==================== bus_arb_mo
Figure 1. Placement by cell class (bus_arb_mo).
Fill, decap, tap and diode cells in gray.
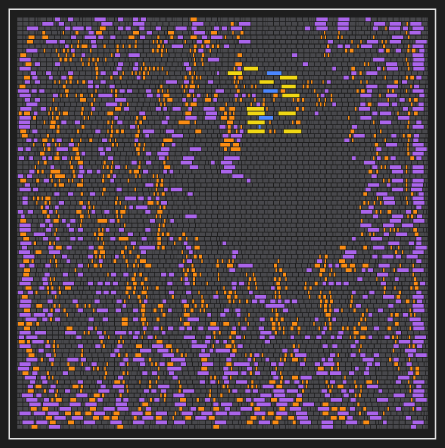

===== src/rtl/bus_arb_mo.sv =====
// Multi-host to multi-device bus arbiter with fixed-priority or round-robin arbitration,
// an in-order outstanding-response FIFO and internally generated decode-error responses.
`timescale 1ns/1ps
module bus_arb_mo #(
    parameter int NrHosts        = 3,
    parameter int NrDevices      = 2,
    parameter int DataWidth      = 32,
    parameter int AddressWidth   = 32,
    parameter int RoundRobin     = 0,
    parameter int MaxOutstanding = 2
) (
    input  logic                                      clk_i,
    input  logic                                      rst_ni,
    input  logic [NrHosts-1:0]                        host_req_i,
    output logic [NrHosts-1:0]                        host_gnt_o,
    input  logic [NrHosts-1:0][AddressWidth-1:0]      host_addr_i,
    input  logic [NrHosts-1:0]                        host_we_i,
    input  logic [NrHosts-1:0][DataWidth/8-1:0]       host_be_i,
    input  logic [NrHosts-1:0][DataWidth-1:0]         host_wdata_i,
    output logic [NrHosts-1:0]                        host_rvalid_o,
    output logic [NrHosts-1:0][DataWidth-1:0]         host_rdata_o,
    output logic [NrHosts-1:0]                        host_err_o,
    output logic [NrDevices-1:0]                      device_req_o,
    output logic [NrDevices-1:0][AddressWidth-1:0]    device_addr_o,
    output logic [NrDevices-1:0]                      device_we_o,
    output logic [NrDevices-1:0][DataWidth/8-1:0]     device_be_o,
    output logic [NrDevices-1:0][DataWidth-1:0]       device_wdata_o,
    input  logic [NrDevices-1:0]                      device_rvalid_i,
    input  logic [NrDevices-1:0][DataWidth-1:0]       device_rdata_i,
    input  logic [NrDevices-1:0]                      device_err_i,
    input  logic [NrDevices-1:0][AddressWidth-1:0]    cfg_device_addr_base,
    input  logic [NrDevices-1:0][AddressWidth-1:0]    cfg_device_addr_mask
);

    localparam int HostW = (NrHosts > 1) ? $clog2(NrHosts) : 1;
    localparam int DevW  = (NrDevices > 1) ? $clog2(NrDevices) : 1;
    localparam int PtrW  = (MaxOutstanding > 1) ? $clog2(MaxOutstanding) : 1;
    localparam int CntW  = $clog2(MaxOutstanding + 1);

    typedef struct packed {
        logic [HostW-1:0] host;
        logic [DevW-1:0]  dev;
        logic             err;
    } entry_t;

    entry_t           fifo_mem [MaxOutstanding];
    logic [PtrW-1:0]  wr_ptr_reg;
    logic [PtrW-1:0]  rd_ptr_reg;
    logic [CntW-1:0]  count_reg;
    logic [HostW-1:0] rr_ptr_reg;
    logic             armed_reg;

    logic [HostW-1:0]        arb_base;
    logic                    arb_valid;
    logic [HostW-1:0]        win_idx;
    logic [AddressWidth-1:0] win_addr;
    logic                    dec_hit;
    logic [DevW-1:0]         dec_dev;
    logic                    fifo_empty;
    logic                    fifo_full;
    logic [PtrW-1:0]         tail_ptr;
    entry_t                  head;
    entry_t                  tail;
    logic                    same_target;
    logic                    pop;
    logic                    grant;
    logic                    stray_rvalid;

    function automatic logic [HostW-1:0] rr_index(input logic [HostW-1:0] base, input int off);
        int s;
        s = int'(base) + off;
        if (s >= NrHosts) s = s - NrHosts;
        return HostW'(s);
    endfunction

    function automatic logic [PtrW-1:0] ptr_inc(input logic [PtrW-1:0] p);
        return (p == PtrW'(MaxOutstanding - 1)) ? '0 : p + PtrW'(1);
    endfunction

    function automatic logic [HostW-1:0] host_inc(input logic [HostW-1:0] h);
        return (h == HostW'(NrHosts - 1)) ? '0 : h + HostW'(1);
    endfunction

    // Fixed priority is round-robin with the search always starting at host 0.
    assign arb_base = (RoundRobin != 0) ? rr_ptr_reg : '0;

    always_comb begin
        arb_valid = 1'b0;
        win_idx   = '0;
        for (int i = 0; i < NrHosts; i++) begin
            if (!arb_valid && host_req_i[rr_index(arb_base, i)]) begin
                arb_valid = 1'b1;
                win_idx   = rr_index(arb_base, i);
            end
        end
    end

    assign win_addr = host_addr_i[win_idx];

    always_comb begin
        dec_hit = 1'b0;
        dec_dev = '0;
        for (int d = 0; d < NrDevices; d++) begin
            if (!dec_hit &&
                ((win_addr & cfg_device_addr_mask[d]) ==
                 (cfg_device_addr_base[d] & cfg_device_addr_mask[d]))) begin
                dec_hit = 1'b1;
                dec_dev = DevW'(d);
            end
        end
    end

    assign fifo_empty = (count_reg == '0);
    assign fifo_full  = (count_reg == CntW'(MaxOutstanding));
    assign tail_ptr   = (wr_ptr_reg == '0) ? PtrW'(MaxOutstanding - 1) : wr_ptr_reg - PtrW'(1);
    assign head       = fifo_mem[rd_ptr_reg];
    assign tail       = fifo_mem[tail_ptr];

    // A decode error is its own target, so it never shares the FIFO with device traffic.
    assign same_target = (tail.err == !dec_hit) && (!dec_hit || (tail.dev == dec_dev));

    assign pop   = !fifo_empty && (head.err || device_rvalid_i[head.dev]);
    assign grant = rst_ni && arb_valid && (!fifo_full || pop) && (fifo_empty || same_target);

    always_comb begin
        host_gnt_o = '0;
        if (grant) host_gnt_o[win_idx] = 1'b1;
    end

    for (genvar gi = 0; gi < NrDevices; gi++) begin : g_dev
        assign device_req_o[gi]   = grant && dec_hit && (dec_dev == DevW'(gi));
        assign device_addr_o[gi]  = device_req_o[gi] ? win_addr              : '0;
        assign device_we_o[gi]    = device_req_o[gi] && host_we_i[win_idx];
        assign device_be_o[gi]    = device_req_o[gi] ? host_be_i[win_idx]    : '0;
        assign device_wdata_o[gi] = device_req_o[gi] ? host_wdata_i[win_idx] : '0;
    end

    // Responses follow the FIFO head only; an error head answers on its own without a device.
    always_comb begin
        host_rvalid_o = '0;
        host_err_o    = '0;
        host_rdata_o  = '0;
        if (pop) begin
            host_rvalid_o[head.host] = 1'b1;
            if (head.err) begin
                host_err_o[head.host] = 1'b1;
            end else begin
                host_rdata_o[head.host] = device_rdata_i[head.dev];
                host_err_o[head.host]   = device_err_i[head.dev];
            end
        end
    end

    always_ff @(posedge clk_i) begin
        if (grant) begin
            fifo_mem[wr_ptr_reg] <= '{host: win_idx, dev: dec_dev, err: !dec_hit};
        end
    end

    always_ff @(posedge clk_i or negedge rst_ni) begin
        if (!rst_ni) begin
            wr_ptr_reg <= '0;
            rd_ptr_reg <= '0;
            count_reg  <= '0;
            rr_ptr_reg <= '0;
            armed_reg  <= 1'b0;
        end else begin
            if (grant) begin
                wr_ptr_reg <= ptr_inc(wr_ptr_reg);
                rr_ptr_reg <= host_inc(win_idx);
                armed_reg  <= 1'b1;
            end
            if (pop) rd_ptr_reg <= ptr_inc(rd_ptr_reg);
            if (grant && !pop)      count_reg <= count_reg + CntW'(1);
            else if (!grant && pop) count_reg <= count_reg - CntW'(1);
        end
    end

    always_comb begin
        stray_rvalid = 1'b0;
        for (int d = 0; d < NrDevices; d++) begin
            if (device_rvalid_i[d] && !(!fifo_empty && !head.err && (head.dev == DevW'(d))))
                stray_rvalid = 1'b1;
        end
    end

    // Late responses to transactions discarded by reset are expected until the next grant.
    assert property (@(posedge clk_i) disable iff (!rst_ni) armed_reg |-> !stray_rvalid)
        else $error("device rvalid with no matching outstanding transaction");

endmodule


===== config.mk =====
export PLATFORM = sky130hd
export DESIGN_NAME = bus_arb_mo
export DESIGN_NICKNAME = d
export VERILOG_FILES = /design/src/rtl/bus_arb_mo.sv
export SDC_FILE = /design/constraint.sdc
export NUM_CORES = 1
export LEC_CHECK = 0
export ABC_AREA = 1
export CAP_MARGIN = 20
export CELL_PAD_IN_SITES_DETAIL_PLACEMENT = 1
export CELL_PAD_IN_SITES_GLOBAL_PLACEMENT = 2
export CORE_AREA = 4 4 254 256
export DETAILED_ROUTE_END_ITERATION = 10
export DIE_AREA = 0 0 258 260
export HOLD_SLACK_MARGIN = 0.08
export PLACE_DENSITY_LB_ADDON = 0.1
export REMOVE_ABC_BUFFERS = 1
export SLEW_MARGIN = 5
export SYNTH_ARGS = -nofsm -noshare
export SYNTH_HDL_FRONTEND = slang
export SYNTH_SLANG_ARGS = --single-unit

===== constraint.sdc =====
create_clock -name clk_i -period 5.16 [get_ports clk_i]
set_input_delay 1.29 -clock clk_i [delete_from_list [all_inputs] [get_ports clk_i]]
set_output_delay 1.29 -clock clk_i [all_outputs]
set_load 0.05 [all_outputs]

==================== subchannel_merger_flat
### config.mk
export PLATFORM = sky130hd
export DESIGN_NAME = subchannel_merger_flat
export DESIGN_NICKNAME = d
export VERILOG_FILES = /design/src/rtl/subchannel_merger_pkg.sv /design/src/rtl/subchannel_merger_if.sv /design/src/rtl/subchannel_merger_fifo.sv /design/src/rtl/subchannel_merger.sv /design/src/flat_wrapper.sv
export SDC_FILE = /design/constraint.sdc
export NUM_CORES = 1
export LEC_CHECK = 0
export ABC_AREA = 1
export CAP_MARGIN = 10
export CORE_ASPECT_RATIO = 0.5
export CORE_UTILIZATION = 59
export DETAILED_ROUTE_END_ITERATION = 6
export MAX_ROUTING_LAYER = met4
export PLACE_DENSITY = 0.79
export REMOVE_ABC_BUFFERS = 1
export SLEW_MARGIN = 0
export SYNTH_ARGS = -nofsm -noshare
export SYNTH_HDL_FRONTEND = slang
export SYNTH_SLANG_ARGS = --single-unit
### constraint.sdc
create_clock -name clk -period 6.2 [get_ports clk]
set_input_delay 1.24 -clock clk [delete_from_list [all_inputs] [get_ports clk]]
set_output_delay 1.24 -clock clk [all_outputs]
set_load 0.02 [all_outputs]
### src/rtl/subchannel_merger_pkg.sv
// subch_merge_pkg: shared types for the subchannel merger.
// FSM states, merge modes and width helpers.
package subch_merge_pkg;

  typedef enum logic [1:0] {
    IDLE,
    INDEP,
    GANGED,
    FLUSH
  } merge_state_e;

  typedef enum logic {
    MODE_INDEP,
    MODE_GANGED
  } merge_mode_e;

  localparam int DEF_NSC   = 2;
  localparam int DEF_DEPTH = 8;
  localparam int PTR_W     = $clog2(DEF_DEPTH);
  localparam int SRC_W     = $clog2(DEF_NSC);

  function automatic int min1(input int w);
    return (w < 1) ? 1 : w;
  endfunction

endpackage

### src/rtl/subchannel_merger_if.sv
// subchannel_merger_if: per-subchannel input beats and the merged
// host-side output stream, with master (source/sink) and slave views.
interface subchannel_merger_if
  import subch_merge_pkg::*;
#(
  parameter int NSC  = DEF_NSC,
  parameter int SW   = 40,
  parameter int DW   = 80,
  parameter int SRCW = SRC_W
);

  logic [NSC*SW-1:0] subch_data_in;
  logic [NSC-1:0]    subch_valid_in;
  logic [NSC-1:0]    subch_ready_out;
  logic [DW-1:0]     data_out;
  logic              data_out_valid;
  logic              data_out_ready;
  logic [SRCW-1:0]   data_out_src;
  logic              data_out_parity;

  modport master (
    output subch_data_in,
    output subch_valid_in,
    output data_out_ready,
    input  subch_ready_out,
    input  data_out,
    input  data_out_valid,
    input  data_out_src,
    input  data_out_parity
  );

  modport slave (
    input  subch_data_in,
    input  subch_valid_in,
    input  data_out_ready,
    output subch_ready_out,
    output data_out,
    output data_out_valid,
    output data_out_src,
    output data_out_parity
  );

endinterface

### src/rtl/subchannel_merger_fifo.sv
// subch_sync_fifo: single-clock FIFO with push/pop/flush.
// Reads are from the head entry; no write-to-read bypass.
module subch_sync_fifo
  import subch_merge_pkg::*;
#(
  parameter int WIDTH = 40,
  parameter int DEPTH = 1 << PTR_W
) (
  input  logic                   clk,
  input  logic                   rst,
  input  logic                   push_i,
  input  logic                   pop_i,
  input  logic                   flush_i,
  input  logic [WIDTH-1:0]       data_i,
  output logic [WIDTH-1:0]       data_o,
  output logic                   full_o,
  output logic                   empty_o,
  output logic [$clog2(DEPTH):0] count_o
);

  localparam int AW = $clog2(DEPTH);

  logic [WIDTH-1:0] mem_q [DEPTH];
  logic [AW-1:0]    wr_q, wr_d;
  logic [AW-1:0]    rd_q, rd_d;
  logic [AW:0]      cnt_q, cnt_d;
  logic             do_push, do_pop;

  assign full_o  = (cnt_q == (AW+1)'(DEPTH));
  assign empty_o = (cnt_q == '0);
  assign count_o = cnt_q;
  assign data_o  = mem_q[rd_q];
  assign do_push = push_i & ~full_o & ~flush_i;
  assign do_pop  = pop_i & ~empty_o & ~flush_i;

  // next pointers and occupancy; pointers wrap naturally
  always_comb begin
    wr_d  = wr_q;
    rd_d  = rd_q;
    cnt_d = cnt_q;
    if (flush_i) begin
      wr_d  = '0;
      rd_d  = '0;
      cnt_d = '0;
    end else begin
      if (do_push) wr_d = wr_q + 1'b1;
      if (do_pop)  rd_d = rd_q + 1'b1;
      if (do_push && !do_pop) cnt_d = cnt_q + 1'b1;
      if (!do_push && do_pop) cnt_d = cnt_q - 1'b1;
    end
  end

  // pointer and count registers
  always_ff @(posedge clk) begin
    if (rst) begin
      wr_q  <= '0;
      rd_q  <= '0;
      cnt_q <= '0;
    end else begin
      wr_q  <= wr_d;
      rd_q  <= rd_d;
      cnt_q <= cnt_d;
    end
  end

  // storage array, written on accepted push
  always_ff @(posedge clk) begin
    if (do_push) mem_q[wr_q] <= data_i;
  end

endmodule

### src/rtl/subchannel_merger.sv
// subchannel_merger: merges per-subchannel read beats onto one host stream.
// Optional: define SUBCH_MERGE_PARITY_EN for registered even parity of data_out.
module subchannel_merger
  import subch_merge_pkg::*;
#(
  parameter int SUBCHANNEL_WIDTH = 40,
  parameter int NUM_SUBCHANNELS  = 2,
  parameter int DATA_WIDTH       = 80,
  parameter int FIFO_DEPTH       = 8,
  parameter int ALIGN_TIMEOUT    = 16
) (
  input  logic                       clk,
  input  logic                       rst,
  input  logic                       cfg_ganged,
  input  logic [NUM_SUBCHANNELS-1:0] cfg_subchannel_en,
  input  logic                       error_clr,
  output logic [min1($clog2(NUM_SUBCHANNELS))-1:0] arb_ptr,
  output logic                       error_status,
  subchannel_merger_if.slave         bus
);

  localparam int NSC  = NUM_SUBCHANNELS;
  localparam int SW   = SUBCHANNEL_WIDTH;
  localparam int DW   = DATA_WIDTH;
  localparam int SRCW = min1($clog2(NSC));
  localparam int CW   = $clog2(FIFO_DEPTH) + 1;
  localparam int SKW  = $clog2(ALIGN_TIMEOUT + 1);

  merge_state_e    state_q, state_d;
  merge_mode_e     mode_q, mode_d;
  logic [SKW-1:0]  skew_q, skew_d;
  logic [SRCW-1:0] arb_q, arb_d;
  logic [DW-1:0]   dout_q, dout_d;
  logic [SRCW-1:0] src_q, src_d;
  logic            vld_q, vld_d;
  logic            err_q, err_d;

  logic [NSC-1:0]  push, pop, full, empty;
  logic [SW-1:0]   fdata [NSC];
  logic [CW-1:0]   fcnt [NSC];
  logic            flush, run, drain_req, load_en;
  logic            fifos_empty, any_ne, all_ne;
  logic [SRCW-1:0] grant;
  logic            grant_vld;

  for (genvar i = 0; i < NSC; i++) begin : g_fifo
    subch_sync_fifo #(
      .WIDTH (SW),
      .DEPTH (FIFO_DEPTH)
    ) u_fifo (
      .clk     (clk),
      .rst     (rst),
      .push_i  (push[i]),
      .pop_i   (pop[i]),
      .flush_i (flush),
      .data_i  (bus.subch_data_in[i*SW +: SW]),
      .data_o  (fdata[i]),
      .full_o  (full[i]),
      .empty_o (empty[i]),
      .count_o (fcnt[i])
    );
  end

  assign run       = (state_q == INDEP) | (state_q == GANGED);
  assign drain_req = run & (merge_mode_e'(cfg_ganged) != mode_q);
  assign load_en   = ~vld_q | bus.data_out_ready;
  assign any_ne    = |(~empty);
  assign all_ne    = &(~empty);

  assign bus.subch_ready_out =
    cfg_subchannel_en & ~full & {NSC{run & ~drain_req}};
  assign push = bus.subch_valid_in & bus.subch_ready_out;

  // all FIFOs drained (used for mode switches)
  always_comb begin
    fifos_empty = 1'b1;
    for (int i = 0; i < NSC; i++) begin
      if (fcnt[i] != '0) fifos_empty = 1'b0;
    end
  end

  // round-robin pick, first non-empty after arb_ptr
  always_comb begin
    grant     = arb_q;
    grant_vld = 1'b0;
    for (int k = NSC; k >= 1; k--) begin
      if (!empty[(int'(arb_q) + k) % NSC]) begin
        grant     = SRCW'((int'(arb_q) + k) % NSC);
        grant_vld = 1'b1;
      end
    end
  end

  // next state, pops, output-register load and error tracking
  always_comb begin
    state_d = state_q;
    mode_d  = mode_q;
    skew_d  = skew_q;
    arb_d   = arb_q;
    dout_d  = dout_q;
    src_d   = src_q;
    vld_d   = vld_q & ~bus.data_out_ready;
    pop     = '0;
    flush   = 1'b0;
    err_d   = (err_q & ~error_clr) |
              (|(bus.subch_valid_in & ~cfg_subchannel_en));
    unique case (state_q)
      IDLE: begin
        skew_d = '0;
        if (fifos_empty && !vld_q) begin
          mode_d  = merge_mode_e'(cfg_ganged);
          state_d = cfg_ganged ? GANGED : INDEP;
        end
      end
      INDEP: begin
        if (load_en && grant_vld) begin
          pop[grant] = 1'b1;
          dout_d     = DW'(fdata[grant]);
          src_d      = grant;
          vld_d      = 1'b1;
          arb_d      = grant;
        end
        if (drain_req && fifos_empty && !vld_q) state_d = IDLE;
      end
      GANGED: begin
        if (load_en && all_ne) begin
          pop    = '1;
          dout_d = '0;
          for (int i = 0; i < NSC; i++) begin
            dout_d[i*SW +: SW] = fdata[i];
          end
          src_d  = '0;
          vld_d  = 1'b1;
          skew_d = '0;
        end else if (!any_ne) begin
          skew_d = '0;
        end else if (!all_ne) begin
          skew_d = skew_q + 1'b1;
        end
        if (!(&cfg_subchannel_en) ||
            (any_ne && !all_ne &&
             skew_q == SKW'(ALIGN_TIMEOUT - 1))) begin
          err_d   = 1'b1;
          state_d = FLUSH;
        end else if (drain_req && fifos_empty && !vld_q) begin
          state_d = IDLE;
        end
      end
      FLUSH: begin
        flush   = 1'b1;
        skew_d  = '0;
        state_d = IDLE;
      end
      default: state_d = IDLE;
    endcase
  end

  // state, mode, arbitration, output word and error registers
  always_ff @(posedge clk) begin
    if (rst) begin
      state_q <= IDLE;
      mode_q  <= MODE_INDEP;
      skew_q  <= '0;
      arb_q   <= '0;
      dout_q  <= '0;
      src_q   <= '0;
      vld_q   <= 1'b0;
      err_q   <= 1'b0;
    end else begin
      state_q <= state_d;
      mode_q  <= mode_d;
      skew_q  <= skew_d;
      arb_q   <= arb_d;
      dout_q  <= dout_d;
      src_q   <= src_d;
      vld_q   <= vld_d;
      err_q   <= err_d;
    end
  end

`ifdef SUBCH_MERGE_PARITY_EN
  logic par_q;

  // parity follows the output word so it holds with it
  always_ff @(posedge clk) begin
    if (rst) par_q <= 1'b0;
    else     par_q <= ^dout_d;
  end

  assign bus.data_out_parity = par_q;
`else
  assign bus.data_out_parity = 1'b0;
`endif

  assign bus.data_out       = dout_q;
  assign bus.data_out_valid = vld_q;
  assign bus.data_out_src   = src_q;
  assign arb_ptr            = arb_q;
  assign error_status       = err_q;

endmodule

### src/flat_wrapper.sv
// flat-port wrapper written by rule: the top's interface ports become plain ports
module subchannel_merger_flat import subch_merge_pkg::*;
#(
  parameter int SUBCHANNEL_WIDTH = 40,
  parameter int NUM_SUBCHANNELS  = 2,
  parameter int DATA_WIDTH       = 80,
  parameter int FIFO_DEPTH       = 8,
  parameter int ALIGN_TIMEOUT    = 16
)
  (clk, rst, cfg_ganged, cfg_subchannel_en, error_clr, arb_ptr, error_status, bus_subch_data_in, bus_subch_valid_in, bus_data_out_ready, bus_subch_ready_out, bus_data_out, bus_data_out_valid, bus_data_out_src, bus_data_out_parity);
  subchannel_merger_if #(.NSC(2), .SW(40), .DW(80), .SRCW(1)) bus_i ();
  input  logic clk;
  input  logic rst;
  input  logic cfg_ganged;
  input  logic [NUM_SUBCHANNELS-1:0] cfg_subchannel_en;
  input  logic error_clr;
  output logic [min1($clog2(NUM_SUBCHANNELS))-1:0] arb_ptr;
  output logic error_status;
  input wire logic [$bits(bus_i.subch_data_in)-1:0] bus_subch_data_in;
  input wire logic [$bits(bus_i.subch_valid_in)-1:0] bus_subch_valid_in;
  input wire logic [$bits(bus_i.data_out_ready)-1:0] bus_data_out_ready;
  output wire logic [$bits(bus_i.subch_ready_out)-1:0] bus_subch_ready_out;
  output wire logic [$bits(bus_i.data_out)-1:0] bus_data_out;
  output wire logic [$bits(bus_i.data_out_valid)-1:0] bus_data_out_valid;
  output wire logic [$bits(bus_i.data_out_src)-1:0] bus_data_out_src;
  output wire logic [$bits(bus_i.data_out_parity)-1:0] bus_data_out_parity;
  assign bus_i.subch_data_in = bus_subch_data_in;
  assign bus_i.subch_valid_in = bus_subch_valid_in;
  assign bus_i.data_out_ready = bus_data_out_ready;
  assign bus_subch_ready_out = bus_i.subch_ready_out;
  assign bus_data_out = bus_i.data_out;
  assign bus_data_out_valid = bus_i.data_out_valid;
  assign bus_data_out_src = bus_i.data_out_src;
  assign bus_data_out_parity = bus_i.data_out_parity;
  subchannel_merger #(.SUBCHANNEL_WIDTH(SUBCHANNEL_WIDTH), .NUM_SUBCHANNELS(NUM_SUBCHANNELS), .DATA_WIDTH(DATA_WIDTH), .FIFO_DEPTH(FIFO_DEPTH), .ALIGN_TIMEOUT(ALIGN_TIMEOUT)) u_core (.clk(clk), .rst(rst), .cfg_ganged(cfg_ganged), .cfg_subchannel_en(cfg_subchannel_en), .error_clr(error_clr), .arb_ptr(arb_ptr), .error_status(error_status), .bus(bus_i));
endmodule
Figure 2. Placement view (subchannel_merger_flat).
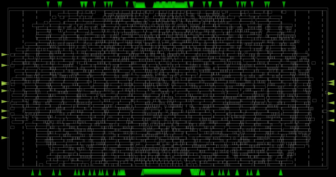
final-layout fill cell count: 3433
Core Rows: 58
Flop Count: 758
final design utilization: 69.1%

Figure 3. Placement by cell class (subchannel_merger_flat).
Fill, decap, tap and diode cells in gray.
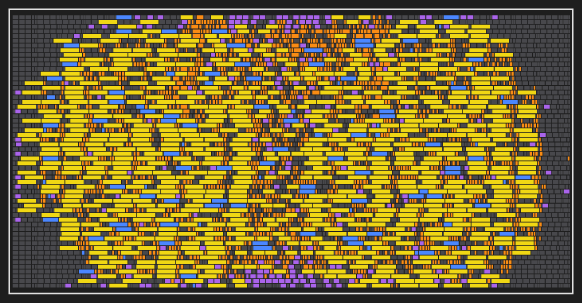
legend:
  flops:
    color: yellow
    cells: 758
    share_of_their_area: 63%
  clock drivers and dummy loads:
    color: blue
    cells: 115
    share_of_their_area: 6.5%
  other buffers and delay cells:
    color: purple
    cells: 209
    share_of_their_area: 5.8%
  combinational and other logic:
    color: orange
    cells: 1884
    share_of_their_area: 25%

==> reports/summary.txt, subchannel_merger_flat <==
FA/HA/MAJ Cells, Area Fraction: 0.774%
XOR Share, Synth: 0.257%
Cells along the critical path: clkdlybuf4s50_1 -> xnor2_1 -> nand2_1 -> nor2_2 -> clkdlybuf4s50_1
Top power group: registers
Port buffer count: 174
Power Clock: 0.00423 W
Switching share of total power: 26.6%
Horizontal extent of the die: 325 um
CTS-repair resized insts: 0
Outcome: completed
Setup total negative slack: 0 ps
Overall die height: 163 um
Core outline area: 0.0508 mm^2
Final net count: 3022
Fraction of layout instances using a drive strength above 1: 7.05%
Chip area from the yosys synthesis statistics: 0.0307 mm^2
Sequential cell fraction of total power: 49.2%
## subchannel_merger_flat: final cells by class
cell class	instances	area, um^2	share of cell area [%]
timing repair buffer	209	2000	5.69
clock inverter	32	312	0.887
tap	690	863	2.46
clock buffer	83	1920	5.45
antenna	1	2.50	0.00713
multi-input combinational	1752	7930	22.6
sequential	758	21600	61.5
inverter	132	502	1.43
## subchannel_merger_flat: worst register-to-register path: stages (launching register included)
cell and delay [ps]:
sky130_fd_sc_hd__dfxtp_1 400, sky130_fd_sc_hd__inv_1 90, sky130_fd_sc_hd__ha_1 320, sky130_fd_sc_hd__nand2_1 100, sky130_fd_sc_hd__nor2_2 110, sky130_fd_sc_hd__nand3_1 290
sky130_fd_sc_hd__inv_1 210, sky130_fd_sc_hd__nand2_1 250, sky130_fd_sc_hd__nor2_4 830, sky130_fd_sc_hd__buf_4 380
## subchannel_merger_flat: metal layers
metal / wire (um) / global-route usage, % / part of all wire, %
met5: 0 / - / 0
met4: 1980 / 9.50 / 2.7
met1: 29500 / 37.3 / 40
met2: 35600 / 45.0 / 48
met3: 6360 / 4.85 / 8.7
Figure 4. Register map, names as in the netlist (bus_arb_mo).
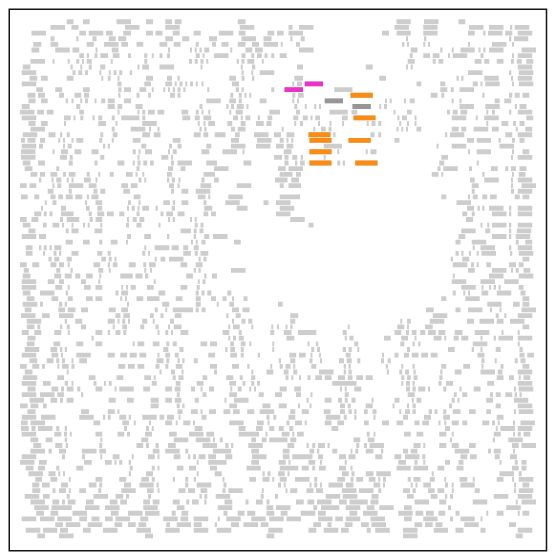
legend:
  `fifo_mem`:
    color: orange
    sequential_cells: 8
    where: top middle
  `count_reg`:
    color: magenta
    sequential_cells: 2
not colored: 2

Figure 5. Wire density map (bus_arb_mo).
Bar = 100 um. The die is cut into 26 by 26 equal tiles; black is low, pale yellow is high, scaled to the fullest tile. Values are wire area over tile area, all layers added.
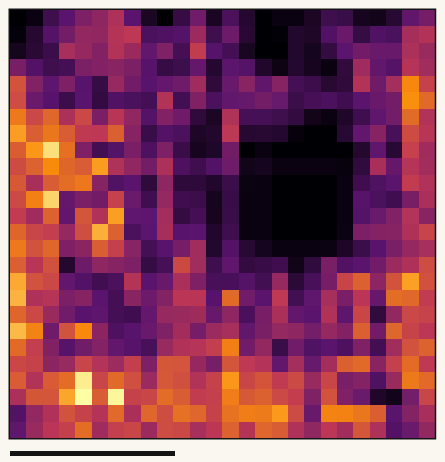
nearly empty tiles: 4.9%
mean over tiles: 0.16
tiles over half the peak: 25%
fullest tile: 0.45

About Figure 1:
legend:
  other buffers and delay cells:
    color: purple
    cells: 826
    share_of_their_area: 62%
  flops:
    color: yellow
    cells: 12
    share_of_their_area: 1.9%
  combinational and other logic:
    color: orange
    cells: 1079
    share_of_their_area: 36%
  clock drivers and dummy loads:
    color: blue
    cells: 4
    share_of_their_area: 0.45%

==> reports/summary.txt, bus_arb_mo <==
Setup-violating endpoint count in the final report: 125
Outcome: complete, but fails checks
Global routing met3 resource utilization: 6.36%
Routability cong.: 0.831
Relative area of clock buffers and inverters in the final design: 0.421%
Violated checks: setup timing
Power consumed by combinational cells: 0.00281 W
Total die area: 0.0671 mm^2
Data required time at the worst endpoint: 3870 ps
Layout inverter count without the clock tree: 122
Clock transition at the registers of the reported paths: 40 ps
Setup skew after layout: 0.413 ps
Worst Max-Slew Pin Slew: 899 ps
Number of primary I/O pins: 653
Setup total negative slack: -12220 ps
Final worst-path setup slack: -173 ps
Multi-input combinational gate total: 957
[bus_arb_mo: worst paths after layout]
| kind | startpoint | slack (ps) | endpoint | depth (start not counted) |
|---|---|---|---|---|
| min in group asynchronous | rst_ni | 1290 | rd_ptr_reg | 1 |
| worst min register to register | count_reg[0] | 500 | count_reg[0] | 1 |
| max in group asynchronous | rst_ni | 3650 | count_reg[0] | 1 |
| worst min-delay path | count_reg[0] | 500 | count_reg[0] | 1 |
| worst max-delay path | host_req_i[0] | -170 | device_wdata_o[6] | 24 |
| worst max register to register | rd_ptr_reg | 2560 | count_reg[1] | 16 |
[bus_arb_mo: cells in the final DEF (no fill, tap or decap), drive strengths merged]
cell type and count:
buf 413, clkdlybuf4s50 404, nand2 311, nor2 267, nand3 232, inv 121
o21ai 76, o21a 32, nand3b 22, diode 20, clkbuf 12, or2 9
edfxtp 8, dfrtp 4, a21oi 2, xor2 2, clkinv 1, o31ai 1
a31oi 1, xnor2 1, ha 1, bufbuf 1
[bus_arb_mo: cell families after synthesis]
family                   share of synthesized area (%)
AND/OR/NAND/NOR                                   66.1
XOR/XNOR                                         0.478
flip-flops                                        6.19
buffers and inverters                             15.3
AND-OR/OR-AND                                     11.7
adder cells (fa/ha/maj)                          0.227

==================== lzc_int2fp_normalizer_flat
Figure 6. Register map, names as in the netlist (lzc_int2fp_normalizer_flat).
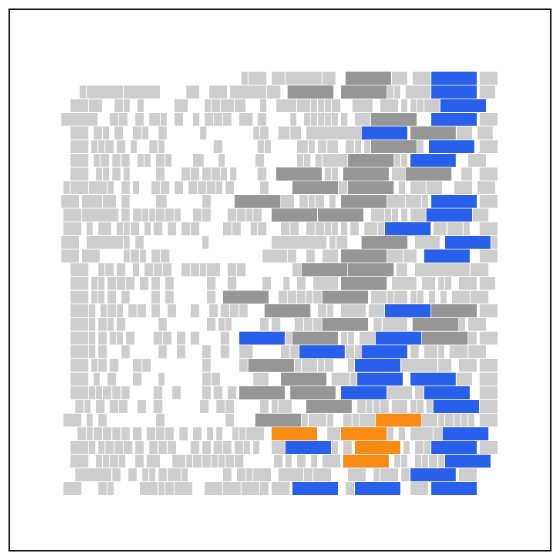

--- config.mk ---
export PLATFORM = sky130hd
export DESIGN_NAME = lzc_int2fp_normalizer_flat
export DESIGN_NICKNAME = d
export VERILOG_FILES = /design/src/rtl/lzc_int2fp_normalizer_if.sv /design/src/rtl/lzc_int2fp_normalizer.sv /design/src/flat_wrapper.sv
export SDC_FILE = /design/constraint.sdc
export NUM_CORES = 1
export LEC_CHECK = 0
export ABC_AREA = 1
export CORE_MARGIN = 10
export CORE_UTILIZATION = 53
export CTS_CLUSTER_DIAMETER = 150
export DETAILED_ROUTE_END_ITERATION = 16
export PLACE_DENSITY = 0.81
export SYNTH_ARGS = -nofsm -noshare
export SYNTH_HDL_FRONTEND = slang
export SYNTH_SLANG_ARGS = --single-unit
--- constraint.sdc ---
create_clock -name clk -period 1.6 [get_ports clk]
set_input_delay 0.24 -clock clk [delete_from_list [all_inputs] [get_ports clk]]
set_output_delay 0.24 -clock clk [all_outputs]
set_load 0.01 [all_outputs]
--- src/rtl/lzc_int2fp_normalizer_if.sv ---
// Handshake bundle between the LZC front end, the int-to-float normalizer and the FP datapath.
// The slave modport is the normalizer side; the master modport drives operands and consumes results.
interface lzc_int2fp_normalizer_if #(
  parameter int DATA_W = 32,
  parameter int CNT_W  = 6
);
  logic              in_valid;
  logic              in_ready;
  logic [DATA_W-1:0] Din;
  logic [CNT_W-1:0]  Lz;
  logic              out_valid;
  logic              out_ready;
  logic [31:0]       Dout;
  logic              inexact;

  modport slave (
    input  in_valid, Din, Lz, out_ready,
    output in_ready, out_valid, Dout, inexact
  );

  modport master (
    output in_valid, Din, Lz, out_ready,
    input  in_ready, out_valid, Dout, inexact
  );
endinterface

--- src/rtl/lzc_int2fp_normalizer.sv ---
// Unsigned 32-bit integer + leading-zero count -> IEEE-754 single, 2-stage valid/ready pipeline.
// Define LZC_NORM_ROUND_EN for round-to-nearest-even; otherwise the fraction is truncated.
module lzc_int2fp_normalizer #(
  parameter int DATA_W   = 32,
  parameter int CNT_W    = 6,
  parameter int MAN_W    = 23,
  parameter int EXP_W    = 8,
  parameter int EXP_BIAS = 127
) (
  input logic clk,
  input logic rst_n,
  lzc_int2fp_normalizer_if.slave bus
);
  localparam int E_W = $clog2(DATA_W);

  logic              v1;
  logic              zero1;
  logic [DATA_W-2:0] sh1;
  logic [E_W-1:0]    e1;
  logic              v2;
  logic [31:0]       dout_q;
  logic              inexact_q;

  logic              adv1;
  logic              adv2;
  logic              zero_next;
  logic [DATA_W-2:0] sh_next;
  logic [E_W-1:0]    e_next;

  logic [MAN_W-1:0]  frac;
  logic [MAN_W-1:0]  frac_r;
  logic              g_bit;
  logic              s_bit;
  logic              carry;
  logic [EXP_W-1:0]  exp_field;
  logic [31:0]       dout_next;
  logic              inexact_next;

  assign adv2         = !v2 || bus.out_ready;
  assign adv1         = !v1 || adv2;
  assign bus.in_ready = adv1;
  assign bus.out_valid = v2;
  assign bus.Dout      = dout_q;
  assign bus.inexact   = inexact_q;

  // The leading one is shifted out of bit 31 and becomes the implicit bit, so only 31 bits are kept.
  always_comb begin
    zero_next = (bus.Lz >= CNT_W'(DATA_W));
    sh_next   = zero_next ? '0 : (DATA_W-1)'(bus.Din << bus.Lz);
    e_next    = E_W'(DATA_W-1) - bus.Lz[E_W-1:0];
  end

  always_comb begin
    frac  = sh1[DATA_W-2 -: MAN_W];
    g_bit = sh1[DATA_W-2-MAN_W];
    s_bit = |sh1[DATA_W-3-MAN_W:0];
`ifdef LZC_NORM_ROUND_EN
    begin
      logic             l_bit;
      logic             up;
      logic [MAN_W:0]   sum;
      l_bit  = sh1[DATA_W-1-MAN_W];
      up     = g_bit && (s_bit || l_bit);
      sum    = {1'b0, frac} + {{MAN_W{1'b0}}, up};
      carry  = sum[MAN_W];
      // On carry-out the fraction wraps to zero and the exponent absorbs the carry.
      frac_r = sum[MAN_W-1:0];
    end
`else
    carry  = 1'b0;
    frac_r = frac;
`endif
    // Modulo-2^EXP_W add matches a 9-bit sum truncated to EXP_W.
    exp_field    = EXP_W'(e1) + EXP_W'(EXP_BIAS) + EXP_W'(carry);
    dout_next    = zero1 ? 32'h0 : {1'b0, exp_field, frac_r};
    inexact_next = zero1 ? 1'b0 : (g_bit || s_bit);
  end

  always_ff @(posedge clk or negedge rst_n) begin
    if (!rst_n) begin
      v1    <= 1'b0;
      zero1 <= 1'b0;
      sh1   <= '0;
      e1    <= '0;
    end else if (adv1) begin
      v1 <= bus.in_valid;
      if (bus.in_valid) begin
        zero1 <= zero_next;
        sh1   <= sh_next;
        e1    <= e_next;
      end
    end
  end

  always_ff @(posedge clk or negedge rst_n) begin
    if (!rst_n) begin
      v2        <= 1'b0;
      dout_q    <= 32'h0;
      inexact_q <= 1'b0;
    end else if (adv2) begin
      v2 <= v1;
      if (v1) begin
        dout_q    <= dout_next;
        inexact_q <= inexact_next;
      end
    end
  end
endmodule

--- src/flat_wrapper.sv ---
// flat-port wrapper written by rule: the top's interface ports become plain ports
module lzc_int2fp_normalizer_flat 
#(
  parameter int DATA_W   = 32,
  parameter int CNT_W    = 6,
  parameter int MAN_W    = 23,
  parameter int EXP_W    = 8,
  parameter int EXP_BIAS = 127
)
  (clk, rst_n, bus_in_valid, bus_Din, bus_Lz, bus_out_ready, bus_in_ready, bus_out_valid, bus_Dout, bus_inexact);
  lzc_int2fp_normalizer_if #(.DATA_W(DATA_W), .CNT_W(CNT_W)) bus_i ();
  input logic clk;
  input logic rst_n;
  input wire logic [$bits(bus_i.in_valid)-1:0] bus_in_valid;
  input wire logic [$bits(bus_i.Din)-1:0] bus_Din;
  input wire logic [$bits(bus_i.Lz)-1:0] bus_Lz;
  input wire logic [$bits(bus_i.out_ready)-1:0] bus_out_ready;
  output wire logic [$bits(bus_i.in_ready)-1:0] bus_in_ready;
  output wire logic [$bits(bus_i.out_valid)-1:0] bus_out_valid;
  output wire logic [$bits(bus_i.Dout)-1:0] bus_Dout;
  output wire logic [$bits(bus_i.inexact)-1:0] bus_inexact;
  assign bus_i.in_valid = bus_in_valid;
  assign bus_i.Din = bus_Din;
  assign bus_i.Lz = bus_Lz;
  assign bus_i.out_ready = bus_out_ready;
  assign bus_in_ready = bus_i.in_ready;
  assign bus_out_valid = bus_i.out_valid;
  assign bus_Dout = bus_i.Dout;
  assign bus_inexact = bus_i.inexact;
  lzc_int2fp_normalizer #(.DATA_W(DATA_W), .CNT_W(CNT_W), .MAN_W(MAN_W), .EXP_W(EXP_W), .EXP_BIAS(EXP_BIAS)) u_core (.clk(clk), .rst_n(rst_n), .bus(bus_i));
endmodule
==================== div_seq_flat
$ cat config.mk
export PLATFORM = sky130hd
export DESIGN_NAME = div_seq_flat
export DESIGN_NICKNAME = d
export VERILOG_FILES = /design/src/rtl/div_seq_pkg.sv /design/src/rtl/div_seq_if.sv /design/src/rtl/div_seq_step.sv /design/src/rtl/div_seq.sv /design/src/flat_wrapper.sv
export SDC_FILE = /design/constraint.sdc
export NUM_CORES = 2
export LEC_CHECK = 0
export CORE_UTILIZATION = 36
export DETAILED_ROUTE_END_ITERATION = 6
export GPL_TIMING_DRIVEN = 0
export HOLD_SLACK_MARGIN = 0.06
export PLACE_DENSITY = 0.55
export SLEW_MARGIN = 20
export SYNTH_ARGS = -nofsm -noshare
export SYNTH_HDL_FRONTEND = slang
export SYNTH_SLANG_ARGS = --single-unit
$ cat constraint.sdc
create_clock -name clk -period 5.39 [get_ports clk]
set_input_delay 1.078 -clock clk [delete_from_list [all_inputs] [get_ports clk]]
set_output_delay 1.078 -clock clk [all_outputs]
set_load 0.05 [all_outputs]
$ cat src/rtl/div_seq_pkg.sv
// Shared encodings for the sequential divider: RISC-V M-extension divide ops
// and the divider FSM state type.
package div_seq_pkg;

  typedef logic [1:0] op_t;
  localparam op_t OP_DIV  = 2'd0;
  localparam op_t OP_DIVU = 2'd1;
  localparam op_t OP_REM  = 2'd2;
  localparam op_t OP_REMU = 2'd3;

  typedef logic [1:0] state_t;
  localparam state_t S_IDLE = 2'd0;
  localparam state_t S_CALC = 2'd1;
  localparam state_t S_FIX  = 2'd2;
  localparam state_t S_DONE = 2'd3;

  function automatic logic is_signed_op(input op_t op);
    return (op == OP_DIV) || (op == OP_REM);
  endfunction

  function automatic logic is_rem_op(input op_t op);
    return (op == OP_REM) || (op == OP_REMU);
  endfunction

endpackage

$ cat src/rtl/div_seq_if.sv
// Request/response bundle between the pipeline (master) and the divider (slave).
interface div_seq_if
  import div_seq_pkg::*;
#(
  parameter int XLEN = 64
);
  logic            req_valid;
  logic            req_ready;
  op_t             op;
  logic            is_word;
  logic [XLEN-1:0] dividend;
  logic [XLEN-1:0] divisor;
  logic            flush;
  logic            resp_valid;
  logic            resp_ready;
  logic [XLEN-1:0] result;
  logic            busy;

  modport master (
    output req_valid, op, is_word, dividend, divisor, flush, resp_ready,
    input  req_ready, resp_valid, result, busy
  );

  modport slave (
    input  req_valid, op, is_word, dividend, divisor, flush, resp_ready,
    output req_ready, resp_valid, result, busy
  );
endinterface

$ cat src/rtl/div_seq_step.sv
// One restoring-division iteration: shift in the next dividend bit, trial
// subtract the divisor, keep the difference when it does not borrow.
module div_step #(
  parameter int XLEN = 64
) (
  input  logic [XLEN-1:0] i_rem,
  input  logic            i_bit,
  input  logic [XLEN-1:0] i_divisor,
  output logic [XLEN-1:0] o_rem,
  output logic            o_qbit
);
  logic [XLEN:0] w_shift;
  logic [XLEN:0] w_diff;

  assign w_shift = {i_rem, i_bit};
  assign w_diff  = w_shift - {1'b0, i_divisor};
  assign o_qbit  = ~w_diff[XLEN];
  assign o_rem   = o_qbit ? w_diff[XLEN-1:0] : w_shift[XLEN-1:0];
endmodule

$ cat src/rtl/div_seq.sv
// Sequential radix-2 divider for DIV/DIVU/REM/REMU and their W forms; owns the
// FSM, iteration counter, special-case handling and sign fix-up.
module div_seq
  import div_seq_pkg::*;
#(
  parameter int XLEN = 64
) (
  input  logic         clk,
  input  logic         rst_n,
  div_seq_if.slave     bus
);
  localparam int CW = $clog2(XLEN + 1);

  state_t          r_state;
  op_t             r_op;
  logic            r_word;
  logic [XLEN-1:0] r_a;
  logic [XLEN-1:0] r_b;
  logic [XLEN-1:0] r_dvsr;
  logic [XLEN-1:0] r_rem;
  logic [XLEN-1:0] r_quo;
  logic [XLEN-1:0] r_result;
  logic [CW-1:0]   r_cnt;

  function automatic logic [XLEN-1:0] ext_op(input logic [XLEN-1:0] v, input logic w,
                                             input logic s);
    if (!w) return v;
    return s ? {{(XLEN-32){v[31]}}, v[31:0]} : {{(XLEN-32){1'b0}}, v[31:0]};
  endfunction

  function automatic logic [XLEN-1:0] mag(input logic [XLEN-1:0] v, input logic s);
    return (s && v[XLEN-1]) ? -v : v;
  endfunction

  function automatic logic [XLEN-1:0] word_fix(input logic [XLEN-1:0] v, input logic w);
    return w ? {{(XLEN-32){v[31]}}, v[31:0]} : v;
  endfunction

  // Operands as seen at acceptance, already extended to the op width.
  logic            w_accept;
  logic            w_req_signed;
  logic [XLEN-1:0] w_ext_a;
  logic [XLEN-1:0] w_ext_b;
  logic [XLEN-1:0] w_mag_a;

  assign w_accept     = bus.req_valid && (r_state == S_IDLE) && !bus.flush;
  assign w_req_signed = is_signed_op(bus.op);
  assign w_ext_a      = ext_op(bus.dividend, bus.is_word, w_req_signed);
  assign w_ext_b      = ext_op(bus.divisor, bus.is_word, w_req_signed);
  assign w_mag_a      = mag(w_ext_a, w_req_signed);

  // Quantities derived from the latched operation.
  logic            w_signed;
  logic            w_neg_a;
  logic            w_neg_b;
  logic            w_div_zero;
  logic            w_ovf;
  logic [XLEN-1:0] w_min;
  logic [CW-1:0]   w_last;
  logic [XLEN-1:0] w_spec_res;
  logic [XLEN-1:0] w_quo_fix;
  logic [XLEN-1:0] w_rem_fix;
  logic [XLEN-1:0] w_step_rem;
  logic            w_qbit;

  assign w_signed   = is_signed_op(r_op);
  assign w_neg_a    = w_signed && r_a[XLEN-1];
  assign w_neg_b    = w_signed && r_b[XLEN-1];
  assign w_div_zero = (r_b == '0);
  assign w_min      = r_word ? {{(XLEN-31){1'b1}}, {31{1'b0}}} : {1'b1, {(XLEN-1){1'b0}}};
  assign w_ovf      = w_signed && (r_a == w_min) && (r_b == '1);
  assign w_last     = r_word ? CW'(31) : CW'(XLEN - 1);
  assign w_spec_res = word_fix(is_rem_op(r_op) ? (w_div_zero ? r_a : '0)
                                               : (w_div_zero ? '1 : r_a), r_word);
  assign w_quo_fix  = (w_neg_a ^ w_neg_b) ? -r_quo : r_quo;
  assign w_rem_fix  = w_neg_a ? -r_rem : r_rem;

  div_step #(.XLEN(XLEN)) u_step (
    .i_rem     (r_rem),
    .i_bit     (r_quo[XLEN-1]),
    .i_divisor (r_dvsr),
    .o_rem     (w_step_rem),
    .o_qbit    (w_qbit)
  );

  // NOTE: datapath registers are reset along with the FSM so no stale operand
  // or result survives a reset.
  always_ff @(posedge clk or negedge rst_n) begin
    if (!rst_n) begin
      r_state  <= S_IDLE;
      r_op     <= OP_DIV;
      r_word   <= 1'b0;
      r_a      <= '0;
      r_b      <= '0;
      r_dvsr   <= '0;
      r_rem    <= '0;
      r_quo    <= '0;
      r_result <= '0;
      r_cnt    <= '0;
    end else if (bus.flush) begin
      r_state  <= S_IDLE;
      r_result <= '0;
      r_cnt    <= '0;
    end else begin
      // NOTE: non-blocking assignments throughout, so every branch reads the
      // pre-edge register values regardless of statement order.
      case (r_state)
        S_IDLE: if (w_accept) begin
          r_op    <= bus.op;
          r_word  <= bus.is_word;
          r_a     <= w_ext_a;
          r_b     <= w_ext_b;
          r_dvsr  <= mag(w_ext_b, w_req_signed);
          r_quo   <= bus.is_word ? {w_mag_a[XLEN-33:0], 32'b0} : w_mag_a;
          r_rem   <= '0;
          r_cnt   <= '0;
          r_state <= S_CALC;
        end
        S_CALC: if (r_cnt == '0 && (w_div_zero || w_ovf)) begin
          r_result <= w_spec_res;
          r_state  <= S_DONE;
        end else begin
          r_rem <= w_step_rem;
          r_quo <= {r_quo[XLEN-2:0], w_qbit};
          r_cnt <= r_cnt + CW'(1);
          if (r_cnt == w_last) r_state <= S_FIX;
        end
        S_FIX: begin
          r_result <= word_fix(is_rem_op(r_op) ? w_rem_fix : w_quo_fix, r_word);
          r_state  <= S_DONE;
        end
        S_DONE: if (bus.resp_ready) begin
          r_result <= '0;
          r_state  <= S_IDLE;
        end
        default: r_state <= S_IDLE;
      endcase
    end
  end

  assign bus.req_ready  = (r_state == S_IDLE);
  assign bus.busy       = (r_state != S_IDLE);
  assign bus.resp_valid = (r_state == S_DONE);
  assign bus.result     = (r_state == S_DONE) ? r_result : '0;
endmodule

$ cat src/flat_wrapper.sv
// flat-port wrapper written by rule: the top's interface ports become plain ports
module div_seq_flat import div_seq_pkg::*;
#(
  parameter int XLEN = 64
)
  (clk, rst_n, bus_req_valid, bus_op, bus_is_word, bus_dividend, bus_divisor, bus_flush, bus_resp_ready, bus_req_ready, bus_resp_valid, bus_result, bus_busy);
  div_seq_if #(.XLEN(XLEN)) bus_i ();
  input  logic clk;
  input  logic rst_n;
  input wire logic [$bits(bus_i.req_valid)-1:0] bus_req_valid;
  input wire logic [$bits(bus_i.op)-1:0] bus_op;
  input wire logic [$bits(bus_i.is_word)-1:0] bus_is_word;
  input wire logic [$bits(bus_i.dividend)-1:0] bus_dividend;
  input wire logic [$bits(bus_i.divisor)-1:0] bus_divisor;
  input wire logic [$bits(bus_i.flush)-1:0] bus_flush;
  input wire logic [$bits(bus_i.resp_ready)-1:0] bus_resp_ready;
  output wire logic [$bits(bus_i.req_ready)-1:0] bus_req_ready;
  output wire logic [$bits(bus_i.resp_valid)-1:0] bus_resp_valid;
  output wire logic [$bits(bus_i.result)-1:0] bus_result;
  output wire logic [$bits(bus_i.busy)-1:0] bus_busy;
  assign bus_i.req_valid = bus_req_valid;
  assign bus_i.op = bus_op;
  assign bus_i.is_word = bus_is_word;
  assign bus_i.dividend = bus_dividend;
  assign bus_i.divisor = bus_divisor;
  assign bus_i.flush = bus_flush;
  assign bus_i.resp_ready = bus_resp_ready;
  assign bus_req_ready = bus_i.req_ready;
  assign bus_resp_valid = bus_i.resp_valid;
  assign bus_result = bus_i.result;
  assign bus_busy = bus_i.busy;
  div_seq #(.XLEN(XLEN)) u_core (.clk(clk), .rst_n(rst_n), .bus(bus_i));
endmodule
Figure 7. Placement view (div_seq_flat).
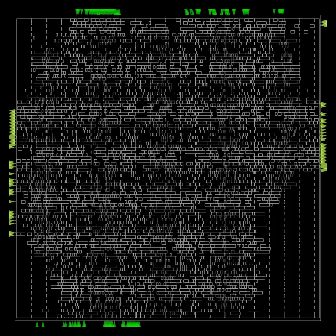
core outline area: 0.0780 mm^2
Flop Count: 395
number of tap instances: 1040
final design utilization: 43.2%

==> reports/summary.txt, div_seq_flat <==
Outcome: completed
Final HPWL from detailed placement: 103000 um
Post-Synthesis Cells: 3644
Worst-case vdd ir drop: 0.000686 V
Main logic family after synthesis: AND-OR/OR-AND gates
Gr usage total: 31.5%
Core Rows: 102
CTS-repair resized insts: 0
Skew-Pair Late Insertion Delay: 630 ps
Highest Clock Rate: 0.189 GHz
Logic depth of the worst setup path including buffers: 13
Number of placed instances with taps included: 4890
DRC violation count after routing: 0
Cell with the largest stage delay on the worst path: sky130_fd_sc_hd__nor2b_1
Final worst-path setup slack: 100 ps
div_seq_flat: power by group through the flow:
stage | sequential [W] | clock [W] | combinational, W
final | 0.00610 | 0.00345 | 0.0163
after global routing | 0.00621 | 0.00357 | 0.0176
after CTS | 0.00602 | 0.00346 | 0.0159
after detailed placement | 0.00606 | 0 | 0.0158
after global placement | 0.00606 | 0 | 0.0158
after floorplan | 0.00520 | 0 | 0.0113
div_seq_flat: cells in the mapped netlist, drive strengths merged (6+ instances only):
cell / number
or3: 31
inv: 109
o21ai: 370
a211oi: 20
a221oi: 27
o211ai: 36
nor2b: 21
a32oi: 6
and4: 6
a22oi: 17
dfrtp: 395
a221o: 25
buf: 41
maj3: 7
a21oi: 261
and3: 19
or2: 15
a211o: 22
xnor2: 160
o221ai: 14
a41oi: 6
clkbuf: 192
a31oi: 27
o21a: 21
a21o: 35
nand2b: 15
nand3: 42
nand2: 599
o41ai: 16
xor2: 139
nor4: 75
ha: 75
o22ai: 11
and2: 74
nor3: 77
o21bai: 17
mux2i: 45
o31ai: 50
or4: 30
a311oi: 24
nand4: 55
nor2: 343
nand4b: 8
Figure 8. A small window of the routed layout (lzc_int2fp_normalizer_flat).
Bar = 20 um. Region (2, 2) to (52, 52) um. Cells in gray, sequential cells in the stronger gray; small squares are vias.
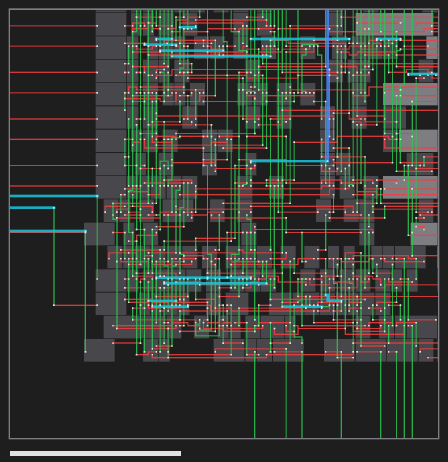
legend:
  metal 1:
    color: red
  metal 4:
    color: blue
  metal 2:
    color: green
  metal 3:
    color: cyan
netlist names of flops here include: `u_core.sh1` (3), `u_core.bus.Dout` (1)
sequential cells in the window: 4
most frequent: nand3_1 (100), nand2_1 (40), clkdlybuf4s50_1 (19)
cells with their middle in the window: 171

## Picture notes: Figure 6
legend:
  `u_core.e1`:
    color: orange
    sequential_cells: 5
  `u_core.bus.Dout`:
    color: blue
    sequential_cells: 31
not colored: 35

==> reports/summary.txt, lzc_int2fp_normalizer_flat <==
Number of primary I/O pins: 77
Cell with the largest stage delay on the worst path: sky130_fd_sc_hd__clkdlybuf4s50_1
Power Clock: 0.00174 W
Cell variety after synth: 28
Post-route non-filler standard cell count: 738
Drt first pass iters: 6
Setup skew after layout: 11.6 ps
Sequential cell fraction of total power: 40.5%
Min-delay worst type: in -> async
DR iter-0 viols: 324
Final worst-path setup slack: 49.0 ps
Post-synthesis sequential element count: 71
Global-route wire length before repair: 21900 um
Final-layout fill cell count: 557
CTS-repair resized insts: 1
Outcome: completed
CTS Root Buffer Type: sky130_fd_sc_hd__clkbuf_8
Number of max-slew violations in the final report: 0
Final ANT Viol Nets: 0
Length in cells of the worst reg-to-reg path: 5
Highest Clock Rate: 0.645 GHz
Number of nets at floorplan: 592
Gr usage total: 23.3%
Port buffer count: 74
Chip area from the yosys synthesis statistics: 0.00405 mm^2
Number of placed instances with taps included: 722
Worst-case vdd ir drop: 0.000416 V
Hold slack: 324 ps
Floorplan Utilization: 55.3%
lzc_int2fp_normalizer_flat: final cells by class:
type | count | area share (%)
clock buffer | 10 | 2.55
clock inverter | 5 | 1.97
inverter | 23 | 1.60
multi-input combinational | 418 | 37.5
sequential | 71 | 32.9
tap | 99 | 2.30
timing repair buffer | 112 | 21.1
lzc_int2fp_normalizer_flat: layer usage:
layer,up-vias,wire length [um]
met5,-,0
met4,0,289
met3,24,992
met2,216,6320
met1,2053,5840
li1,2069,-
lzc_int2fp_normalizer_flat: sequential cells by signal (all words and copies together), names as in the netlist:
register              flops
u_core.bus.inexact        1
u_core.bus.out_valid      1
u_core.bus.Dout          31
u_core.sh1               31
u_core.v1                 1
u_core.e1                 5
u_core.zero1              1
lzc_int2fp_normalizer_flat: worst paths after layout:
check                                          start                  end  slack (ps)
worst max-delay path             u_core.bus.Dout[15]         bus_Dout[15]          50
worst min-delay path                           rst_n  u_core.bus.Dout[23]         320
worst max register to register  u_core.bus.out_valid       u_core.sh1[11]         130
worst min register to register   u_core.bus.Dout[30]  u_core.bus.Dout[30]         500
max in group asynchronous                      rst_n       u_core.sh1[10]         740
min in group clk                 u_core.bus.Dout[30]  u_core.bus.Dout[30]         500

==> layout pictures side by side <==
Wire density map.
panel A
Bar = 100 um. The die is cut into 28 by 28 equal tiles; black is low, pale yellow is high, scaled to the fullest tile. Values are wire area over tile area, all layers added.
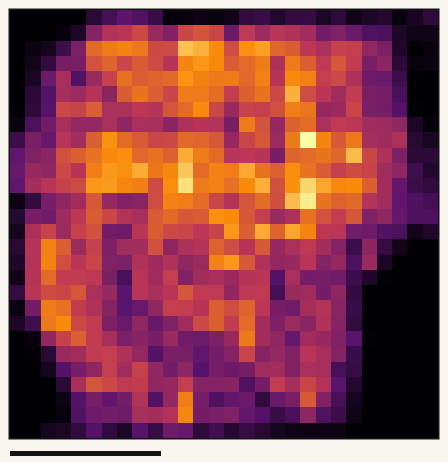
panel B
Bar = 20 um. The die is cut into 21 by 21 equal tiles; black is low, pale yellow is high, scaled to the fullest tile. Values are wire area over tile area, all layers added.
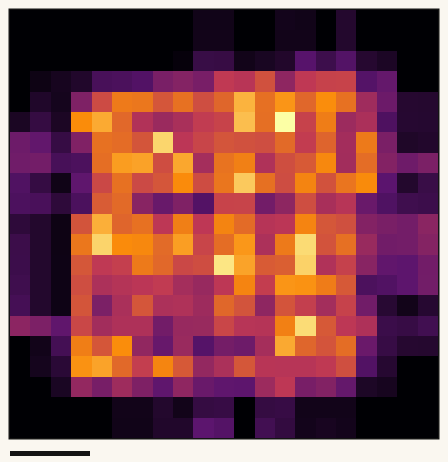
panel A -> div_seq_flat
panel B -> lzc_int2fp_normalizer_flat

Key to panel B:
densest ninth of the die: middle
tiles over half the peak: 32%
fullest tile: 0.56
emptiest ninth of the die: top left
mean over tiles: 0.19


==================== uart_tx_arbiter
$ cat config.mk
export PLATFORM = sky130hd
export DESIGN_NAME = uart_tx_arbiter
export DESIGN_NICKNAME = d
export VERILOG_FILES = /design/src/rtl/uart_tx_arbiter.sv
export SDC_FILE = /design/constraint.sdc
export NUM_CORES = 1
export LEC_CHECK = 0
export ABC_CLOCK_PERIOD_IN_PS = 4660
export CAP_MARGIN = 5
export CORE_ASPECT_RATIO = 0.9
export CORE_MARGIN = 4
export CORE_UTILIZATION = 45
export DETAILED_ROUTE_END_ITERATION = 7
export PLACE_DENSITY_LB_ADDON = 0.25
export SYNTH_ARGS = -nofsm -noshare
export SYNTH_HDL_FRONTEND = slang
export SYNTH_SLANG_ARGS = --single-unit
$ cat constraint.sdc
create_clock -name clk -period 4.66 [get_ports clk]
set_input_delay 0.932 -clock clk [delete_from_list [all_inputs] [get_ports clk]]
set_output_delay 0.932 -clock clk [all_outputs]
set_load 0.01 [all_outputs]
$ cat src/rtl/uart_tx_arbiter.sv
// Round-robin arbiter sharing one UART TX core between NUM_REQ byte-stream sources.
// A grant is held for a whole packet; bytes pass through a one-entry output register.
module uart_tx_arbiter #(
  parameter int NUM_REQ = 4,
  parameter int DATA_W  = 8,
  parameter int TIMEOUT = 255,
  localparam int ID_W   = $clog2(NUM_REQ)
) (
  input  logic                      clk,
  input  logic                      rst,
  input  logic [NUM_REQ-1:0]        req_valid,
  input  logic [NUM_REQ*DATA_W-1:0] req_data,
  input  logic [NUM_REQ-1:0]        req_last,
  output logic [NUM_REQ-1:0]        req_ready,
  output logic                      tx_valid,
  output logic [DATA_W-1:0]         tx_data,
  output logic [ID_W-1:0]           tx_src,
  input  logic                      tx_ready,
  output logic                      busy,
  output logic                      dbg_state_o
);

  // Handshakes: a byte moves on a rising clk edge when valid & ready are both high;
  // valid/data must hold until then, and ready may depend combinationally on the consumer.

  localparam logic [0:0] IDLE = 1'b0;
  localparam logic [0:0] LOCK = 1'b1;

  localparam int CNT_W = (TIMEOUT > 0) ? $clog2(TIMEOUT + 1) : 1;
  localparam logic [CNT_W-1:0] TO_LAST = CNT_W'((TIMEOUT > 0) ? TIMEOUT - 1 : 0);
  localparam logic [ID_W:0]    NREQ_W  = (ID_W + 1)'(NUM_REQ);

  logic [0:0]        state_q, state_d;
  logic [ID_W-1:0]   grant_q, grant_d;
  logic [ID_W-1:0]   last_grant_q, last_grant_d;
  logic [CNT_W-1:0]  cnt_q, cnt_d;
  logic              tx_valid_q, tx_valid_d;
  logic [DATA_W-1:0] tx_data_q, tx_data_d;
  logic [ID_W-1:0]   tx_src_q, tx_src_d;

  logic              pick_found;
  logic [ID_W-1:0]   pick_idx;
  logic [ID_W:0]     idx_w;
  logic [DATA_W-1:0] sel_data;
  logic              sel_valid;
  logic              sel_last;
  logic              accept;

  // Search starts just after the previous winner so every source gets its turn.
  always_comb begin
    pick_found = 1'b0;
    pick_idx   = '0;
    idx_w      = '0;
    for (int k = 1; k <= NUM_REQ; k++) begin
      idx_w = {1'b0, last_grant_q} + (ID_W + 1)'(k);
      if (idx_w >= NREQ_W) idx_w = idx_w - NREQ_W;
      if (!pick_found && req_valid[idx_w[ID_W-1:0]]) begin
        pick_found = 1'b1;
        pick_idx   = idx_w[ID_W-1:0];
      end
    end
  end

  always_comb begin
    sel_data  = '0;
    sel_valid = 1'b0;
    sel_last  = 1'b0;
    for (int i = 0; i < NUM_REQ; i++) begin
      if (grant_q == ID_W'(i)) begin
        sel_data  = req_data[i*DATA_W +: DATA_W];
        sel_valid = req_valid[i];
        sel_last  = req_last[i];
      end
    end
  end

  always_comb begin
    req_ready = '0;
    if (state_q == LOCK) req_ready[grant_q] = ~tx_valid_q | tx_ready;
  end

  assign accept = (state_q == LOCK) & sel_valid & (~tx_valid_q | tx_ready);

  always_comb begin
    state_d      = state_q;
    grant_d      = grant_q;
    last_grant_d = last_grant_q;
    cnt_d        = cnt_q;
    tx_valid_d   = tx_valid_q;
    tx_data_d    = tx_data_q;
    tx_src_d     = tx_src_q;
    if (tx_valid_q & tx_ready) tx_valid_d = 1'b0;
    case (state_q)
      IDLE: begin
        if (pick_found) begin
          grant_d = pick_idx;
          cnt_d   = '0;
          state_d = LOCK;
        end
      end
      LOCK: begin
        if (accept) begin
          tx_valid_d = 1'b1;
          tx_data_d  = sel_data;
          tx_src_d   = grant_q;
          cnt_d      = '0;
          if (sel_last) begin
            last_grant_d = grant_q;
            state_d      = IDLE;
          end
        end else begin
          cnt_d = cnt_q + CNT_W'(1);
          // A stalled source loses its grant once TIMEOUT idle cycles have elapsed.
          if ((TIMEOUT != 0) && (cnt_q == TO_LAST)) begin
            last_grant_d = grant_q;
            state_d      = IDLE;
          end
        end
      end
      default: state_d = IDLE;
    endcase
  end

  always_ff @(posedge clk or posedge rst) begin
    if (rst) begin
      state_q      <= IDLE;
      grant_q      <= '0;
      last_grant_q <= ID_W'(NUM_REQ - 1);
      cnt_q        <= '0;
      tx_valid_q   <= 1'b0;
      tx_data_q    <= '0;
      tx_src_q     <= '0;
    end else begin
      state_q      <= state_d;
      grant_q      <= grant_d;
      last_grant_q <= last_grant_d;
      cnt_q        <= cnt_d;
      tx_valid_q   <= tx_valid_d;
      tx_data_q    <= tx_data_d;
      tx_src_q     <= tx_src_d;
    end
  end

  assign tx_valid    = tx_valid_q;
  assign tx_data     = tx_data_q;
  assign tx_src      = tx_src_q;
  assign busy        = (state_q == LOCK) | tx_valid_q;
  assign dbg_state_o = state_q;

endmodule

==================== decode_hazard_ctrl_flat
==> src/rtl/decode_hazard_ctrl_if.sv <==
// Decode-stage hazard interface: register usage and timing of the instruction in D,
// plus the stall, flush and forwarding controls returned by the hazard controller.
interface decode_hazard_ctrl_if;
  logic [4:0] rs_D;
  logic [4:0] rt_D;
  logic [1:0] Tuse_rs_D;
  logic [1:0] Tuse_rt_D;
  logic [4:0] WriteReg_D;
  logic [1:0] Tnew_D;
  logic       LinkSrc_D;
  logic       MD_Start_D;
  logic       MD_Div_D;
  logic       MD_Use_D;
  logic       Stall_D;
  logic       FlushE;
  logic [1:0] MUX_RS_D_Sel;
  logic [1:0] MUX_RT_D_Sel;
  logic       MDBusy;

  modport master (
    output rs_D, rt_D, Tuse_rs_D, Tuse_rt_D, WriteReg_D, Tnew_D, LinkSrc_D,
    output MD_Start_D, MD_Div_D, MD_Use_D,
    input  Stall_D, FlushE, MUX_RS_D_Sel, MUX_RT_D_Sel, MDBusy
  );

  modport slave (
    input  rs_D, rt_D, Tuse_rs_D, Tuse_rt_D, WriteReg_D, Tnew_D, LinkSrc_D,
    input  MD_Start_D, MD_Div_D, MD_Use_D,
    output Stall_D, FlushE, MUX_RS_D_Sel, MUX_RT_D_Sel, MDBusy
  );
endinterface

==> src/rtl/decode_hazard_ctrl.sv <==
// Decode-stage hazard controller: Tnew/Tuse scoreboard, D-stage forwarding and MDU busy window.
// Optional HAZARD_STAT_EN adds a saturating stall-cycle counter output stall_cnt.
module decode_hazard_ctrl #(
  parameter int unsigned MULT_CYCLES = 5,
  parameter int unsigned DIV_CYCLES  = 10,
  parameter int unsigned CNT_W       = 4
) (
  input logic                 CLK,
  input logic                 RESET,
  decode_hazard_ctrl_if.slave bus
`ifdef HAZARD_STAT_EN
  ,
  output logic [31:0]         stall_cnt
`endif
);

  // E and M scoreboard slots. W-stage results reach D through register-file
  // write-through, so nothing downstream of M is needed to make decisions.
  logic [4:0]       e_addr_q, m_addr_q;
  logic [1:0]       e_tnew_q, m_tnew_q;
  logic             e_link_q, m_link_q;
  logic             start_e_q;
  logic             md_div_q;
  logic [CNT_W-1:0] cnt_q;

  logic stall_rs, stall_rt, stall_md, stall;

  always_comb begin
    stall_rs = 1'b0;
    stall_rt = 1'b0;
    if (bus.rs_D != 5'd0) begin
      stall_rs = ((bus.rs_D == e_addr_q) && (bus.Tuse_rs_D < e_tnew_q)) ||
                 ((bus.rs_D == m_addr_q) && (bus.Tuse_rs_D < m_tnew_q));
    end
    if (bus.rt_D != 5'd0) begin
      stall_rt = ((bus.rt_D == e_addr_q) && (bus.Tuse_rt_D < e_tnew_q)) ||
                 ((bus.rt_D == m_addr_q) && (bus.Tuse_rt_D < m_tnew_q));
    end
    stall_md = bus.MD_Use_D && ((cnt_q != '0) || start_e_q);
    stall    = stall_rs || stall_rt || stall_md;
  end

  // Only a ready (tnew==0) result sitting in M is forwarded; select 3 is unused.
  always_comb begin
    bus.MUX_RS_D_Sel = 2'd0;
    bus.MUX_RT_D_Sel = 2'd0;
    if ((bus.rs_D != 5'd0) && (bus.rs_D == m_addr_q) && (m_tnew_q == 2'd0)) begin
      bus.MUX_RS_D_Sel = m_link_q ? 2'd2 : 2'd1;
    end
    if ((bus.rt_D != 5'd0) && (bus.rt_D == m_addr_q) && (m_tnew_q == 2'd0)) begin
      bus.MUX_RT_D_Sel = m_link_q ? 2'd2 : 2'd1;
    end
  end

  assign bus.Stall_D = stall;
  assign bus.FlushE  = stall;
  assign bus.MDBusy  = (cnt_q != '0);

  always_ff @(posedge CLK) begin
    if (RESET) begin
      e_addr_q  <= 5'd0;
      e_tnew_q  <= 2'd0;
      e_link_q  <= 1'b0;
      m_addr_q  <= 5'd0;
      m_tnew_q  <= 2'd0;
      m_link_q  <= 1'b0;
      start_e_q <= 1'b0;
      md_div_q  <= 1'b0;
      cnt_q     <= '0;
    end else begin
      m_addr_q <= e_addr_q;
      m_tnew_q <= (e_tnew_q == 2'd0) ? 2'd0 : e_tnew_q - 2'd1;
      m_link_q <= e_link_q;
      if (stall) begin
        e_addr_q <= 5'd0;
        e_tnew_q <= 2'd0;
        e_link_q <= 1'b0;
      end else begin
        e_addr_q <= bus.WriteReg_D;
        e_tnew_q <= bus.Tnew_D;
        e_link_q <= bus.LinkSrc_D;
      end
      // A start held in D by a stall is not recorded until it actually issues.
      start_e_q <= bus.MD_Start_D && !stall;
      md_div_q  <= bus.MD_Div_D;
      if (start_e_q) begin
        cnt_q <= md_div_q ? CNT_W'(DIV_CYCLES) : CNT_W'(MULT_CYCLES);
      end else if (cnt_q != '0) begin
        cnt_q <= cnt_q - 1'b1;
      end
    end
  end

`ifdef HAZARD_STAT_EN
  always_ff @(posedge CLK) begin
    if (RESET) begin
      stall_cnt <= 32'd0;
    end else if (stall && (stall_cnt != 32'hFFFF_FFFF)) begin
      stall_cnt <= stall_cnt + 32'd1;
    end
  end
`endif

endmodule

==> src/flat_wrapper.sv <==
// flat-port wrapper written by rule: the top's interface ports become plain ports
module decode_hazard_ctrl_flat 
#(
  parameter int unsigned MULT_CYCLES = 5,
  parameter int unsigned DIV_CYCLES  = 10,
  parameter int unsigned CNT_W       = 4
)
  (CLK, RESET, bus_rs_D, bus_rt_D, bus_Tuse_rs_D, bus_Tuse_rt_D, bus_WriteReg_D, bus_Tnew_D, bus_LinkSrc_D, bus_MD_Start_D, bus_MD_Div_D, bus_MD_Use_D, bus_Stall_D, bus_FlushE, bus_MUX_RS_D_Sel, bus_MUX_RT_D_Sel, bus_MDBusy);
  decode_hazard_ctrl_if bus_i ();
  input logic CLK;
  input logic RESET;
  input wire logic [$bits(bus_i.rs_D)-1:0] bus_rs_D;
  input wire logic [$bits(bus_i.rt_D)-1:0] bus_rt_D;
  input wire logic [$bits(bus_i.Tuse_rs_D)-1:0] bus_Tuse_rs_D;
  input wire logic [$bits(bus_i.Tuse_rt_D)-1:0] bus_Tuse_rt_D;
  input wire logic [$bits(bus_i.WriteReg_D)-1:0] bus_WriteReg_D;
  input wire logic [$bits(bus_i.Tnew_D)-1:0] bus_Tnew_D;
  input wire logic [$bits(bus_i.LinkSrc_D)-1:0] bus_LinkSrc_D;
  input wire logic [$bits(bus_i.MD_Start_D)-1:0] bus_MD_Start_D;
  input wire logic [$bits(bus_i.MD_Div_D)-1:0] bus_MD_Div_D;
  input wire logic [$bits(bus_i.MD_Use_D)-1:0] bus_MD_Use_D;
  output wire logic [$bits(bus_i.Stall_D)-1:0] bus_Stall_D;
  output wire logic [$bits(bus_i.FlushE)-1:0] bus_FlushE;
  output wire logic [$bits(bus_i.MUX_RS_D_Sel)-1:0] bus_MUX_RS_D_Sel;
  output wire logic [$bits(bus_i.MUX_RT_D_Sel)-1:0] bus_MUX_RT_D_Sel;
  output wire logic [$bits(bus_i.MDBusy)-1:0] bus_MDBusy;
  assign bus_i.rs_D = bus_rs_D;
  assign bus_i.rt_D = bus_rt_D;
  assign bus_i.Tuse_rs_D = bus_Tuse_rs_D;
  assign bus_i.Tuse_rt_D = bus_Tuse_rt_D;
  assign bus_i.WriteReg_D = bus_WriteReg_D;
  assign bus_i.Tnew_D = bus_Tnew_D;
  assign bus_i.LinkSrc_D = bus_LinkSrc_D;
  assign bus_i.MD_Start_D = bus_MD_Start_D;
  assign bus_i.MD_Div_D = bus_MD_Div_D;
  assign bus_i.MD_Use_D = bus_MD_Use_D;
  assign bus_Stall_D = bus_i.Stall_D;
  assign bus_FlushE = bus_i.FlushE;
  assign bus_MUX_RS_D_Sel = bus_i.MUX_RS_D_Sel;
  assign bus_MUX_RT_D_Sel = bus_i.MUX_RT_D_Sel;
  assign bus_MDBusy = bus_i.MDBusy;
  decode_hazard_ctrl #(.MULT_CYCLES(MULT_CYCLES), .DIV_CYCLES(DIV_CYCLES), .CNT_W(CNT_W)) u_core (.CLK(CLK), .RESET(RESET), .bus(bus_i));
endmodule
==> config.mk <==
export PLATFORM = sky130hd
export DESIGN_NAME = decode_hazard_ctrl_flat
export DESIGN_NICKNAME = d
export VERILOG_FILES = /design/src/rtl/decode_hazard_ctrl_if.sv /design/src/rtl/decode_hazard_ctrl.sv /design/src/flat_wrapper.sv
export SDC_FILE = /design/constraint.sdc
export NUM_CORES = 1
export LEC_CHECK = 0
export CAP_MARGIN = 20
export CORE_UTILIZATION = 42
export DETAILED_ROUTE_END_ITERATION = 16
export GPL_TIMING_DRIVEN = 0
export MAX_ROUTING_LAYER = met4
export PLACE_DENSITY = 0.78
export SLEW_MARGIN = 10
export SYNTH_ARGS = -nofsm -noshare
export SYNTH_HDL_FRONTEND = slang
export SYNTH_SLANG_ARGS = --single-unit
==> constraint.sdc <==
create_clock -name CLK -period 1.8 [get_ports CLK]
set_input_delay 0.27 -clock CLK [delete_from_list [all_inputs] [get_ports CLK]]
set_output_delay 0.27 -clock CLK [all_outputs]
set_load 0.05 [all_outputs]
==================== codec_cfg_ctrl_flat
**src/rtl/codec_cfg_ctrl_pkg.sv**
```systemverilog
// codec_cfg_ctrl_pkg: sequencer state encoding, default device address and byte selection helper.
package codec_cfg_ctrl_pkg;
    typedef enum logic [2:0] {IDLE, START, BYTE, ACK, STOP, GAP, DONE} state_t;
    localparam logic [7:0] DEV_ADDR_DEF = 8'h34;
    function automatic logic [7:0] pick_byte(input logic [1:0] sel, input logic [7:0] dev, input logic [15:0] word);
        return sel == 2'd0 ? dev : sel == 2'd1 ? word[15:8] : word[7:0];
    endfunction
endpackage

```
**src/rtl/codec_cfg_ctrl_if.sv**
```systemverilog
// codec_cfg_ctrl_if: control handshake and I2C pin bundle between the sequencer and its surroundings.
interface codec_cfg_ctrl_if;
    logic start;
    logic sda_i;
    logic scl;
    logic sda_oe;
    logic busy;
    logic done;
    logic err;
    logic [3:0] reg_idx;
    modport master(input start, sda_i, output scl, sda_oe, busy, done, err, reg_idx);
    modport slave(output start, sda_i, input scl, sda_oe, busy, done, err, reg_idx);
endinterface

```
**src/rtl/codec_cfg_rom.sv**
```systemverilog
// codec_cfg_rom: fixed codec register table, {reg[6:0], data[8:0]} per entry.
module codec_cfg_rom (
    input  logic [3:0]  idx,
    output logic [15:0] word
);
    always_comb begin
        case (idx)
            4'd0: word = 16'h0E13;
            4'd1: word = 16'h0579;
            4'd2: word = 16'h0C07;
            4'd3: word = 16'h1001;
            4'd4: word = 16'h13FF;
            4'd5: word = 16'h1012;
            4'd6: word = 16'h1E00;
            default: word = 16'h0000;
        endcase
    end
endmodule

```
**src/rtl/codec_cfg_ctrl.sv**
```systemverilog
// codec_cfg_ctrl: walks the register table and writes each entry to the codec as a 3-byte I2C write,
// retrying NACKed entries and reporting busy/done/err.
module codec_cfg_ctrl
    import codec_cfg_ctrl_pkg::*;
#(
    parameter int         CLK_DIV   = 125,
    parameter logic [7:0] DEV_ADDR  = DEV_ADDR_DEF,
    parameter int         NUM_REGS  = 7,
    parameter int         MAX_RETRY = 3
) (
    input logic              clk,
    input logic              rst_n,
    codec_cfg_ctrl_if.master bus
);
    localparam int DW = $clog2(CLK_DIV);
    localparam logic [3:0] LAST = 4'(NUM_REGS - 1);
    state_t state, state_nxt;
    logic [DW-1:0] div;
    logic [1:0] q, byte_sel;
    logic [2:0] bit_cnt;
    logic [3:0] retry;
    logic nack, fin, tick, accept, scl_nxt, sda_nxt;
    logic [15:0] word;
    logic [7:0] cur_byte;

    codec_cfg_rom u_rom (.idx(bus.reg_idx), .word(word));

    assign accept   = bus.start && (state == IDLE || state == DONE);
    assign tick     = state != IDLE && state != DONE && div == DW'(CLK_DIV - 1);
    assign cur_byte = pick_byte(byte_sel, DEV_ADDR, word);

    // q counts the quarter of the current slot; every state spends whole 4-tick slots
    always_ff @(posedge clk) begin
        if (!rst_n) begin
            state       <= IDLE;
            div         <= '0;
            q           <= '0;
            byte_sel    <= '0;
            bit_cnt     <= 3'd7;
            retry       <= '0;
            nack        <= 1'b0;
            fin         <= 1'b0;
            bus.scl     <= 1'b1;
            bus.sda_oe  <= 1'b0;
            bus.busy    <= 1'b0;
            bus.done    <= 1'b0;
            bus.err     <= 1'b0;
            bus.reg_idx <= '0;
        end else begin
            state <= state_nxt;
            if (accept) begin
                div         <= '0;
                q           <= '0;
                byte_sel    <= '0;
                bit_cnt     <= 3'd7;
                retry       <= '0;
                nack        <= 1'b0;
                fin         <= 1'b0;
                bus.busy    <= 1'b1;
                bus.done    <= 1'b0;
                bus.err     <= 1'b0;
                bus.reg_idx <= '0;
            end else begin
                if (state != IDLE && state != DONE)
                    div <= tick ? '0 : div + 1'b1;
                if (tick) begin
                    q          <= q + 2'd1;
                    bus.scl    <= scl_nxt;
                    bus.sda_oe <= sda_nxt;
                    if (state == ACK && q == 2'd2)
                        nack <= bus.sda_i;
                    // bit_cnt wraps 0 -> 7 on its own, ready for the next byte
                    if (q == 2'd3 && state == BYTE)
                        bit_cnt <= bit_cnt - 3'd1;
                    if (q == 2'd3 && state == ACK) begin
                        byte_sel <= byte_sel + 2'd1;
                        if (!nack && byte_sel == 2'd2) begin
                            fin <= bus.reg_idx == LAST;
                            if (bus.reg_idx != LAST) begin
                                bus.reg_idx <= bus.reg_idx + 4'd1;
                                retry       <= '0;
                            end
                        end
                    end
                    if (q == 2'd3 && state == GAP) begin
                        byte_sel <= '0;
                        nack     <= 1'b0;
                        fin      <= 1'b0;
                        if (fin) begin
                            bus.done <= 1'b1;
                            bus.busy <= 1'b0;
                        end else if (nack && retry == 4'(MAX_RETRY)) begin
                            bus.err  <= 1'b1;
                            bus.busy <= 1'b0;
                        end else if (nack)
                            retry <= retry + 4'd1;
                    end
                end
            end
        end
    end

    always_comb begin
        state_nxt = state;
        if (accept)
            state_nxt = START;
        else if (tick && q == 2'd3)
            case (state)
                START:   state_nxt = BYTE;
                BYTE:    state_nxt = bit_cnt == 3'd0 ? ACK : BYTE;
                ACK:     state_nxt = (nack || byte_sel == 2'd2) ? STOP : BYTE;
                STOP:    state_nxt = GAP;
                GAP:     state_nxt = fin ? DONE : (nack && retry == 4'(MAX_RETRY)) ? IDLE : START;
                default: state_nxt = state;
            endcase
    end

    // bus levels to apply at the tick that opens quarter q of the current state
    always_comb begin
        scl_nxt = 1'b1;
        sda_nxt = 1'b0;
        case (state)
            START: begin
                scl_nxt = q != 2'd3;
                sda_nxt = q != 2'd0;
            end
            BYTE: begin
                scl_nxt = q[0] ^ q[1];
                sda_nxt = ~cur_byte[bit_cnt];
            end
            ACK:  scl_nxt = q[0] ^ q[1];
            STOP: begin
                scl_nxt = q != 2'd0;
                sda_nxt = ~q[1];
            end
            default: ;
        endcase
    end
endmodule

```
**src/flat_wrapper.sv**
```systemverilog
// flat-port wrapper written by rule: the top's interface ports become plain ports
module codec_cfg_ctrl_flat import codec_cfg_ctrl_pkg::*;
#(
    parameter int         CLK_DIV   = 125,
    parameter logic [7:0] DEV_ADDR  = DEV_ADDR_DEF,
    parameter int         NUM_REGS  = 7,
    parameter int         MAX_RETRY = 3
)
  (clk, rst_n, bus_start, bus_sda_i, bus_scl, bus_sda_oe, bus_busy, bus_done, bus_err, bus_reg_idx);
  codec_cfg_ctrl_if bus_i ();
  input logic clk;
  input logic rst_n;
  input wire logic [$bits(bus_i.start)-1:0] bus_start;
  input wire logic [$bits(bus_i.sda_i)-1:0] bus_sda_i;
  output wire logic [$bits(bus_i.scl)-1:0] bus_scl;
  output wire logic [$bits(bus_i.sda_oe)-1:0] bus_sda_oe;
  output wire logic [$bits(bus_i.busy)-1:0] bus_busy;
  output wire logic [$bits(bus_i.done)-1:0] bus_done;
  output wire logic [$bits(bus_i.err)-1:0] bus_err;
  output wire logic [$bits(bus_i.reg_idx)-1:0] bus_reg_idx;
  assign bus_i.start = bus_start;
  assign bus_i.sda_i = bus_sda_i;
  assign bus_scl = bus_i.scl;
  assign bus_sda_oe = bus_i.sda_oe;
  assign bus_busy = bus_i.busy;
  assign bus_done = bus_i.done;
  assign bus_err = bus_i.err;
  assign bus_reg_idx = bus_i.reg_idx;
  codec_cfg_ctrl #(.CLK_DIV(CLK_DIV), .DEV_ADDR(DEV_ADDR), .NUM_REGS(NUM_REGS), .MAX_RETRY(MAX_RETRY)) u_core (.clk(clk), .rst_n(rst_n), .bus(bus_i));
endmodule
```
**config.mk**
```make
export PLATFORM = sky130hd
export DESIGN_NAME = codec_cfg_ctrl_flat
export DESIGN_NICKNAME = d
export VERILOG_FILES = /design/src/rtl/codec_cfg_ctrl_pkg.sv /design/src/rtl/codec_cfg_ctrl_if.sv /design/src/rtl/codec_cfg_rom.sv /design/src/rtl/codec_cfg_ctrl.sv /design/src/flat_wrapper.sv
export SDC_FILE = /design/constraint.sdc
export NUM_CORES = 1
export LEC_CHECK = 0
export CELL_PAD_IN_SITES_DETAIL_PLACEMENT = 1
export CELL_PAD_IN_SITES_GLOBAL_PLACEMENT = 1
export CORE_MARGIN = 2
export CORE_UTILIZATION = 40
export DETAILED_ROUTE_END_ITERATION = 12
export GPL_TIMING_DRIVEN = 0
export PLACE_DENSITY = 0.8
export SYNTH_ARGS = -nofsm -noshare
export SYNTH_HDL_FRONTEND = slang
export SYNTH_HIERARCHICAL = 1
export SYNTH_SLANG_ARGS = --single-unit
```
**constraint.sdc**
```tcl
create_clock -name clk -period 2 [get_ports clk]
set_clock_uncertainty 0.15 [all_clocks]
set_input_delay 0.3 -clock clk [delete_from_list [all_inputs] [get_ports clk]]
set_output_delay 0.3 -clock clk [all_outputs]
set_load 0.02 [all_outputs]
```
==================== skew_feeder
--- config.mk ---
export PLATFORM = sky130hd
export DESIGN_NAME = skew_feeder
export DESIGN_NICKNAME = d
export VERILOG_FILES = /design/src/rtl/skew_feeder.sv
export SDC_FILE = /design/constraint.sdc
export NUM_CORES = 1
export LEC_CHECK = 0
export ABC_AREA = 1
export CORE_UTILIZATION = 40
export CTS_CLUSTER_SIZE = 28
export DETAILED_ROUTE_END_ITERATION = 10
export MAX_ROUTING_LAYER = met4
export PLACE_DENSITY = 0.68
export SYNTH_ARGS = -nofsm -noshare
export SYNTH_HDL_FRONTEND = slang
export SYNTH_SLANG_ARGS = --single-unit
--- constraint.sdc ---
create_clock -name clk -period 3.9 [get_ports clk]
set_clock_uncertainty 0.2 [all_clocks]
set_input_delay 0.78 -clock clk [delete_from_list [all_inputs] [get_ports clk]]
set_output_delay 0.78 -clock clk [all_outputs]
set_load 0.01 [all_outputs]
--- src/rtl/skew_feeder.sv ---
// Pops len words from each lane FIFO with a one-cycle-per-lane diagonal skew and feeds the
// west edge of the PE array; a single global stall keeps every lane aligned to the skew.
module skew_feeder #(
  parameter int LANES  = 4,
  parameter int DATA_W = 8,
  parameter int LEN_W  = 4
) (
  input  logic                      clk,
  input  logic                      reset,
  input  logic                      start,
  input  logic [LEN_W-1:0]          len,
  input  logic [LANES-1:0]          fifo_empty,
  input  logic [LANES*DATA_W-1:0]   fifo_dout,
  output logic [LANES-1:0]          fifo_rd,
  output logic [LANES*DATA_W-1:0]   pe_data,
  output logic [LANES-1:0]          pe_valid,
  output logic                      busy,
  output logic                      done
);

  localparam int T_W = LEN_W + $clog2(LANES) + 1;

  typedef enum logic [1:0] {IDLE, RUN, DRAIN, DONE} state_t;

  state_t             state;
  logic [T_W-1:0]     t;
  logic [LEN_W-1:0]   len_q;
  logic [LANES-1:0]   rd_d;
  logic [LANES-1:0]   want;
  logic               stall;
  logic [T_W-1:0]     len_ext;
  logic [T_W-1:0]     last_t;
  logic               last_issue;

  assign len_ext = T_W'(len_q);
  assign last_t  = len_ext + T_W'(LANES) - T_W'(2);

  // Lane gi is inside its pop window for t in [gi, gi+len_q).
  generate
    for (genvar gi = 0; gi < LANES; gi++) begin : g_want
      if (gi == 0) begin : g_first
        assign want[gi] = (t < len_ext);
      end else begin : g_rest
        assign want[gi] = (t >= T_W'(gi)) && (t < T_W'(gi) + len_ext);
      end
    end
  endgenerate

  assign stall      = |(want & fifo_empty);
  assign last_issue = (t >= last_t);
  assign fifo_rd    = ((state == RUN) && !stall) ? want : '0;
  assign busy       = (state != IDLE);
  assign done       = (state == DONE);

  always_ff @(posedge clk or posedge reset) begin
    if (reset) begin
      state <= IDLE;
      t     <= '0;
      len_q <= '0;
    end else begin
      case (state)
        IDLE: begin
          if (start) begin
            if (len != '0) begin
              state <= RUN;
              len_q <= len;
              t     <= '0;
            end else begin
              state <= DONE;
            end
          end
        end
        RUN: begin
          if (!stall) begin
            t <= t + T_W'(1);
            if (last_issue) state <= DRAIN;
          end
        end
        DRAIN:   state <= DONE;
        DONE:    state <= IDLE;
        default: state <= IDLE;
      endcase
    end
  end

  // FIFO read data arrives one cycle after the pop, so the pop strobe is delayed to match.
  always_ff @(posedge clk or posedge reset) begin
    if (reset) begin
      rd_d     <= '0;
      pe_valid <= '0;
      pe_data  <= '0;
    end else begin
      rd_d     <= fifo_rd;
      pe_valid <= rd_d;
      for (int i = 0; i < LANES; i++) begin
        pe_data[i*DATA_W +: DATA_W] <= rd_d[i] ? fifo_dout[i*DATA_W +: DATA_W] : '0;
      end
    end
  end

endmodule

Figure 9. Wire density map (codec_cfg_ctrl_flat).
Bar = 20 um. The die is cut into 16 by 16 equal tiles; black is low, pale yellow is high, scaled to the fullest tile. Values are wire area over tile area, all layers added.
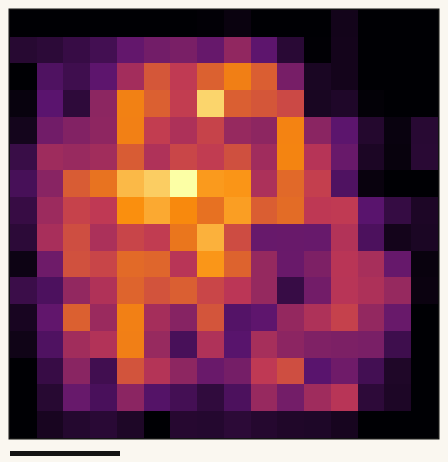
tiles over half the peak: 25%
fullest tile: 0.53
nearly empty tiles: 15%

==> reports/summary.txt, codec_cfg_ctrl_flat <==
Core outline area: 0.00517 mm^2
Worst-case vdd ir drop: 0.000344 V
Worst Max-Slew Pin Slew: 613 ps
Launch instance of the worst min-delay path: u_core/bus.scl
Post-Syn Area: 0.00217 mm^2
Cell Int Power: 0.000956 W
Maximum level of the CTS H-tree: 2
Number of primary I/O pins: 13
Floorplan Utilization: 42.0%
Count of library flops with an enable pin: 0
Setup-violating endpoint count in the final report: 0
Yosys cell count: 264
Routed met3 length: 145 um
Delay contributed by the slowest stage of the critical path: 410 ps
Outcome: completed
Setup repair after global routing missed its margin: true
Post-place setup slack: -685 ps
Switching share of total power: 25.3%
Relative area of clock buffers and inverters in the final design: 3.19%
Final worst-path setup slack: 7.86 ps
==> codec_cfg_ctrl_flat: cell usage after synthesis, types with 3 or more instances <==
| cell type | n |
|---|---|
| sky130_fd_sc_hd__nor3_1 | 9 |
| sky130_fd_sc_hd__o31ai_1 | 4 |
| sky130_fd_sc_hd__nor2b_1 | 8 |
| sky130_fd_sc_hd__o211ai_1 | 3 |
| sky130_fd_sc_hd__dfxtp_1 | 32 |
| sky130_fd_sc_hd__nand2_1 | 17 |
| sky130_fd_sc_hd__ha_1 | 13 |
| sky130_fd_sc_hd__nor2_1 | 26 |
| sky130_fd_sc_hd__xnor2_1 | 5 |
| sky130_fd_sc_hd__o21ai_0 | 12 |
| sky130_fd_sc_hd__inv_1 | 17 |
| sky130_fd_sc_hd__nand2b_1 | 10 |
| sky130_fd_sc_hd__xor2_1 | 7 |
| sky130_fd_sc_hd__a21oi_1 | 13 |
| sky130_fd_sc_hd__buf_4 | 8 |
| sky130_fd_sc_hd__nand4_1 | 4 |
| sky130_fd_sc_hd__a2111oi_0 | 3 |
| sky130_fd_sc_hd__clkbuf_1 | 4 |
| sky130_fd_sc_hd__nand3_1 | 9 |
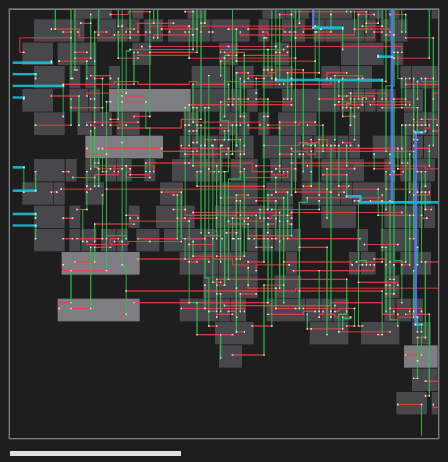
Figure 10: skew_feeder, a small window of the routed layout.
Bar = 20 um. Region (0, 0) to (50, 50) um. Cells in gray, sequential cells in the stronger gray; small squares are vias.
legend:
  metal 4:
    color: blue
  metal 1:
    color: red
  metal 3:
    color: cyan
  metal 2:
    color: green
sequential cells in the window: 4
most frequent: nand2_1 (31), ha_1 (25), inv_1 (22)
cells with their middle in the window: 160
netlist names of flops here include: `len_q` (4)

==> reports/summary.txt, skew_feeder <==
Cell with the largest stage delay on the worst path: sky130_fd_sc_hd__dfrtp_1
Met1 WL: 2870 um
Global-route wire length before repair: 10200 um
CP Capture Type: output pin
Switch Pwr: 0.000830 W
Delay contributed by the slowest stage of the critical path: 430 ps
Maximum level of the CTS H-tree: 2
Number of placed instances with taps included: 484
Number of hold buffers added after CTS: 0
Number of max-slew violations in the final report: 0
Final net count: 486
CTS-repair resized insts: 4
Outcome: completed
Count of synthesis-stage warnings from yosys: 0
DRC violation count after routing: 0
Cell variety after synth: 25
Biggest area consumer among cell classes: registers
Relative contribution of combinational cells to total power: 47.6%
FA/HA/MAJ Cells, Area Fraction: 12.6%
Most common reg cell: sky130_fd_sc_hd__dfrtp_1
Layout inverter count without the clock tree: 65
Chip area from the yosys synthesis statistics: 0.00278 mm^2
Wire length on met2: 2720 um
ANT cells: 0
Largest area contributor in the netlist: sky130_fd_sc_hd__dfrtp_1
Power Clock: 0.000326 W
Final design instance area without fill: 0.00383 mm^2
Clk buf depth: 2
Category of cells accounting for the largest share of critical-path delay: simple AND/OR/NAND/NOR gates
skew_feeder: sequential cells by signal, summed over array words and instances (netlist names):
signal and flops:
pe_data 32, t 7, len_q 4, pe_valid 4, rd_d 4, state 2
skew_feeder: per-layer routing:
metal,vias to the layer above,GRT usage [%]
met5,-,-
met4,0,5.15
met3,7,3.79
met2,79,29.0
met1,1014,23.6
li1,1177,-
skew_feeder: placed cells by master, fill, tap and decap left out, drive strengths merged:
| master | netlist | layout |
|---|---|---|
| ha | 28 | 28 |
| o21ai | 7 | 7 |
| o21bai | 1 | 1 |
| o21a | 1 | 1 |
| nand3 | 16 | 16 |
| or2 | 3 | 3 |
| buf | 2 | 6 |
| nand2 | 90 | 90 |
| nor2 | 22 | 22 |
| nor4 | 2 | 2 |
| nor3 | 4 | 4 |
| inv | 65 | 66 |
| clkbuf | 6 | 5 |
| clkinvlp | 0 | 2 |
| a21oi | 9 | 9 |
| nand4 | 13 | 13 |
| clkdlybuf4s50 | 0 | 80 |
| dfrtp | 53 | 53 |
| dlymetal6s2s | 0 | 1 |
| dlygate4sd2 | 0 | 3 |
| xnor2 | 2 | 2 |
| xor2 | 2 | 2 |
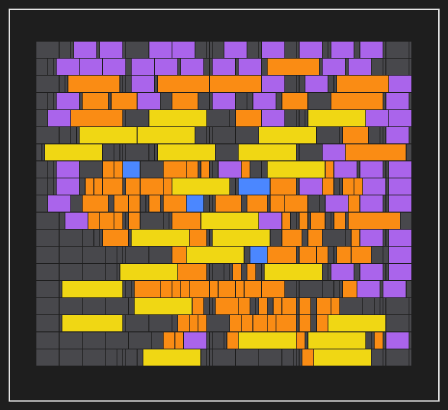
Figure 11: uart_tx_arbiter, placement by cell class.
Fill, decap, tap and diode cells in gray.
legend:
  flops:
    color: yellow
    cells: 24
    share_of_their_area: 30%
  combinational and other logic:
    color: orange
    cells: 101
    share_of_their_area: 39%
  clock drivers and dummy loads:
    color: blue
    cells: 4
    share_of_their_area: 1.8%
  other buffers and delay cells:
    color: purple
    cells: 59
    share_of_their_area: 29%

==> reports/summary.txt, uart_tx_arbiter <==
Highest layer used for signal routing: met4
Setup repair after global routing missed its margin: false
Mean post-synth cell area: 11.2 um^2
Cell Int Power: 0.000729 W
Top power group: combinational logic
CTS-repair resized insts: 0
Sequential cell fraction of total power: 35.8%
Floorplan Utilization: 47.3%
Switch Pwr: 0.000430 W
Category of cells accounting for the largest share of critical-path delay: buffers and inverters
Cells along the critical path: clkdlybuf4s50_1 -> or2b_2 -> nand3_1 -> nor2_1 -> clkdlybuf4s50_1
Share of the cycle needed by the critical path after routing: 71.5%
DRC violation count after routing: 0
Critical path peak fanout: 5
Overall die height: 62.1 um
Worst-case vdd ir drop: 0.000293 V
Post-place setup slack: 1320 ps
Relative contribution of combinational cells to total power: 54.8%
Top cell excl fill/tap: sky130_fd_sc_hd__clkdlybuf4s50_1
Cell variety after synth: 38
Number of antenna violations at the first check in global routing: 0
Number of nets at floorplan: 176
Share of flip-flops with an asynchronous set or reset after synthesis: 100%
Length in cells of the worst reg-to-reg path: 4
Remaining global-route overflow: 0
Total sequential power: 0.000415 W
Outcome: completed
Hold slack: 495 ps
Post-Syn Area: 0.00146 mm^2
## uart_tx_arbiter: cell families after synthesis
group / after synthesis / share of synthesized area, %
adder cells (fa/ha/maj): 2 / 1.71
flip-flops: 24 / 41.2
buffers and inverters: 13 / 5.73
AND/OR/NAND/NOR: 40 / 13.5
AND-OR/OR-AND: 25 / 10.6
multiplexers: 25 / 26.0
XOR/XNOR: 2 / 1.20
## uart_tx_arbiter: layout make-up
| cell class | count | share of cell area, % |
|---|---|---|
| multi-input combinational | 94 | 37.2 |
| sequential | 24 | 28.9 |
| timing repair buffer | 59 | 28.3 |
| tap | 42 | 2.52 |
| clock buffer | 4 | 1.74 |
| inverter | 7 | 1.26 |
## uart_tx_arbiter: tightest hold or removal path: cells and delay by family, from the launching register on
family             cells  cell delay, ps
AOI/OAI and AO/OA      1              60
DFF                    1             360
and+or+nand+nor        1              40
## uart_tx_arbiter: flip-flops by register name, summed over array words and instances (netlist names)
| name | flops |
|---|---|
| cnt_q | 8 |
| dbg_state_o | 1 |
| grant_q | 2 |
| last_grant_q | 2 |
| tx_data | 8 |
| tx_src | 2 |
| tx_valid | 1 |
Figure 12. Wire density map (decode_hazard_ctrl_flat).
Bar = 20 um. The die is cut into 11 by 11 equal tiles; black is low, pale yellow is high, scaled to the fullest tile. Values are wire area over tile area, all layers added.
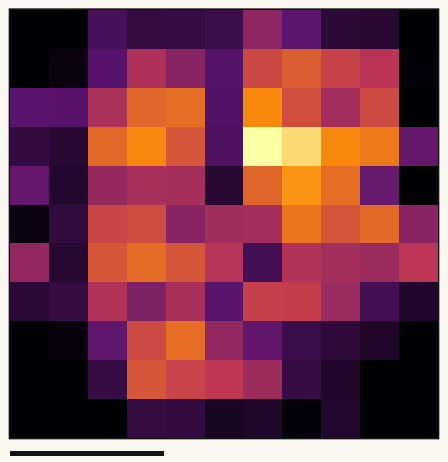
nearly empty tiles: 17%
mean over tiles: 0.13
emptiest ninth of the die: bottom right

==> reports/summary.txt, decode_hazard_ctrl_flat <==
Outcome: complete, but fails checks
Violated checks: DRC, setup timing
Biggest regs: u_core.e_addr_q x5, u_core.m_addr_q x5, u_core.cnt_q x4
Yosys cell count: 134
Logic share of the area: 43.3%
Final worst-path setup slack: -572 ps
Worst reg-to-reg setup slack: 30 ps
Post-synthesis cell type with the largest instance count: sky130_fd_sc_hd__dfxtp_1
Final ANT Viol Nets: 0
Clock tree buffer count of the final layout: 3
Logic area: 785 um^2
Category of cells accounting for the largest share of critical-path delay: simple AND/OR/NAND/NOR gates
Data required time at the worst endpoint: 1530 ps
Total sequential power: 0.000675 W
Number of nets at floorplan: 168
Largest area contributor in the netlist: sky130_fd_sc_hd__dfxtp_1
Setup-violating endpoint count in the final report: 6
Critical Path End: bus_Stall_D
Multi-input combinational gate total: 93
Cell repeated most along the worst path: sky130_fd_sc_hd__buf_8
Startpoint type of the worst setup path: flop
Port buffer count: 33
DRC violation count after routing: 1
Arr. time, crit path: 2100 ps
[decode_hazard_ctrl_flat: per-layer routing]
layer	vias to the layer above	global-route usage (%)	routed length, um	part of all wire [%]
li1	544	-	-	-
met1	466	20.2	1130	42
met2	25	32.5	1400	53
met3	4	2.81	99	3.7
met4	0	9.29	29	1.1
met5	-	-	0	0
[decode_hazard_ctrl_flat: stage by stage]
| stage | instance area [um^2] | std cells |
|---|---|---|
| after CTS | 1730 | 209 |
| final | 1810 | 211 |
| after global placement | 1610 | 198 |
| after floorplan | 1240 | 134 |
| after global routing | 1810 | 211 |
| after detailed placement | 1610 | 198 |
[decode_hazard_ctrl_flat: kinds of logic after synthesis]
| family | share of synthesized area (%) |
|---|---|
| flops | 36.6 |
| compound gates | 8.73 |
| simple gates | 23.8 |
| xor+xnor | 16.7 |
| buf+inv | 6.86 |
| fa+ha+maj | 7.28 |
[decode_hazard_ctrl_flat: worst reg2reg max path, delay by kind of cell (launching register included)]
family          cells  cell delay [ps]
simple gates        2              580
buf+inv             3              380
flops               1              340
compound gates      2              260
fa+ha+maj           1              120

==================== puf_crp_collector_flat
## config.mk

```make
export PLATFORM = sky130hd
export DESIGN_NAME = puf_crp_collector_flat
export DESIGN_NICKNAME = d
export VERILOG_FILES = /design/src/rtl/puf_pkg.sv /design/src/rtl/puf_crp_collector_if.sv /design/src/rtl/sync2.sv /design/src/rtl/puf_crp_collector.sv /design/src/flat_wrapper.sv
export SDC_FILE = /design/constraint.sdc
export NUM_CORES = 1
export LEC_CHECK = 0
export CAP_MARGIN = 40
export CORE_AREA = 2 2 93 77
export CTS_CLUSTER_DIAMETER = 50
export CTS_CLUSTER_SIZE = 10
export DETAILED_ROUTE_END_ITERATION = 16
export DIE_AREA = 0 0 95 79
export PLACE_DENSITY_LB_ADDON = 0.2
export SLEW_MARGIN = 20
export SYNTH_ARGS = -nofsm -noshare
export SYNTH_HDL_FRONTEND = slang
export SYNTH_SLANG_ARGS = --single-unit
```

## constraint.sdc

```tcl
create_clock -name clk -period 2.55 [get_ports clk]
set_input_delay 0.51 -clock clk [delete_from_list [all_inputs] [get_ports clk]]
set_output_delay 0.51 -clock clk [all_outputs]
set_load 0.02 [all_outputs]
```

## src/rtl/puf_pkg.sv

```systemverilog
// Shared constants for the arbiter-PUF challenge/response collector:
// default sizes, LFSR feedback taps and the controller state encodings.
package puf_pkg;

  localparam int DEF_C_LENGTH  = 8;
  localparam int DEF_N_EVAL    = 7;
  localparam int DEF_RESP_BITS = 8;

  // Fibonacci taps for x^8+x^6+x^5+x^4+1 (bit i-1 set for term x^i)
  localparam logic [7:0] LFSR_TAPS_8 = 8'hB8;

  localparam logic [2:0] ST_IDLE   = 3'd0;
  localparam logic [2:0] ST_SETUP  = 3'd1;
  localparam logic [2:0] ST_FIRE   = 3'd2;
  localparam logic [2:0] ST_SYNC1  = 3'd3;
  localparam logic [2:0] ST_SYNC2  = 3'd4;
  localparam logic [2:0] ST_SAMPLE = 3'd5;

  function automatic logic [63:0] lfsr_taps(input int len);
    case (len)
      4:       return 64'hC;
      8:       return {56'd0, LFSR_TAPS_8};
      16:      return 64'hB400;
      default: return 64'd3 << (len - 2);
    endcase
  endfunction

endpackage

```

## src/rtl/puf_crp_collector_if.sv

```systemverilog
// Host and PUF-side signal bundle of the collector; master is the host/PUF
// environment, slave is the collector itself.
interface puf_crp_collector_if import puf_pkg::*; #(
  parameter int C_LENGTH  = DEF_C_LENGTH,
  parameter int RESP_BITS = DEF_RESP_BITS
);
  localparam int UW = $clog2(RESP_BITS + 1);

  // Handshake: start is a one-cycle request honoured only while the collector
  // is idle and not pulsing done; done is a one-cycle pulse that marks
  // resp_word/unstable_cnt as updated, and they hold until the next done.
  logic                 start;
  logic [C_LENGTH-1:0]  seed;
  logic                 busy;
  logic                 done;
  logic [RESP_BITS-1:0] resp_word;
  logic [UW-1:0]        unstable_cnt;
  logic [C_LENGTH-1:0]  puf_challenge;
  logic                 puf_pulse;
  logic                 puf_response;

  modport master (
    output start, seed, puf_response,
    input  busy, done, resp_word, unstable_cnt, puf_challenge, puf_pulse
  );

  modport slave (
    input  start, seed, puf_response,
    output busy, done, resp_word, unstable_cnt, puf_challenge, puf_pulse
  );
endinterface

```

## src/rtl/sync2.sv

```systemverilog
// Two-flop synchronizer for the asynchronous arbiter response.
module sync2 (
  input  logic clk,
  input  logic rst_n,
  input  logic d,
  output logic q
);
  logic meta;

  always_ff @(posedge clk or negedge rst_n) begin
    if (!rst_n) begin
      meta <= 1'b0;
      q    <= 1'b0;
    end else begin
      meta <= d;
      q    <= meta;
    end
  end
endmodule

```

## src/rtl/puf_crp_collector.sv

```systemverilog
// Drives challenge/launch pulses into the arbiter PUF, majority-votes each
// response bit over N_EVAL evaluations and packs RESP_BITS bits per word.
module puf_crp_collector import puf_pkg::*; #(
  parameter int C_LENGTH  = DEF_C_LENGTH,
  parameter int N_EVAL    = DEF_N_EVAL,
  parameter int RESP_BITS = DEF_RESP_BITS
) (
  input  logic                clk,
  input  logic                rst_n,
  puf_crp_collector_if.slave  bus,
  output logic [2:0]          state_dbg
);
  localparam int OW = $clog2(N_EVAL + 1);
  localparam int BW = $clog2(RESP_BITS + 1);
  localparam logic [C_LENGTH-1:0] TAPS = C_LENGTH'(lfsr_taps(C_LENGTH));

  logic [2:0]           state;
  logic [OW-1:0]        ones_cnt;
  logic [OW-1:0]        eval_idx;
  logic [BW-1:0]        bit_idx;
  logic [BW-1:0]        unst;
  logic [RESP_BITS-1:0] shreg;
  logic [C_LENGTH-1:0]  lfsr;
  logic                 pulse_q;
  logic                 busy_q;
  logic                 done_q;
  logic [RESP_BITS-1:0] word_q;
  logic [BW-1:0]        unst_q;
  logic                 resp_sync;

  logic [OW-1:0]        ones_final;
  logic                 vote;
  logic                 bit_unstable;
  logic                 eval_last;
  logic                 bit_last;
  logic                 accept;
  logic [C_LENGTH-1:0]  lfsr_next;
  logic [RESP_BITS-1:0] shreg_next;
  logic [BW-1:0]        unst_next;

  sync2 u_sync (
    .clk   (clk),
    .rst_n (rst_n),
    .d     (bus.puf_response),
    .q     (resp_sync)
  );

  // ones_final already includes the sample arriving in the current SAMPLE cycle
  always_comb begin
    ones_final   = ones_cnt + OW'(resp_sync);
    vote         = (ones_final > OW'(N_EVAL / 2));
    bit_unstable = (ones_final != '0) && (ones_final != OW'(N_EVAL));
    eval_last    = (eval_idx == OW'(N_EVAL - 1));
    bit_last     = (bit_idx == BW'(RESP_BITS - 1));
    lfsr_next    = {lfsr[C_LENGTH-2:0], ^(lfsr & TAPS)};
    shreg_next   = (shreg << 1) | RESP_BITS'(vote);
    unst_next    = unst + BW'(bit_unstable);
    // a start coinciding with the done pulse is dropped
    accept       = (state == ST_IDLE) && bus.start && !done_q;
  end

  always_ff @(posedge clk or negedge rst_n) begin
    if (!rst_n) begin
      state    <= ST_IDLE;
      ones_cnt <= '0;
      eval_idx <= '0;
      bit_idx  <= '0;
      unst     <= '0;
      shreg    <= '0;
      lfsr     <= '0;
      pulse_q  <= 1'b0;
      busy_q   <= 1'b0;
      done_q   <= 1'b0;
      word_q   <= '0;
      unst_q   <= '0;
    end else begin
      done_q <= 1'b0;
      case (state)
        ST_IDLE: begin
          if (accept) begin
            // all-zero seed would lock the LFSR
            lfsr     <= (bus.seed == '0) ? C_LENGTH'(1) : bus.seed;
            ones_cnt <= '0;
            eval_idx <= '0;
            bit_idx  <= '0;
            unst     <= '0;
            shreg    <= '0;
            busy_q   <= 1'b1;
            state    <= ST_SETUP;
          end
        end
        ST_SETUP: begin
          pulse_q <= 1'b1;
          state   <= ST_FIRE;
        end
        ST_FIRE: begin
          pulse_q <= 1'b0;
          state   <= ST_SYNC1;
        end
        ST_SYNC1: state <= ST_SYNC2;
        ST_SYNC2: state <= ST_SAMPLE;
        ST_SAMPLE: begin
          if (!eval_last) begin
            ones_cnt <= ones_final;
            eval_idx <= eval_idx + OW'(1);
            state    <= ST_SETUP;
          end else begin
            ones_cnt <= '0;
            eval_idx <= '0;
            shreg    <= shreg_next;
            unst     <= unst_next;
            if (bit_last) begin
              // challenge stays put so it only moves on SAMPLE->SETUP
              word_q <= shreg_next;
              unst_q <= unst_next;
              done_q <= 1'b1;
              busy_q <= 1'b0;
              state  <= ST_IDLE;
            end else begin
              bit_idx <= bit_idx + BW'(1);
              lfsr    <= lfsr_next;
              state   <= ST_SETUP;
            end
          end
        end
        default: state <= ST_IDLE;
      endcase
    end
  end

  assign bus.busy          = busy_q;
  assign bus.done          = done_q;
  assign bus.resp_word     = word_q;
  assign bus.unstable_cnt  = unst_q;
  assign bus.puf_challenge = lfsr;
  assign bus.puf_pulse     = pulse_q;
  assign state_dbg         = state;
endmodule

```

## src/flat_wrapper.sv

```systemverilog
// flat-port wrapper written by rule: the top's interface ports become plain ports
module puf_crp_collector_flat import puf_pkg::*;
#(
  parameter int C_LENGTH  = DEF_C_LENGTH,
  parameter int N_EVAL    = DEF_N_EVAL,
  parameter int RESP_BITS = DEF_RESP_BITS
)
  (clk, rst_n, state_dbg, bus_start, bus_seed, bus_puf_response, bus_busy, bus_done, bus_resp_word, bus_unstable_cnt, bus_puf_challenge, bus_puf_pulse);
  puf_crp_collector_if #(.C_LENGTH(C_LENGTH), .RESP_BITS(RESP_BITS)) bus_i ();
  input  logic clk;
  input  logic rst_n;
  output logic [2:0] state_dbg;
  input wire logic [$bits(bus_i.start)-1:0] bus_start;
  input wire logic [$bits(bus_i.seed)-1:0] bus_seed;
  input wire logic [$bits(bus_i.puf_response)-1:0] bus_puf_response;
  output wire logic [$bits(bus_i.busy)-1:0] bus_busy;
  output wire logic [$bits(bus_i.done)-1:0] bus_done;
  output wire logic [$bits(bus_i.resp_word)-1:0] bus_resp_word;
  output wire logic [$bits(bus_i.unstable_cnt)-1:0] bus_unstable_cnt;
  output wire logic [$bits(bus_i.puf_challenge)-1:0] bus_puf_challenge;
  output wire logic [$bits(bus_i.puf_pulse)-1:0] bus_puf_pulse;
  assign bus_i.start = bus_start;
  assign bus_i.seed = bus_seed;
  assign bus_i.puf_response = bus_puf_response;
  assign bus_busy = bus_i.busy;
  assign bus_done = bus_i.done;
  assign bus_resp_word = bus_i.resp_word;
  assign bus_unstable_cnt = bus_i.unstable_cnt;
  assign bus_puf_challenge = bus_i.puf_challenge;
  assign bus_puf_pulse = bus_i.puf_pulse;
  puf_crp_collector #(.C_LENGTH(C_LENGTH), .N_EVAL(N_EVAL), .RESP_BITS(RESP_BITS)) u_core (.clk(clk), .rst_n(rst_n), .bus(bus_i), .state_dbg(state_dbg));
endmodule
```

==================== svi_chan_array
**src/rtl/svi_chan_array.sv**
```systemverilog
// svi_chan_array: NCH run-time programmable WIDTH-bit stimulus channels (const/alias/count/rotate).
// Optional macro SVI_CHAN_PARITY_EN adds a registered per-channel even-parity output o_par.
module svi_chan_array #(
    parameter int NCH   = 3,
    parameter int WIDTH = 8,
    parameter int CHW   = (NCH > 1) ? $clog2(NCH) : 1
) (
    input  logic                 clk,
    input  logic                 rst_n,
    input  logic                 cfg_valid,
    output logic                 cfg_ready,
    input  logic [CHW-1:0]       cfg_ch,
    input  logic [1:0]           cfg_mode,
    input  logic [WIDTH-1:0]     cfg_data,
    input  logic                 freeze,
    input  logic [NCH*WIDTH-1:0] src_in,
    output logic [NCH*WIDTH-1:0] o_ch,
    output logic                 err_sticky
`ifdef SVI_CHAN_PARITY_EN
    ,
    output logic [NCH-1:0]       o_par
`endif
);

    localparam logic [1:0] MODE_CONST  = 2'd0;
    localparam logic [1:0] MODE_ALIAS  = 2'd1;
    localparam logic [1:0] MODE_COUNT  = 2'd2;
    localparam logic [1:0] MODE_ROTATE = 2'd3;

    // One extra bit so an index equal to NCH (e.g. 4 when NCH=4 is not possible, 3 when NCH=3) compares correctly.
    localparam logic [CHW:0] NCH_W = (CHW + 1)'(NCH);

    logic [1:0]       mode_q   [NCH];
    logic [1:0]       mode_nxt [NCH];
    logic [WIDTH-1:0] val_q    [NCH];
    logic [WIDTH-1:0] val_nxt  [NCH];
    logic             busy_q;
    logic             accept;
    logic             in_range;

    function automatic logic [WIDTH-1:0] reset_val(input int k);
        return (k % 2 == 1) ? {WIDTH{1'b1}} : {WIDTH{1'b0}};
    endfunction

    assign cfg_ready = ~busy_q;
    assign accept    = cfg_valid && !busy_q;
    assign in_range  = ({1'b0, cfg_ch} < NCH_W);

    // A write to a channel beats freeze and the channel's own mode step on that edge.
    always_comb begin
        for (int k = 0; k < NCH; k++) begin
            mode_nxt[k] = mode_q[k];
            val_nxt[k]  = val_q[k];
            if (accept && in_range && (cfg_ch == CHW'(k))) begin
                mode_nxt[k] = cfg_mode;
                val_nxt[k]  = cfg_data;
            end else if (!freeze) begin
                case (mode_q[k])
                    MODE_ALIAS:  val_nxt[k] = src_in[k*WIDTH +: WIDTH];
                    MODE_COUNT:  val_nxt[k] = val_q[k] + WIDTH'(1);
                    MODE_ROTATE: val_nxt[k] = {val_q[k][WIDTH-2:0], val_q[k][WIDTH-1]};
                    default:     val_nxt[k] = val_q[k];
                endcase
            end
        end
    end

    always_ff @(posedge clk) begin
        if (!rst_n) begin
            for (int k = 0; k < NCH; k++) begin
                mode_q[k] <= MODE_CONST;
                val_q[k]  <= reset_val(k);
            end
            busy_q     <= 1'b0;
            err_sticky <= 1'b0;
        end else begin
            for (int k = 0; k < NCH; k++) begin
                mode_q[k] <= mode_nxt[k];
                val_q[k]  <= val_nxt[k];
            end
            busy_q <= accept;
            if (accept && !in_range) begin
                err_sticky <= 1'b1;
            end
        end
    end

    for (genvar g = 0; g < NCH; g++) begin : g_out
        assign o_ch[g*WIDTH +: WIDTH] = val_q[g];
    end

`ifdef SVI_CHAN_PARITY_EN
    // Parity is taken from the next value so it lines up with o_ch in the same cycle.
    logic [NCH-1:0] par_q;

    always_ff @(posedge clk) begin
        if (!rst_n) begin
            for (int k = 0; k < NCH; k++) begin
                par_q[k] <= ^reset_val(k);
            end
        end else begin
            for (int k = 0; k < NCH; k++) begin
                par_q[k] <= ^val_nxt[k];
            end
        end
    end

    assign o_par = par_q;
`endif

endmodule

```
**config.mk**
```make
export PLATFORM = sky130hd
export DESIGN_NAME = svi_chan_array
export DESIGN_NICKNAME = d
export VERILOG_FILES = /design/src/rtl/svi_chan_array.sv
export SDC_FILE = /design/constraint.sdc
export NUM_CORES = 1
export LEC_CHECK = 0
export CAP_MARGIN = 5
export CORE_MARGIN = 1
export CORE_UTILIZATION = 48
export DETAILED_ROUTE_END_ITERATION = 8
export PLACE_DENSITY = 0.91
export SLEW_MARGIN = 15
export SYNTH_ARGS = -nofsm -noshare
export SYNTH_HDL_FRONTEND = slang
export SYNTH_SLANG_ARGS = --single-unit
export TNS_END_PERCENT = 20
```
**constraint.sdc**
```tcl
create_clock -name clk -period 1.99 [get_ports clk]
set_input_delay 0.199 -clock clk [delete_from_list [all_inputs] [get_ports clk]]
set_output_delay 0.199 -clock clk [all_outputs]
set_load 0.05 [all_outputs]
```
Figure 13. Placement by cell class (puf_crp_collector_flat).
Fill, decap, tap and diode cells in gray.
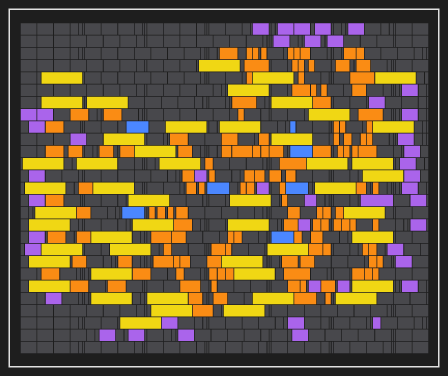
legend:
  clock drivers and dummy loads:
    color: blue
    cells: 7
    share_of_their_area: 3.2%
  flops:
    color: yellow
    cells: 49
    share_of_their_area: 45%
  other buffers and delay cells:
    color: purple
    cells: 44
    share_of_their_area: 16%
  combinational and other logic:
    color: orange
    cells: 136
    share_of_their_area: 36%

==> reports/summary.txt, puf_crp_collector_flat <==
Yosys simple share: 13.2%
Highest layer used for signal routing: met4
XOR Share, Synth: 2.73%
Number of tap instances: 87
Mean post-synth cell area: 11.6 um^2
Final-layout fill cell count: 643
Count of library flops with an enable pin: 0
Sequential share of the synthesized area: 54.5%
CTS buffer count: 5
Flop Count: 49
Global routing met3 resource utilization: 3.70%
Fraction of the mapped netlist area in compound gates: 12.7%
Worst relative slew slack: 63.0%
Routed met3 length: 202 um
Worst Max-Slew Pin Slew: 555 ps
Overall routed net length: 4480 um
Non-clock buffer share: 15.3%
R2r endpoint: u_core.bus.unstable_cnt[2]
Detail-routed via count per cell: 4.80
Outcome: completed
==> puf_crp_collector_flat: per-stage QoR <==
step | utilization (%) | instances
floorplan | - | 194
global placement | 41.1 | 316
detailed placement | 41.1 | 316
CTS | 42.4 | 323
global route | 42.4 | 323
finish | 42.4 | 323
==> puf_crp_collector_flat: state kept, by name, summed over array words and instances, names as in the netlist, 3 cells and up <==
signal and count:
u_core.bus.puf_challenge 8, u_core.bus.resp_word 8, u_core.shreg 7, u_core.bit_idx 4
u_core.bus.unstable_cnt 4, u_core.unst 4, u_core.eval_idx 3, u_core.ones_cnt 3
u_core.state_dbg 3
==> puf_crp_collector_flat: power breakdown <==
| group | total (W) | internal (W) | leakage, nW | switching (W) |
|---|---|---|---|---|
| clock network | 0.000448 | 0.000215 | 0.0443 | 0.000233 |
| logic | 0.0000754 | 0.0000399 | 0.651 | 0.0000356 |
| registers | 0.000807 | 0.000792 | 0.637 | 0.0000146 |
| total | 0.00133 | 0.00105 | 1.33 | 0.000283 |
==> puf_crp_collector_flat: kinds of logic after synthesis <==
family	Yosys count
simple gates	62
mux	21
buf+inv	11
flops	49
compound gates	39
fa+ha+maj	5
xor+xnor	7
Figure 14. Placement by cell class (svi_chan_array).
Fill, decap, tap and diode cells in gray.
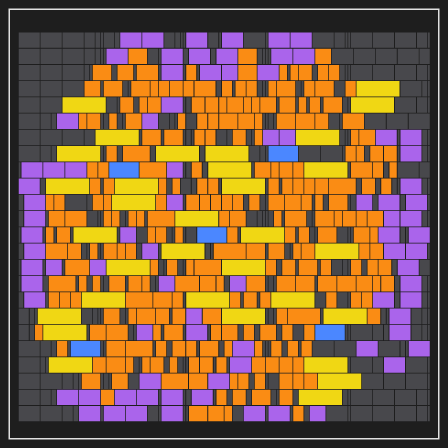
legend:
  other buffers and delay cells:
    color: purple
    cells: 82
    share_of_their_area: 25%
  clock drivers:
    color: blue
    cells: 5
    share_of_their_area: 2.2%
  flops:
    color: yellow
    cells: 32
    share_of_their_area: 21%
  combinational and other logic:
    color: orange
    cells: 257
    share_of_their_area: 52%

Figure 15. Metal layers overlaid (svi_chan_array).
Bar = 20 um. Two of the layers only.
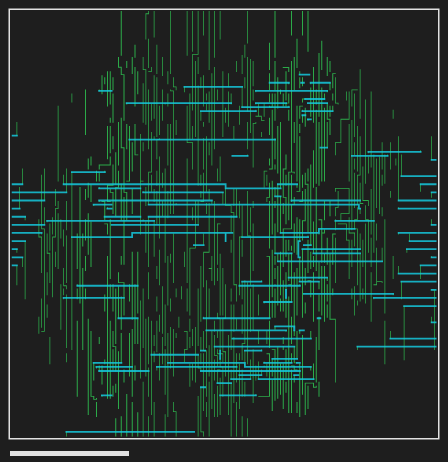
legend:
  metal 2:
    color: green
    wire_length: 3250 um
  metal 3:
    color: cyan
    wire_length: 812 um

==> reports/summary.txt, svi_chan_array <==
Met1 usage: 40.0%
Commonest non-fill, non-tap cells in the layout: sky130_fd_sc_hd__clkdlybuf4s50_1, sky130_fd_sc_hd__nand2_1, sky130_fd_sc_hd__dfxtp_1
Outcome: completed
Hold slack: 452 ps
Startpoint type of the worst setup path: flop
Drt first pass iters: 5
Clk buf depth: 2
Fraction of met2 tracks used by global routing: 43.7%
Setup-violating endpoint count in the final report: 0
Number of antenna violations at the first check in global routing: 0
Final net count: 425
Register cell area after layout: 641 um^2
Total Power: 0.00175 W
CTS buffer count: 5
Critical path peak fanout: 9
==> svi_chan_array: how the worst max path moves through the flow <==
| stage | from | endpoint | slack, ps | depth (start not counted) |
|---|---|---|---|---|
| after floorplan | val_q[0][8] | val_q[0][14] | 200 | 5 |
| after global placement | cfg_ch[0] | val_q[0][3] | 150 | 6 |
| after detailed placement | cfg_ch[0] | val_q[0][3] | 90 | 6 |
| after CTS | val_q[0][4] | o_ch[4] | 120 | 1 |
| after global routing | mode_q[0][2] | val_q[0][10] | 2 | 7 |
| final | val_q[0][4] | o_ch[4] | 110 | 1 |
==> svi_chan_array: report_power, final <==
part	internal, W	switching (W)	total [W]
clock	0.000225	0.000224	0.000449
combinational	0.000244	0.000305	0.000549
sequential	0.000681	0.0000745	0.000756
total	0.00115	0.000603	0.00175
==> svi_chan_array: logic make-up (layout without fill, tap and decap cells) <==
group | count (synthesis) | count (layout) | share of synthesized area, %
AOI/OAI and AO/OA | 122 | 122 | 34.9
xor gates and xnor gates | 5 | 5 | 1.88
DFF | 32 | 32 | 27.5
and+or+nand+nor | 110 | 110 | 25.8
muxes | 2 | 2 | 0.859
buffers and inverters | 31 | 98 | 5.31
adders and majority gates | 7 | 7 | 3.76

==================== hazard_forward_unit
--- src/rtl/pipeline_pkg.sv ---
// Shared pipeline encodings: forwarding-select codes, the hard-wired zero
// register and the lw opcode, plus the MEM-over-WB forwarding priority rule.
package pipeline_pkg;

   typedef enum logic [1:0] {
      FWD_REG = 2'b00,   // operand straight from the register file
      FWD_MEM = 2'b01,   // ALU result sitting in EX/MEM
      FWD_WB  = 2'b10    // result being written back from MEM/WB
   } fwd_sel_e;

   localparam logic [4:0] REG_ZERO = 5'd0;
   localparam logic [5:0] OP_LW    = 6'h23;

   // The youngest in-flight writer wins; $0 is hard-wired and never forwarded.
   function automatic fwd_sel_e fwd_select(input logic       rw_m,
                                           input logic [4:0] wr_m,
                                           input logic       rw_w,
                                           input logic [4:0] wr_w,
                                           input logic [4:0] src);
      fwd_sel_e sel;
      sel = FWD_REG;
      if (rw_m && (wr_m != REG_ZERO) && (wr_m == src))
         sel = FWD_MEM;
      else if (rw_w && (wr_w != REG_ZERO) && (wr_w == src))
         sel = FWD_WB;
      return sel;
   endfunction

endpackage

--- src/rtl/hazard_forward_unit_sat_counter.sv ---
// Event counter that sticks at its all-ones value instead of wrapping.
module sat_counter #(
   parameter int W = 16
) (
   input  logic         CLOCK,
   input  logic         RESET,
   input  logic         inc,
   output logic [W-1:0] count
);

   // Count one per cycle with inc high, holding at the maximum value.
   // NOTE: sequential state uses non-blocking assignments so every flop samples pre-edge values.
   always_ff @(posedge CLOCK or posedge RESET) begin
      if (RESET)
         count <= '0;
      else if (inc && (count != '1))
         count <= count + 1'b1;
   end

endmodule

--- src/rtl/hazard_forward_unit.sv ---
// Hazard and forwarding control for the 5-stage pipeline: tracks EX
// destinations through MEM/WB, selects EX operand bypasses, raises load-use
// stalls and redirect flushes, and counts stall/flush cycles.
module hazard_forward_unit
   import pipeline_pkg::*;
#(
   parameter int CNT_W = 16
) (
   input  logic             CLOCK,
   input  logic             RESET,
   input  logic [4:0]       Rs_D,
   input  logic [4:0]       Rt_D,
   input  logic [4:0]       Rs_E,
   input  logic [4:0]       Rt_E,
   input  logic [4:0]       WriteReg_E,
   input  logic             RegWrite_E,
   input  logic             MemtoReg_E,
   input  logic             PCSrc_E,
   input  logic             Jump_D,
   output logic             Stall_F,
   output logic             Stall_D,
   output logic             Flush_D,
   output logic             Flush_E,
   output logic [1:0]       ForwardA_E,
   output logic [1:0]       ForwardB_E,
   output logic [CNT_W-1:0] stall_cnt,
   output logic [CNT_W-1:0] flush_cnt
);

   logic [4:0] wr_m, wr_w;
   logic       rw_m, rw_w;
   logic       lwstall;
   logic       redirect;

   // Shadow copies of the destination register as it moves through MEM and WB.
   // A flushed ID_EX already presents RegWrite_E=0, so these never need to stall.
   always_ff @(posedge CLOCK or posedge RESET) begin
      if (RESET) begin
         wr_m <= REG_ZERO;
         rw_m <= 1'b0;
         wr_w <= REG_ZERO;
         rw_w <= 1'b0;
      end else begin
         wr_m <= WriteReg_E;
         rw_m <= RegWrite_E;
         wr_w <= wr_m;
         rw_w <= rw_m;
      end
   end

   // Same-cycle hazard detection, bypass selection and reset output forcing.
   always_comb begin
      // NOTE: every output gets a default first so no path through this block infers a latch.
      Stall_F    = 1'b0;
      Stall_D    = 1'b0;
      Flush_D    = 1'b1;
      Flush_E    = 1'b1;
      ForwardA_E = FWD_REG;
      ForwardB_E = FWD_REG;

      lwstall  = MemtoReg_E && RegWrite_E && (WriteReg_E != REG_ZERO) &&
                 ((WriteReg_E == Rs_D) || (WriteReg_E == Rt_D));
      redirect = PCSrc_E || Jump_D;

      if (!RESET) begin
         // A taken branch kills the wrong-path D instruction, so it must not stall.
         Stall_F    = lwstall && !PCSrc_E;
         Stall_D    = lwstall && !PCSrc_E;
         Flush_D    = redirect;
         Flush_E    = lwstall || PCSrc_E;
         ForwardA_E = fwd_select(rw_m, wr_m, rw_w, wr_w, Rs_E);
         ForwardB_E = fwd_select(rw_m, wr_m, rw_w, wr_w, Rt_E);
      end
   end

   sat_counter #(.W(CNT_W)) u_stall_cnt (
      .CLOCK (CLOCK),
      .RESET (RESET),
      .inc   (Stall_D),
      .count (stall_cnt)
   );

   sat_counter #(.W(CNT_W)) u_flush_cnt (
      .CLOCK (CLOCK),
      .RESET (RESET),
      .inc   (redirect),
      .count (flush_cnt)
   );

endmodule

--- config.mk ---
export PLATFORM = sky130hd
export DESIGN_NAME = hazard_forward_unit
export DESIGN_NICKNAME = d
export VERILOG_FILES = /design/src/rtl/pipeline_pkg.sv /design/src/rtl/hazard_forward_unit_sat_counter.sv /design/src/rtl/hazard_forward_unit.sv
export SDC_FILE = /design/constraint.sdc
export NUM_CORES = 1
export LEC_CHECK = 0
export ABC_AREA = 1
export CAP_MARGIN = 25
export CELL_PAD_IN_SITES_DETAIL_PLACEMENT = 0
export CELL_PAD_IN_SITES_GLOBAL_PLACEMENT = 1
export CORE_MARGIN = 2
export CORE_UTILIZATION = 32
export DETAILED_ROUTE_END_ITERATION = 6
export GPL_TIMING_DRIVEN = 0
export HOLD_SLACK_MARGIN = 0.08
export PLACE_DENSITY = 0.73
export SLEW_MARGIN = 20
export SYNTH_ARGS = -nofsm -noshare
export SYNTH_HDL_FRONTEND = slang
export SYNTH_SLANG_ARGS = --single-unit
--- constraint.sdc ---
create_clock -name CLOCK -period 2.4 [get_ports CLOCK]
set_clock_uncertainty 0.1 [all_clocks]
set_input_delay 0.48 -clock CLOCK [delete_from_list [all_inputs] [get_ports CLOCK]]
set_output_delay 0.48 -clock CLOCK [all_outputs]
set_load 0.005 [all_outputs]
==> reports/summary.txt <==
Port buffer count: 70
Commonest non-fill, non-tap cells in the layout: sky130_fd_sc_hd__nand2_1, sky130_fd_sc_hd__clkdlybuf4s50_1, sky130_fd_sc_hd__dfrtp_1
DRC violation count after routing: 0
Clock transition at the registers of the reported paths: 80 ps
Cell variety after synth: 28
Post-place setup slack: -905 ps
Final net count: 478
CTS buffer count: 5
Final-layout fill cell count: 885
Share of flip-flops with an asynchronous set or reset after synthesis: 100%
Data required time at the worst endpoint: 1820 ps
Dominant cells by area after synthesis: sky130_fd_sc_hd__dfrtp_1, sky130_fd_sc_hd__nand2_1, sky130_fd_sc_hd__xor2_1, sky130_fd_sc_hd__xnor2_1, sky130_fd_sc_hd__inv_1
Biggest area consumer among cell classes: multi-input combinational cells
Core Rows: 33
Total die area: 0.00938 mm^2
Setup repair after global routing missed its margin: true
Clk buf depth: 2
Flip-flop and latch share of the layout cell area: 29.3%
Synth-to-Final Area Change: 36.0%
Setup-violating endpoint count in the final report: 0
Detail-routed via count per cell: 4.57
Chip area from the yosys synthesis statistics: 0.00276 mm^2
Routed met3 length: 173 um
Outcome: completed
CTS Root Buffer Type: sky130_fd_sc_hd__clkbuf_8
Critical path origin: Rt_E[0]
[where the power goes]
group	internal, W	leakage [nW]	switching, W	total [W]
Combinational	0.000286	1.16	0.000238	0.000524
Sequential	0.000823	0.571	0.000110	0.000933
Clock	0.000188	0.0359	0.000240	0.000428
Total	0.00130	1.76	0.000588	0.00188
[per-layer routing]
metal	vias up	GRT usage [%]
met4	0	3.25
met2	29	26.4
met1	1180	21.0
li1	1289	-
met3	7	3.11
met5	-	0
[through the flow]
stage	util, %	hold slack [ps]	setup TNS, ps	std cells	instance area [um^2]
after floorplan	-	254	0	359	2760
after global placement	43.3	264	-4460	534	3600
after detailed placement	43.6	278	-3960	535	3620
after CTS	45.2	293	0	546	3750
after global routing	45.2	184	-16.6	548	3750
final	45.2	173	0	548	3750
[kinds of logic (layout without fill, tap and decap cells)]
logic type | after synthesis | count (layout) | share of synthesized area (%)
buffers and inverters | 47 | 131 | 7.80
adder cells (fa/ha/maj) | 2 | 2 | 0.906
AND/OR/NAND/NOR | 212 | 212 | 35.5
flip-flops | 44 | 44 | 39.9
XOR/XNOR | 44 | 44 | 14.0
AND-OR/OR-AND | 10 | 10 | 1.95
Figure 16. A small window of the routed layout (hazard_forward_unit).
Bar = 20 um. Region (0, 0) to (50, 50) um. Cells in gray, sequential cells in the stronger gray; small squares are vias.
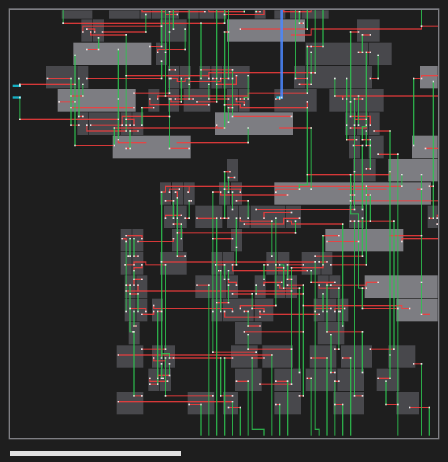
legend:
  metal 1:
    color: red
  metal 2:
    color: green
  metal 3:
    color: cyan
  metal 4:
    color: blue
cells with their middle in the window: 114
netlist names of flops here include: `u_stall_cnt.count` (5), `wr_m` (5)
sequential cells in the window: 11
most frequent: nand2_1 (37), inv_1 (12), dlygate4sd2_1 (12)



==> layout pictures side by side <==
A small window of the routed layout.
(a)
Bar = 20 um. Region (0, 0) to (50, 50) um. Cells in gray, sequential cells in the stronger gray; small squares are vias.
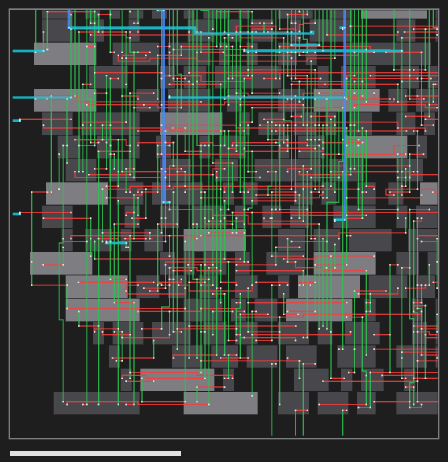
(b)
Bar = 20 um. Region (0, 0) to (50, 50) um. Cells in gray, sequential cells in the stronger gray; small squares are vias.
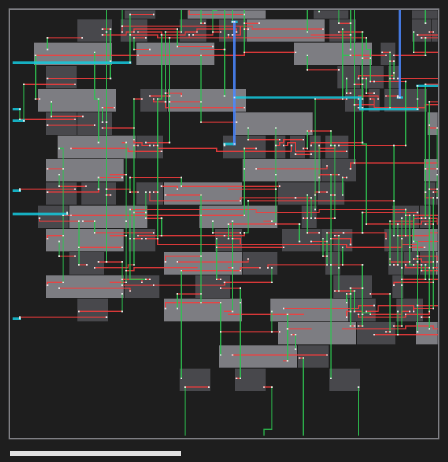
(c)
Bar = 20 um. Region (56, 16) to (106, 66) um. Cells in gray, sequential cells in the stronger gray; small squares are vias.
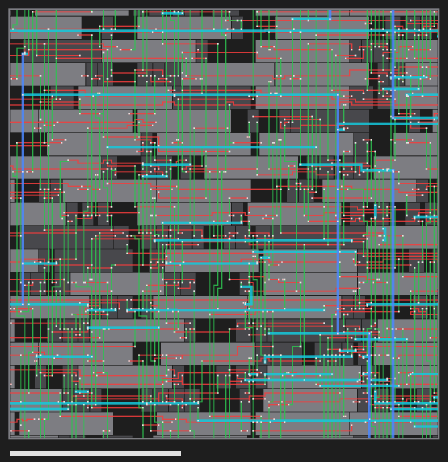
(d)
Bar = 20 um. Region (40, 40) to (90, 90) um. Cells in gray, sequential cells in the stronger gray; small squares are vias.
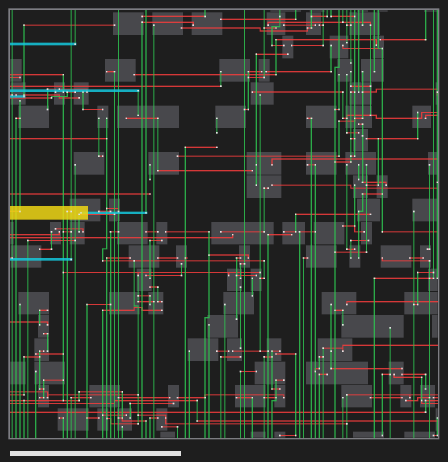
(e)
Bar = 20 um. Region (46, 46) to (96, 96) um. Cells in gray, sequential cells in the stronger gray; small squares are vias.
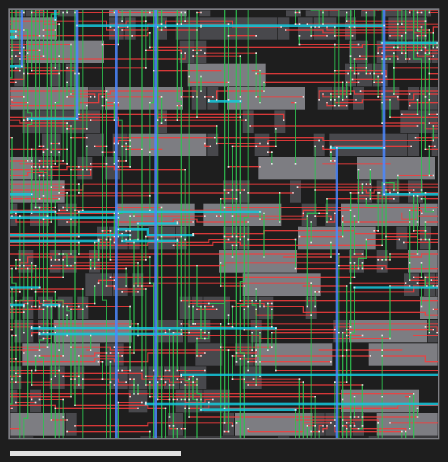
The one with the largest die is (e).
(a) -> codec_cfg_ctrl_flat
(b) -> puf_crp_collector_flat
(c) -> subchannel_merger_flat
(d) -> bus_arb_mo
(e) -> div_seq_flat

Key to (e):
legend:
  metal 1:
    color: red
  metal 3:
    color: cyan
  metal 2:
    color: green
  metal 4:
    color: blue
netlist names of flops here include: `u_core.r_dvsr` (13), `u_core.r_b` (12)
most frequent: nand2_1 (25), dfrtp_1 (25), o21ai_0 (23)
cells with their middle in the window: 148
sequential cells in the window: 25


==> gallery <==
Placement view.
Plate I
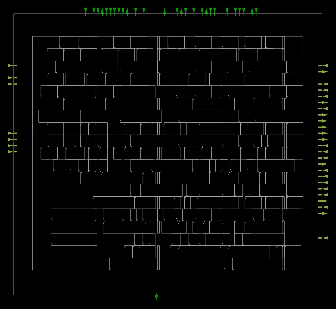
Plate II
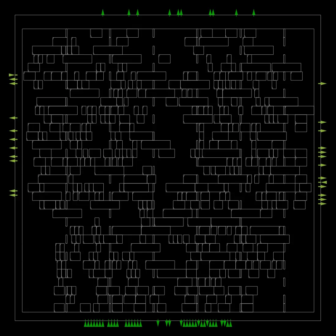
Plate III
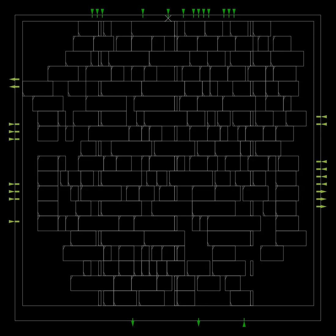
Plate IV
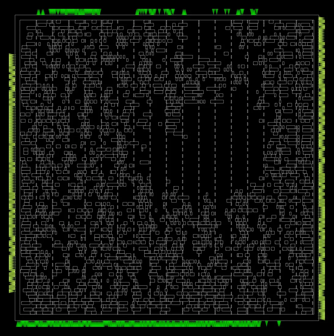
Plate V
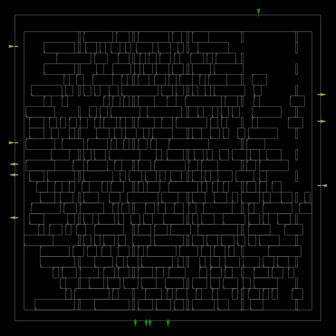
Plate VI
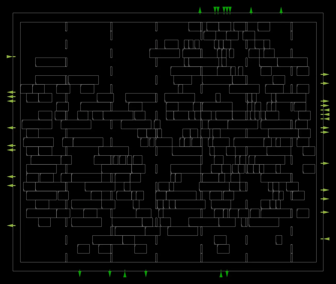
- most cells: Plate IV
- fewest sequential cells: Plate IV
- codec_cfg_ctrl_flat = Plate V
- puf_crp_collector_flat = Plate VI
- decode_hazard_ctrl_flat = Plate III
- hazard_forward_unit = Plate II
- bus_arb_mo = Plate IV
- uart_tx_arbiter = Plate I

Power is estimated from default activity; no workload was simulated.
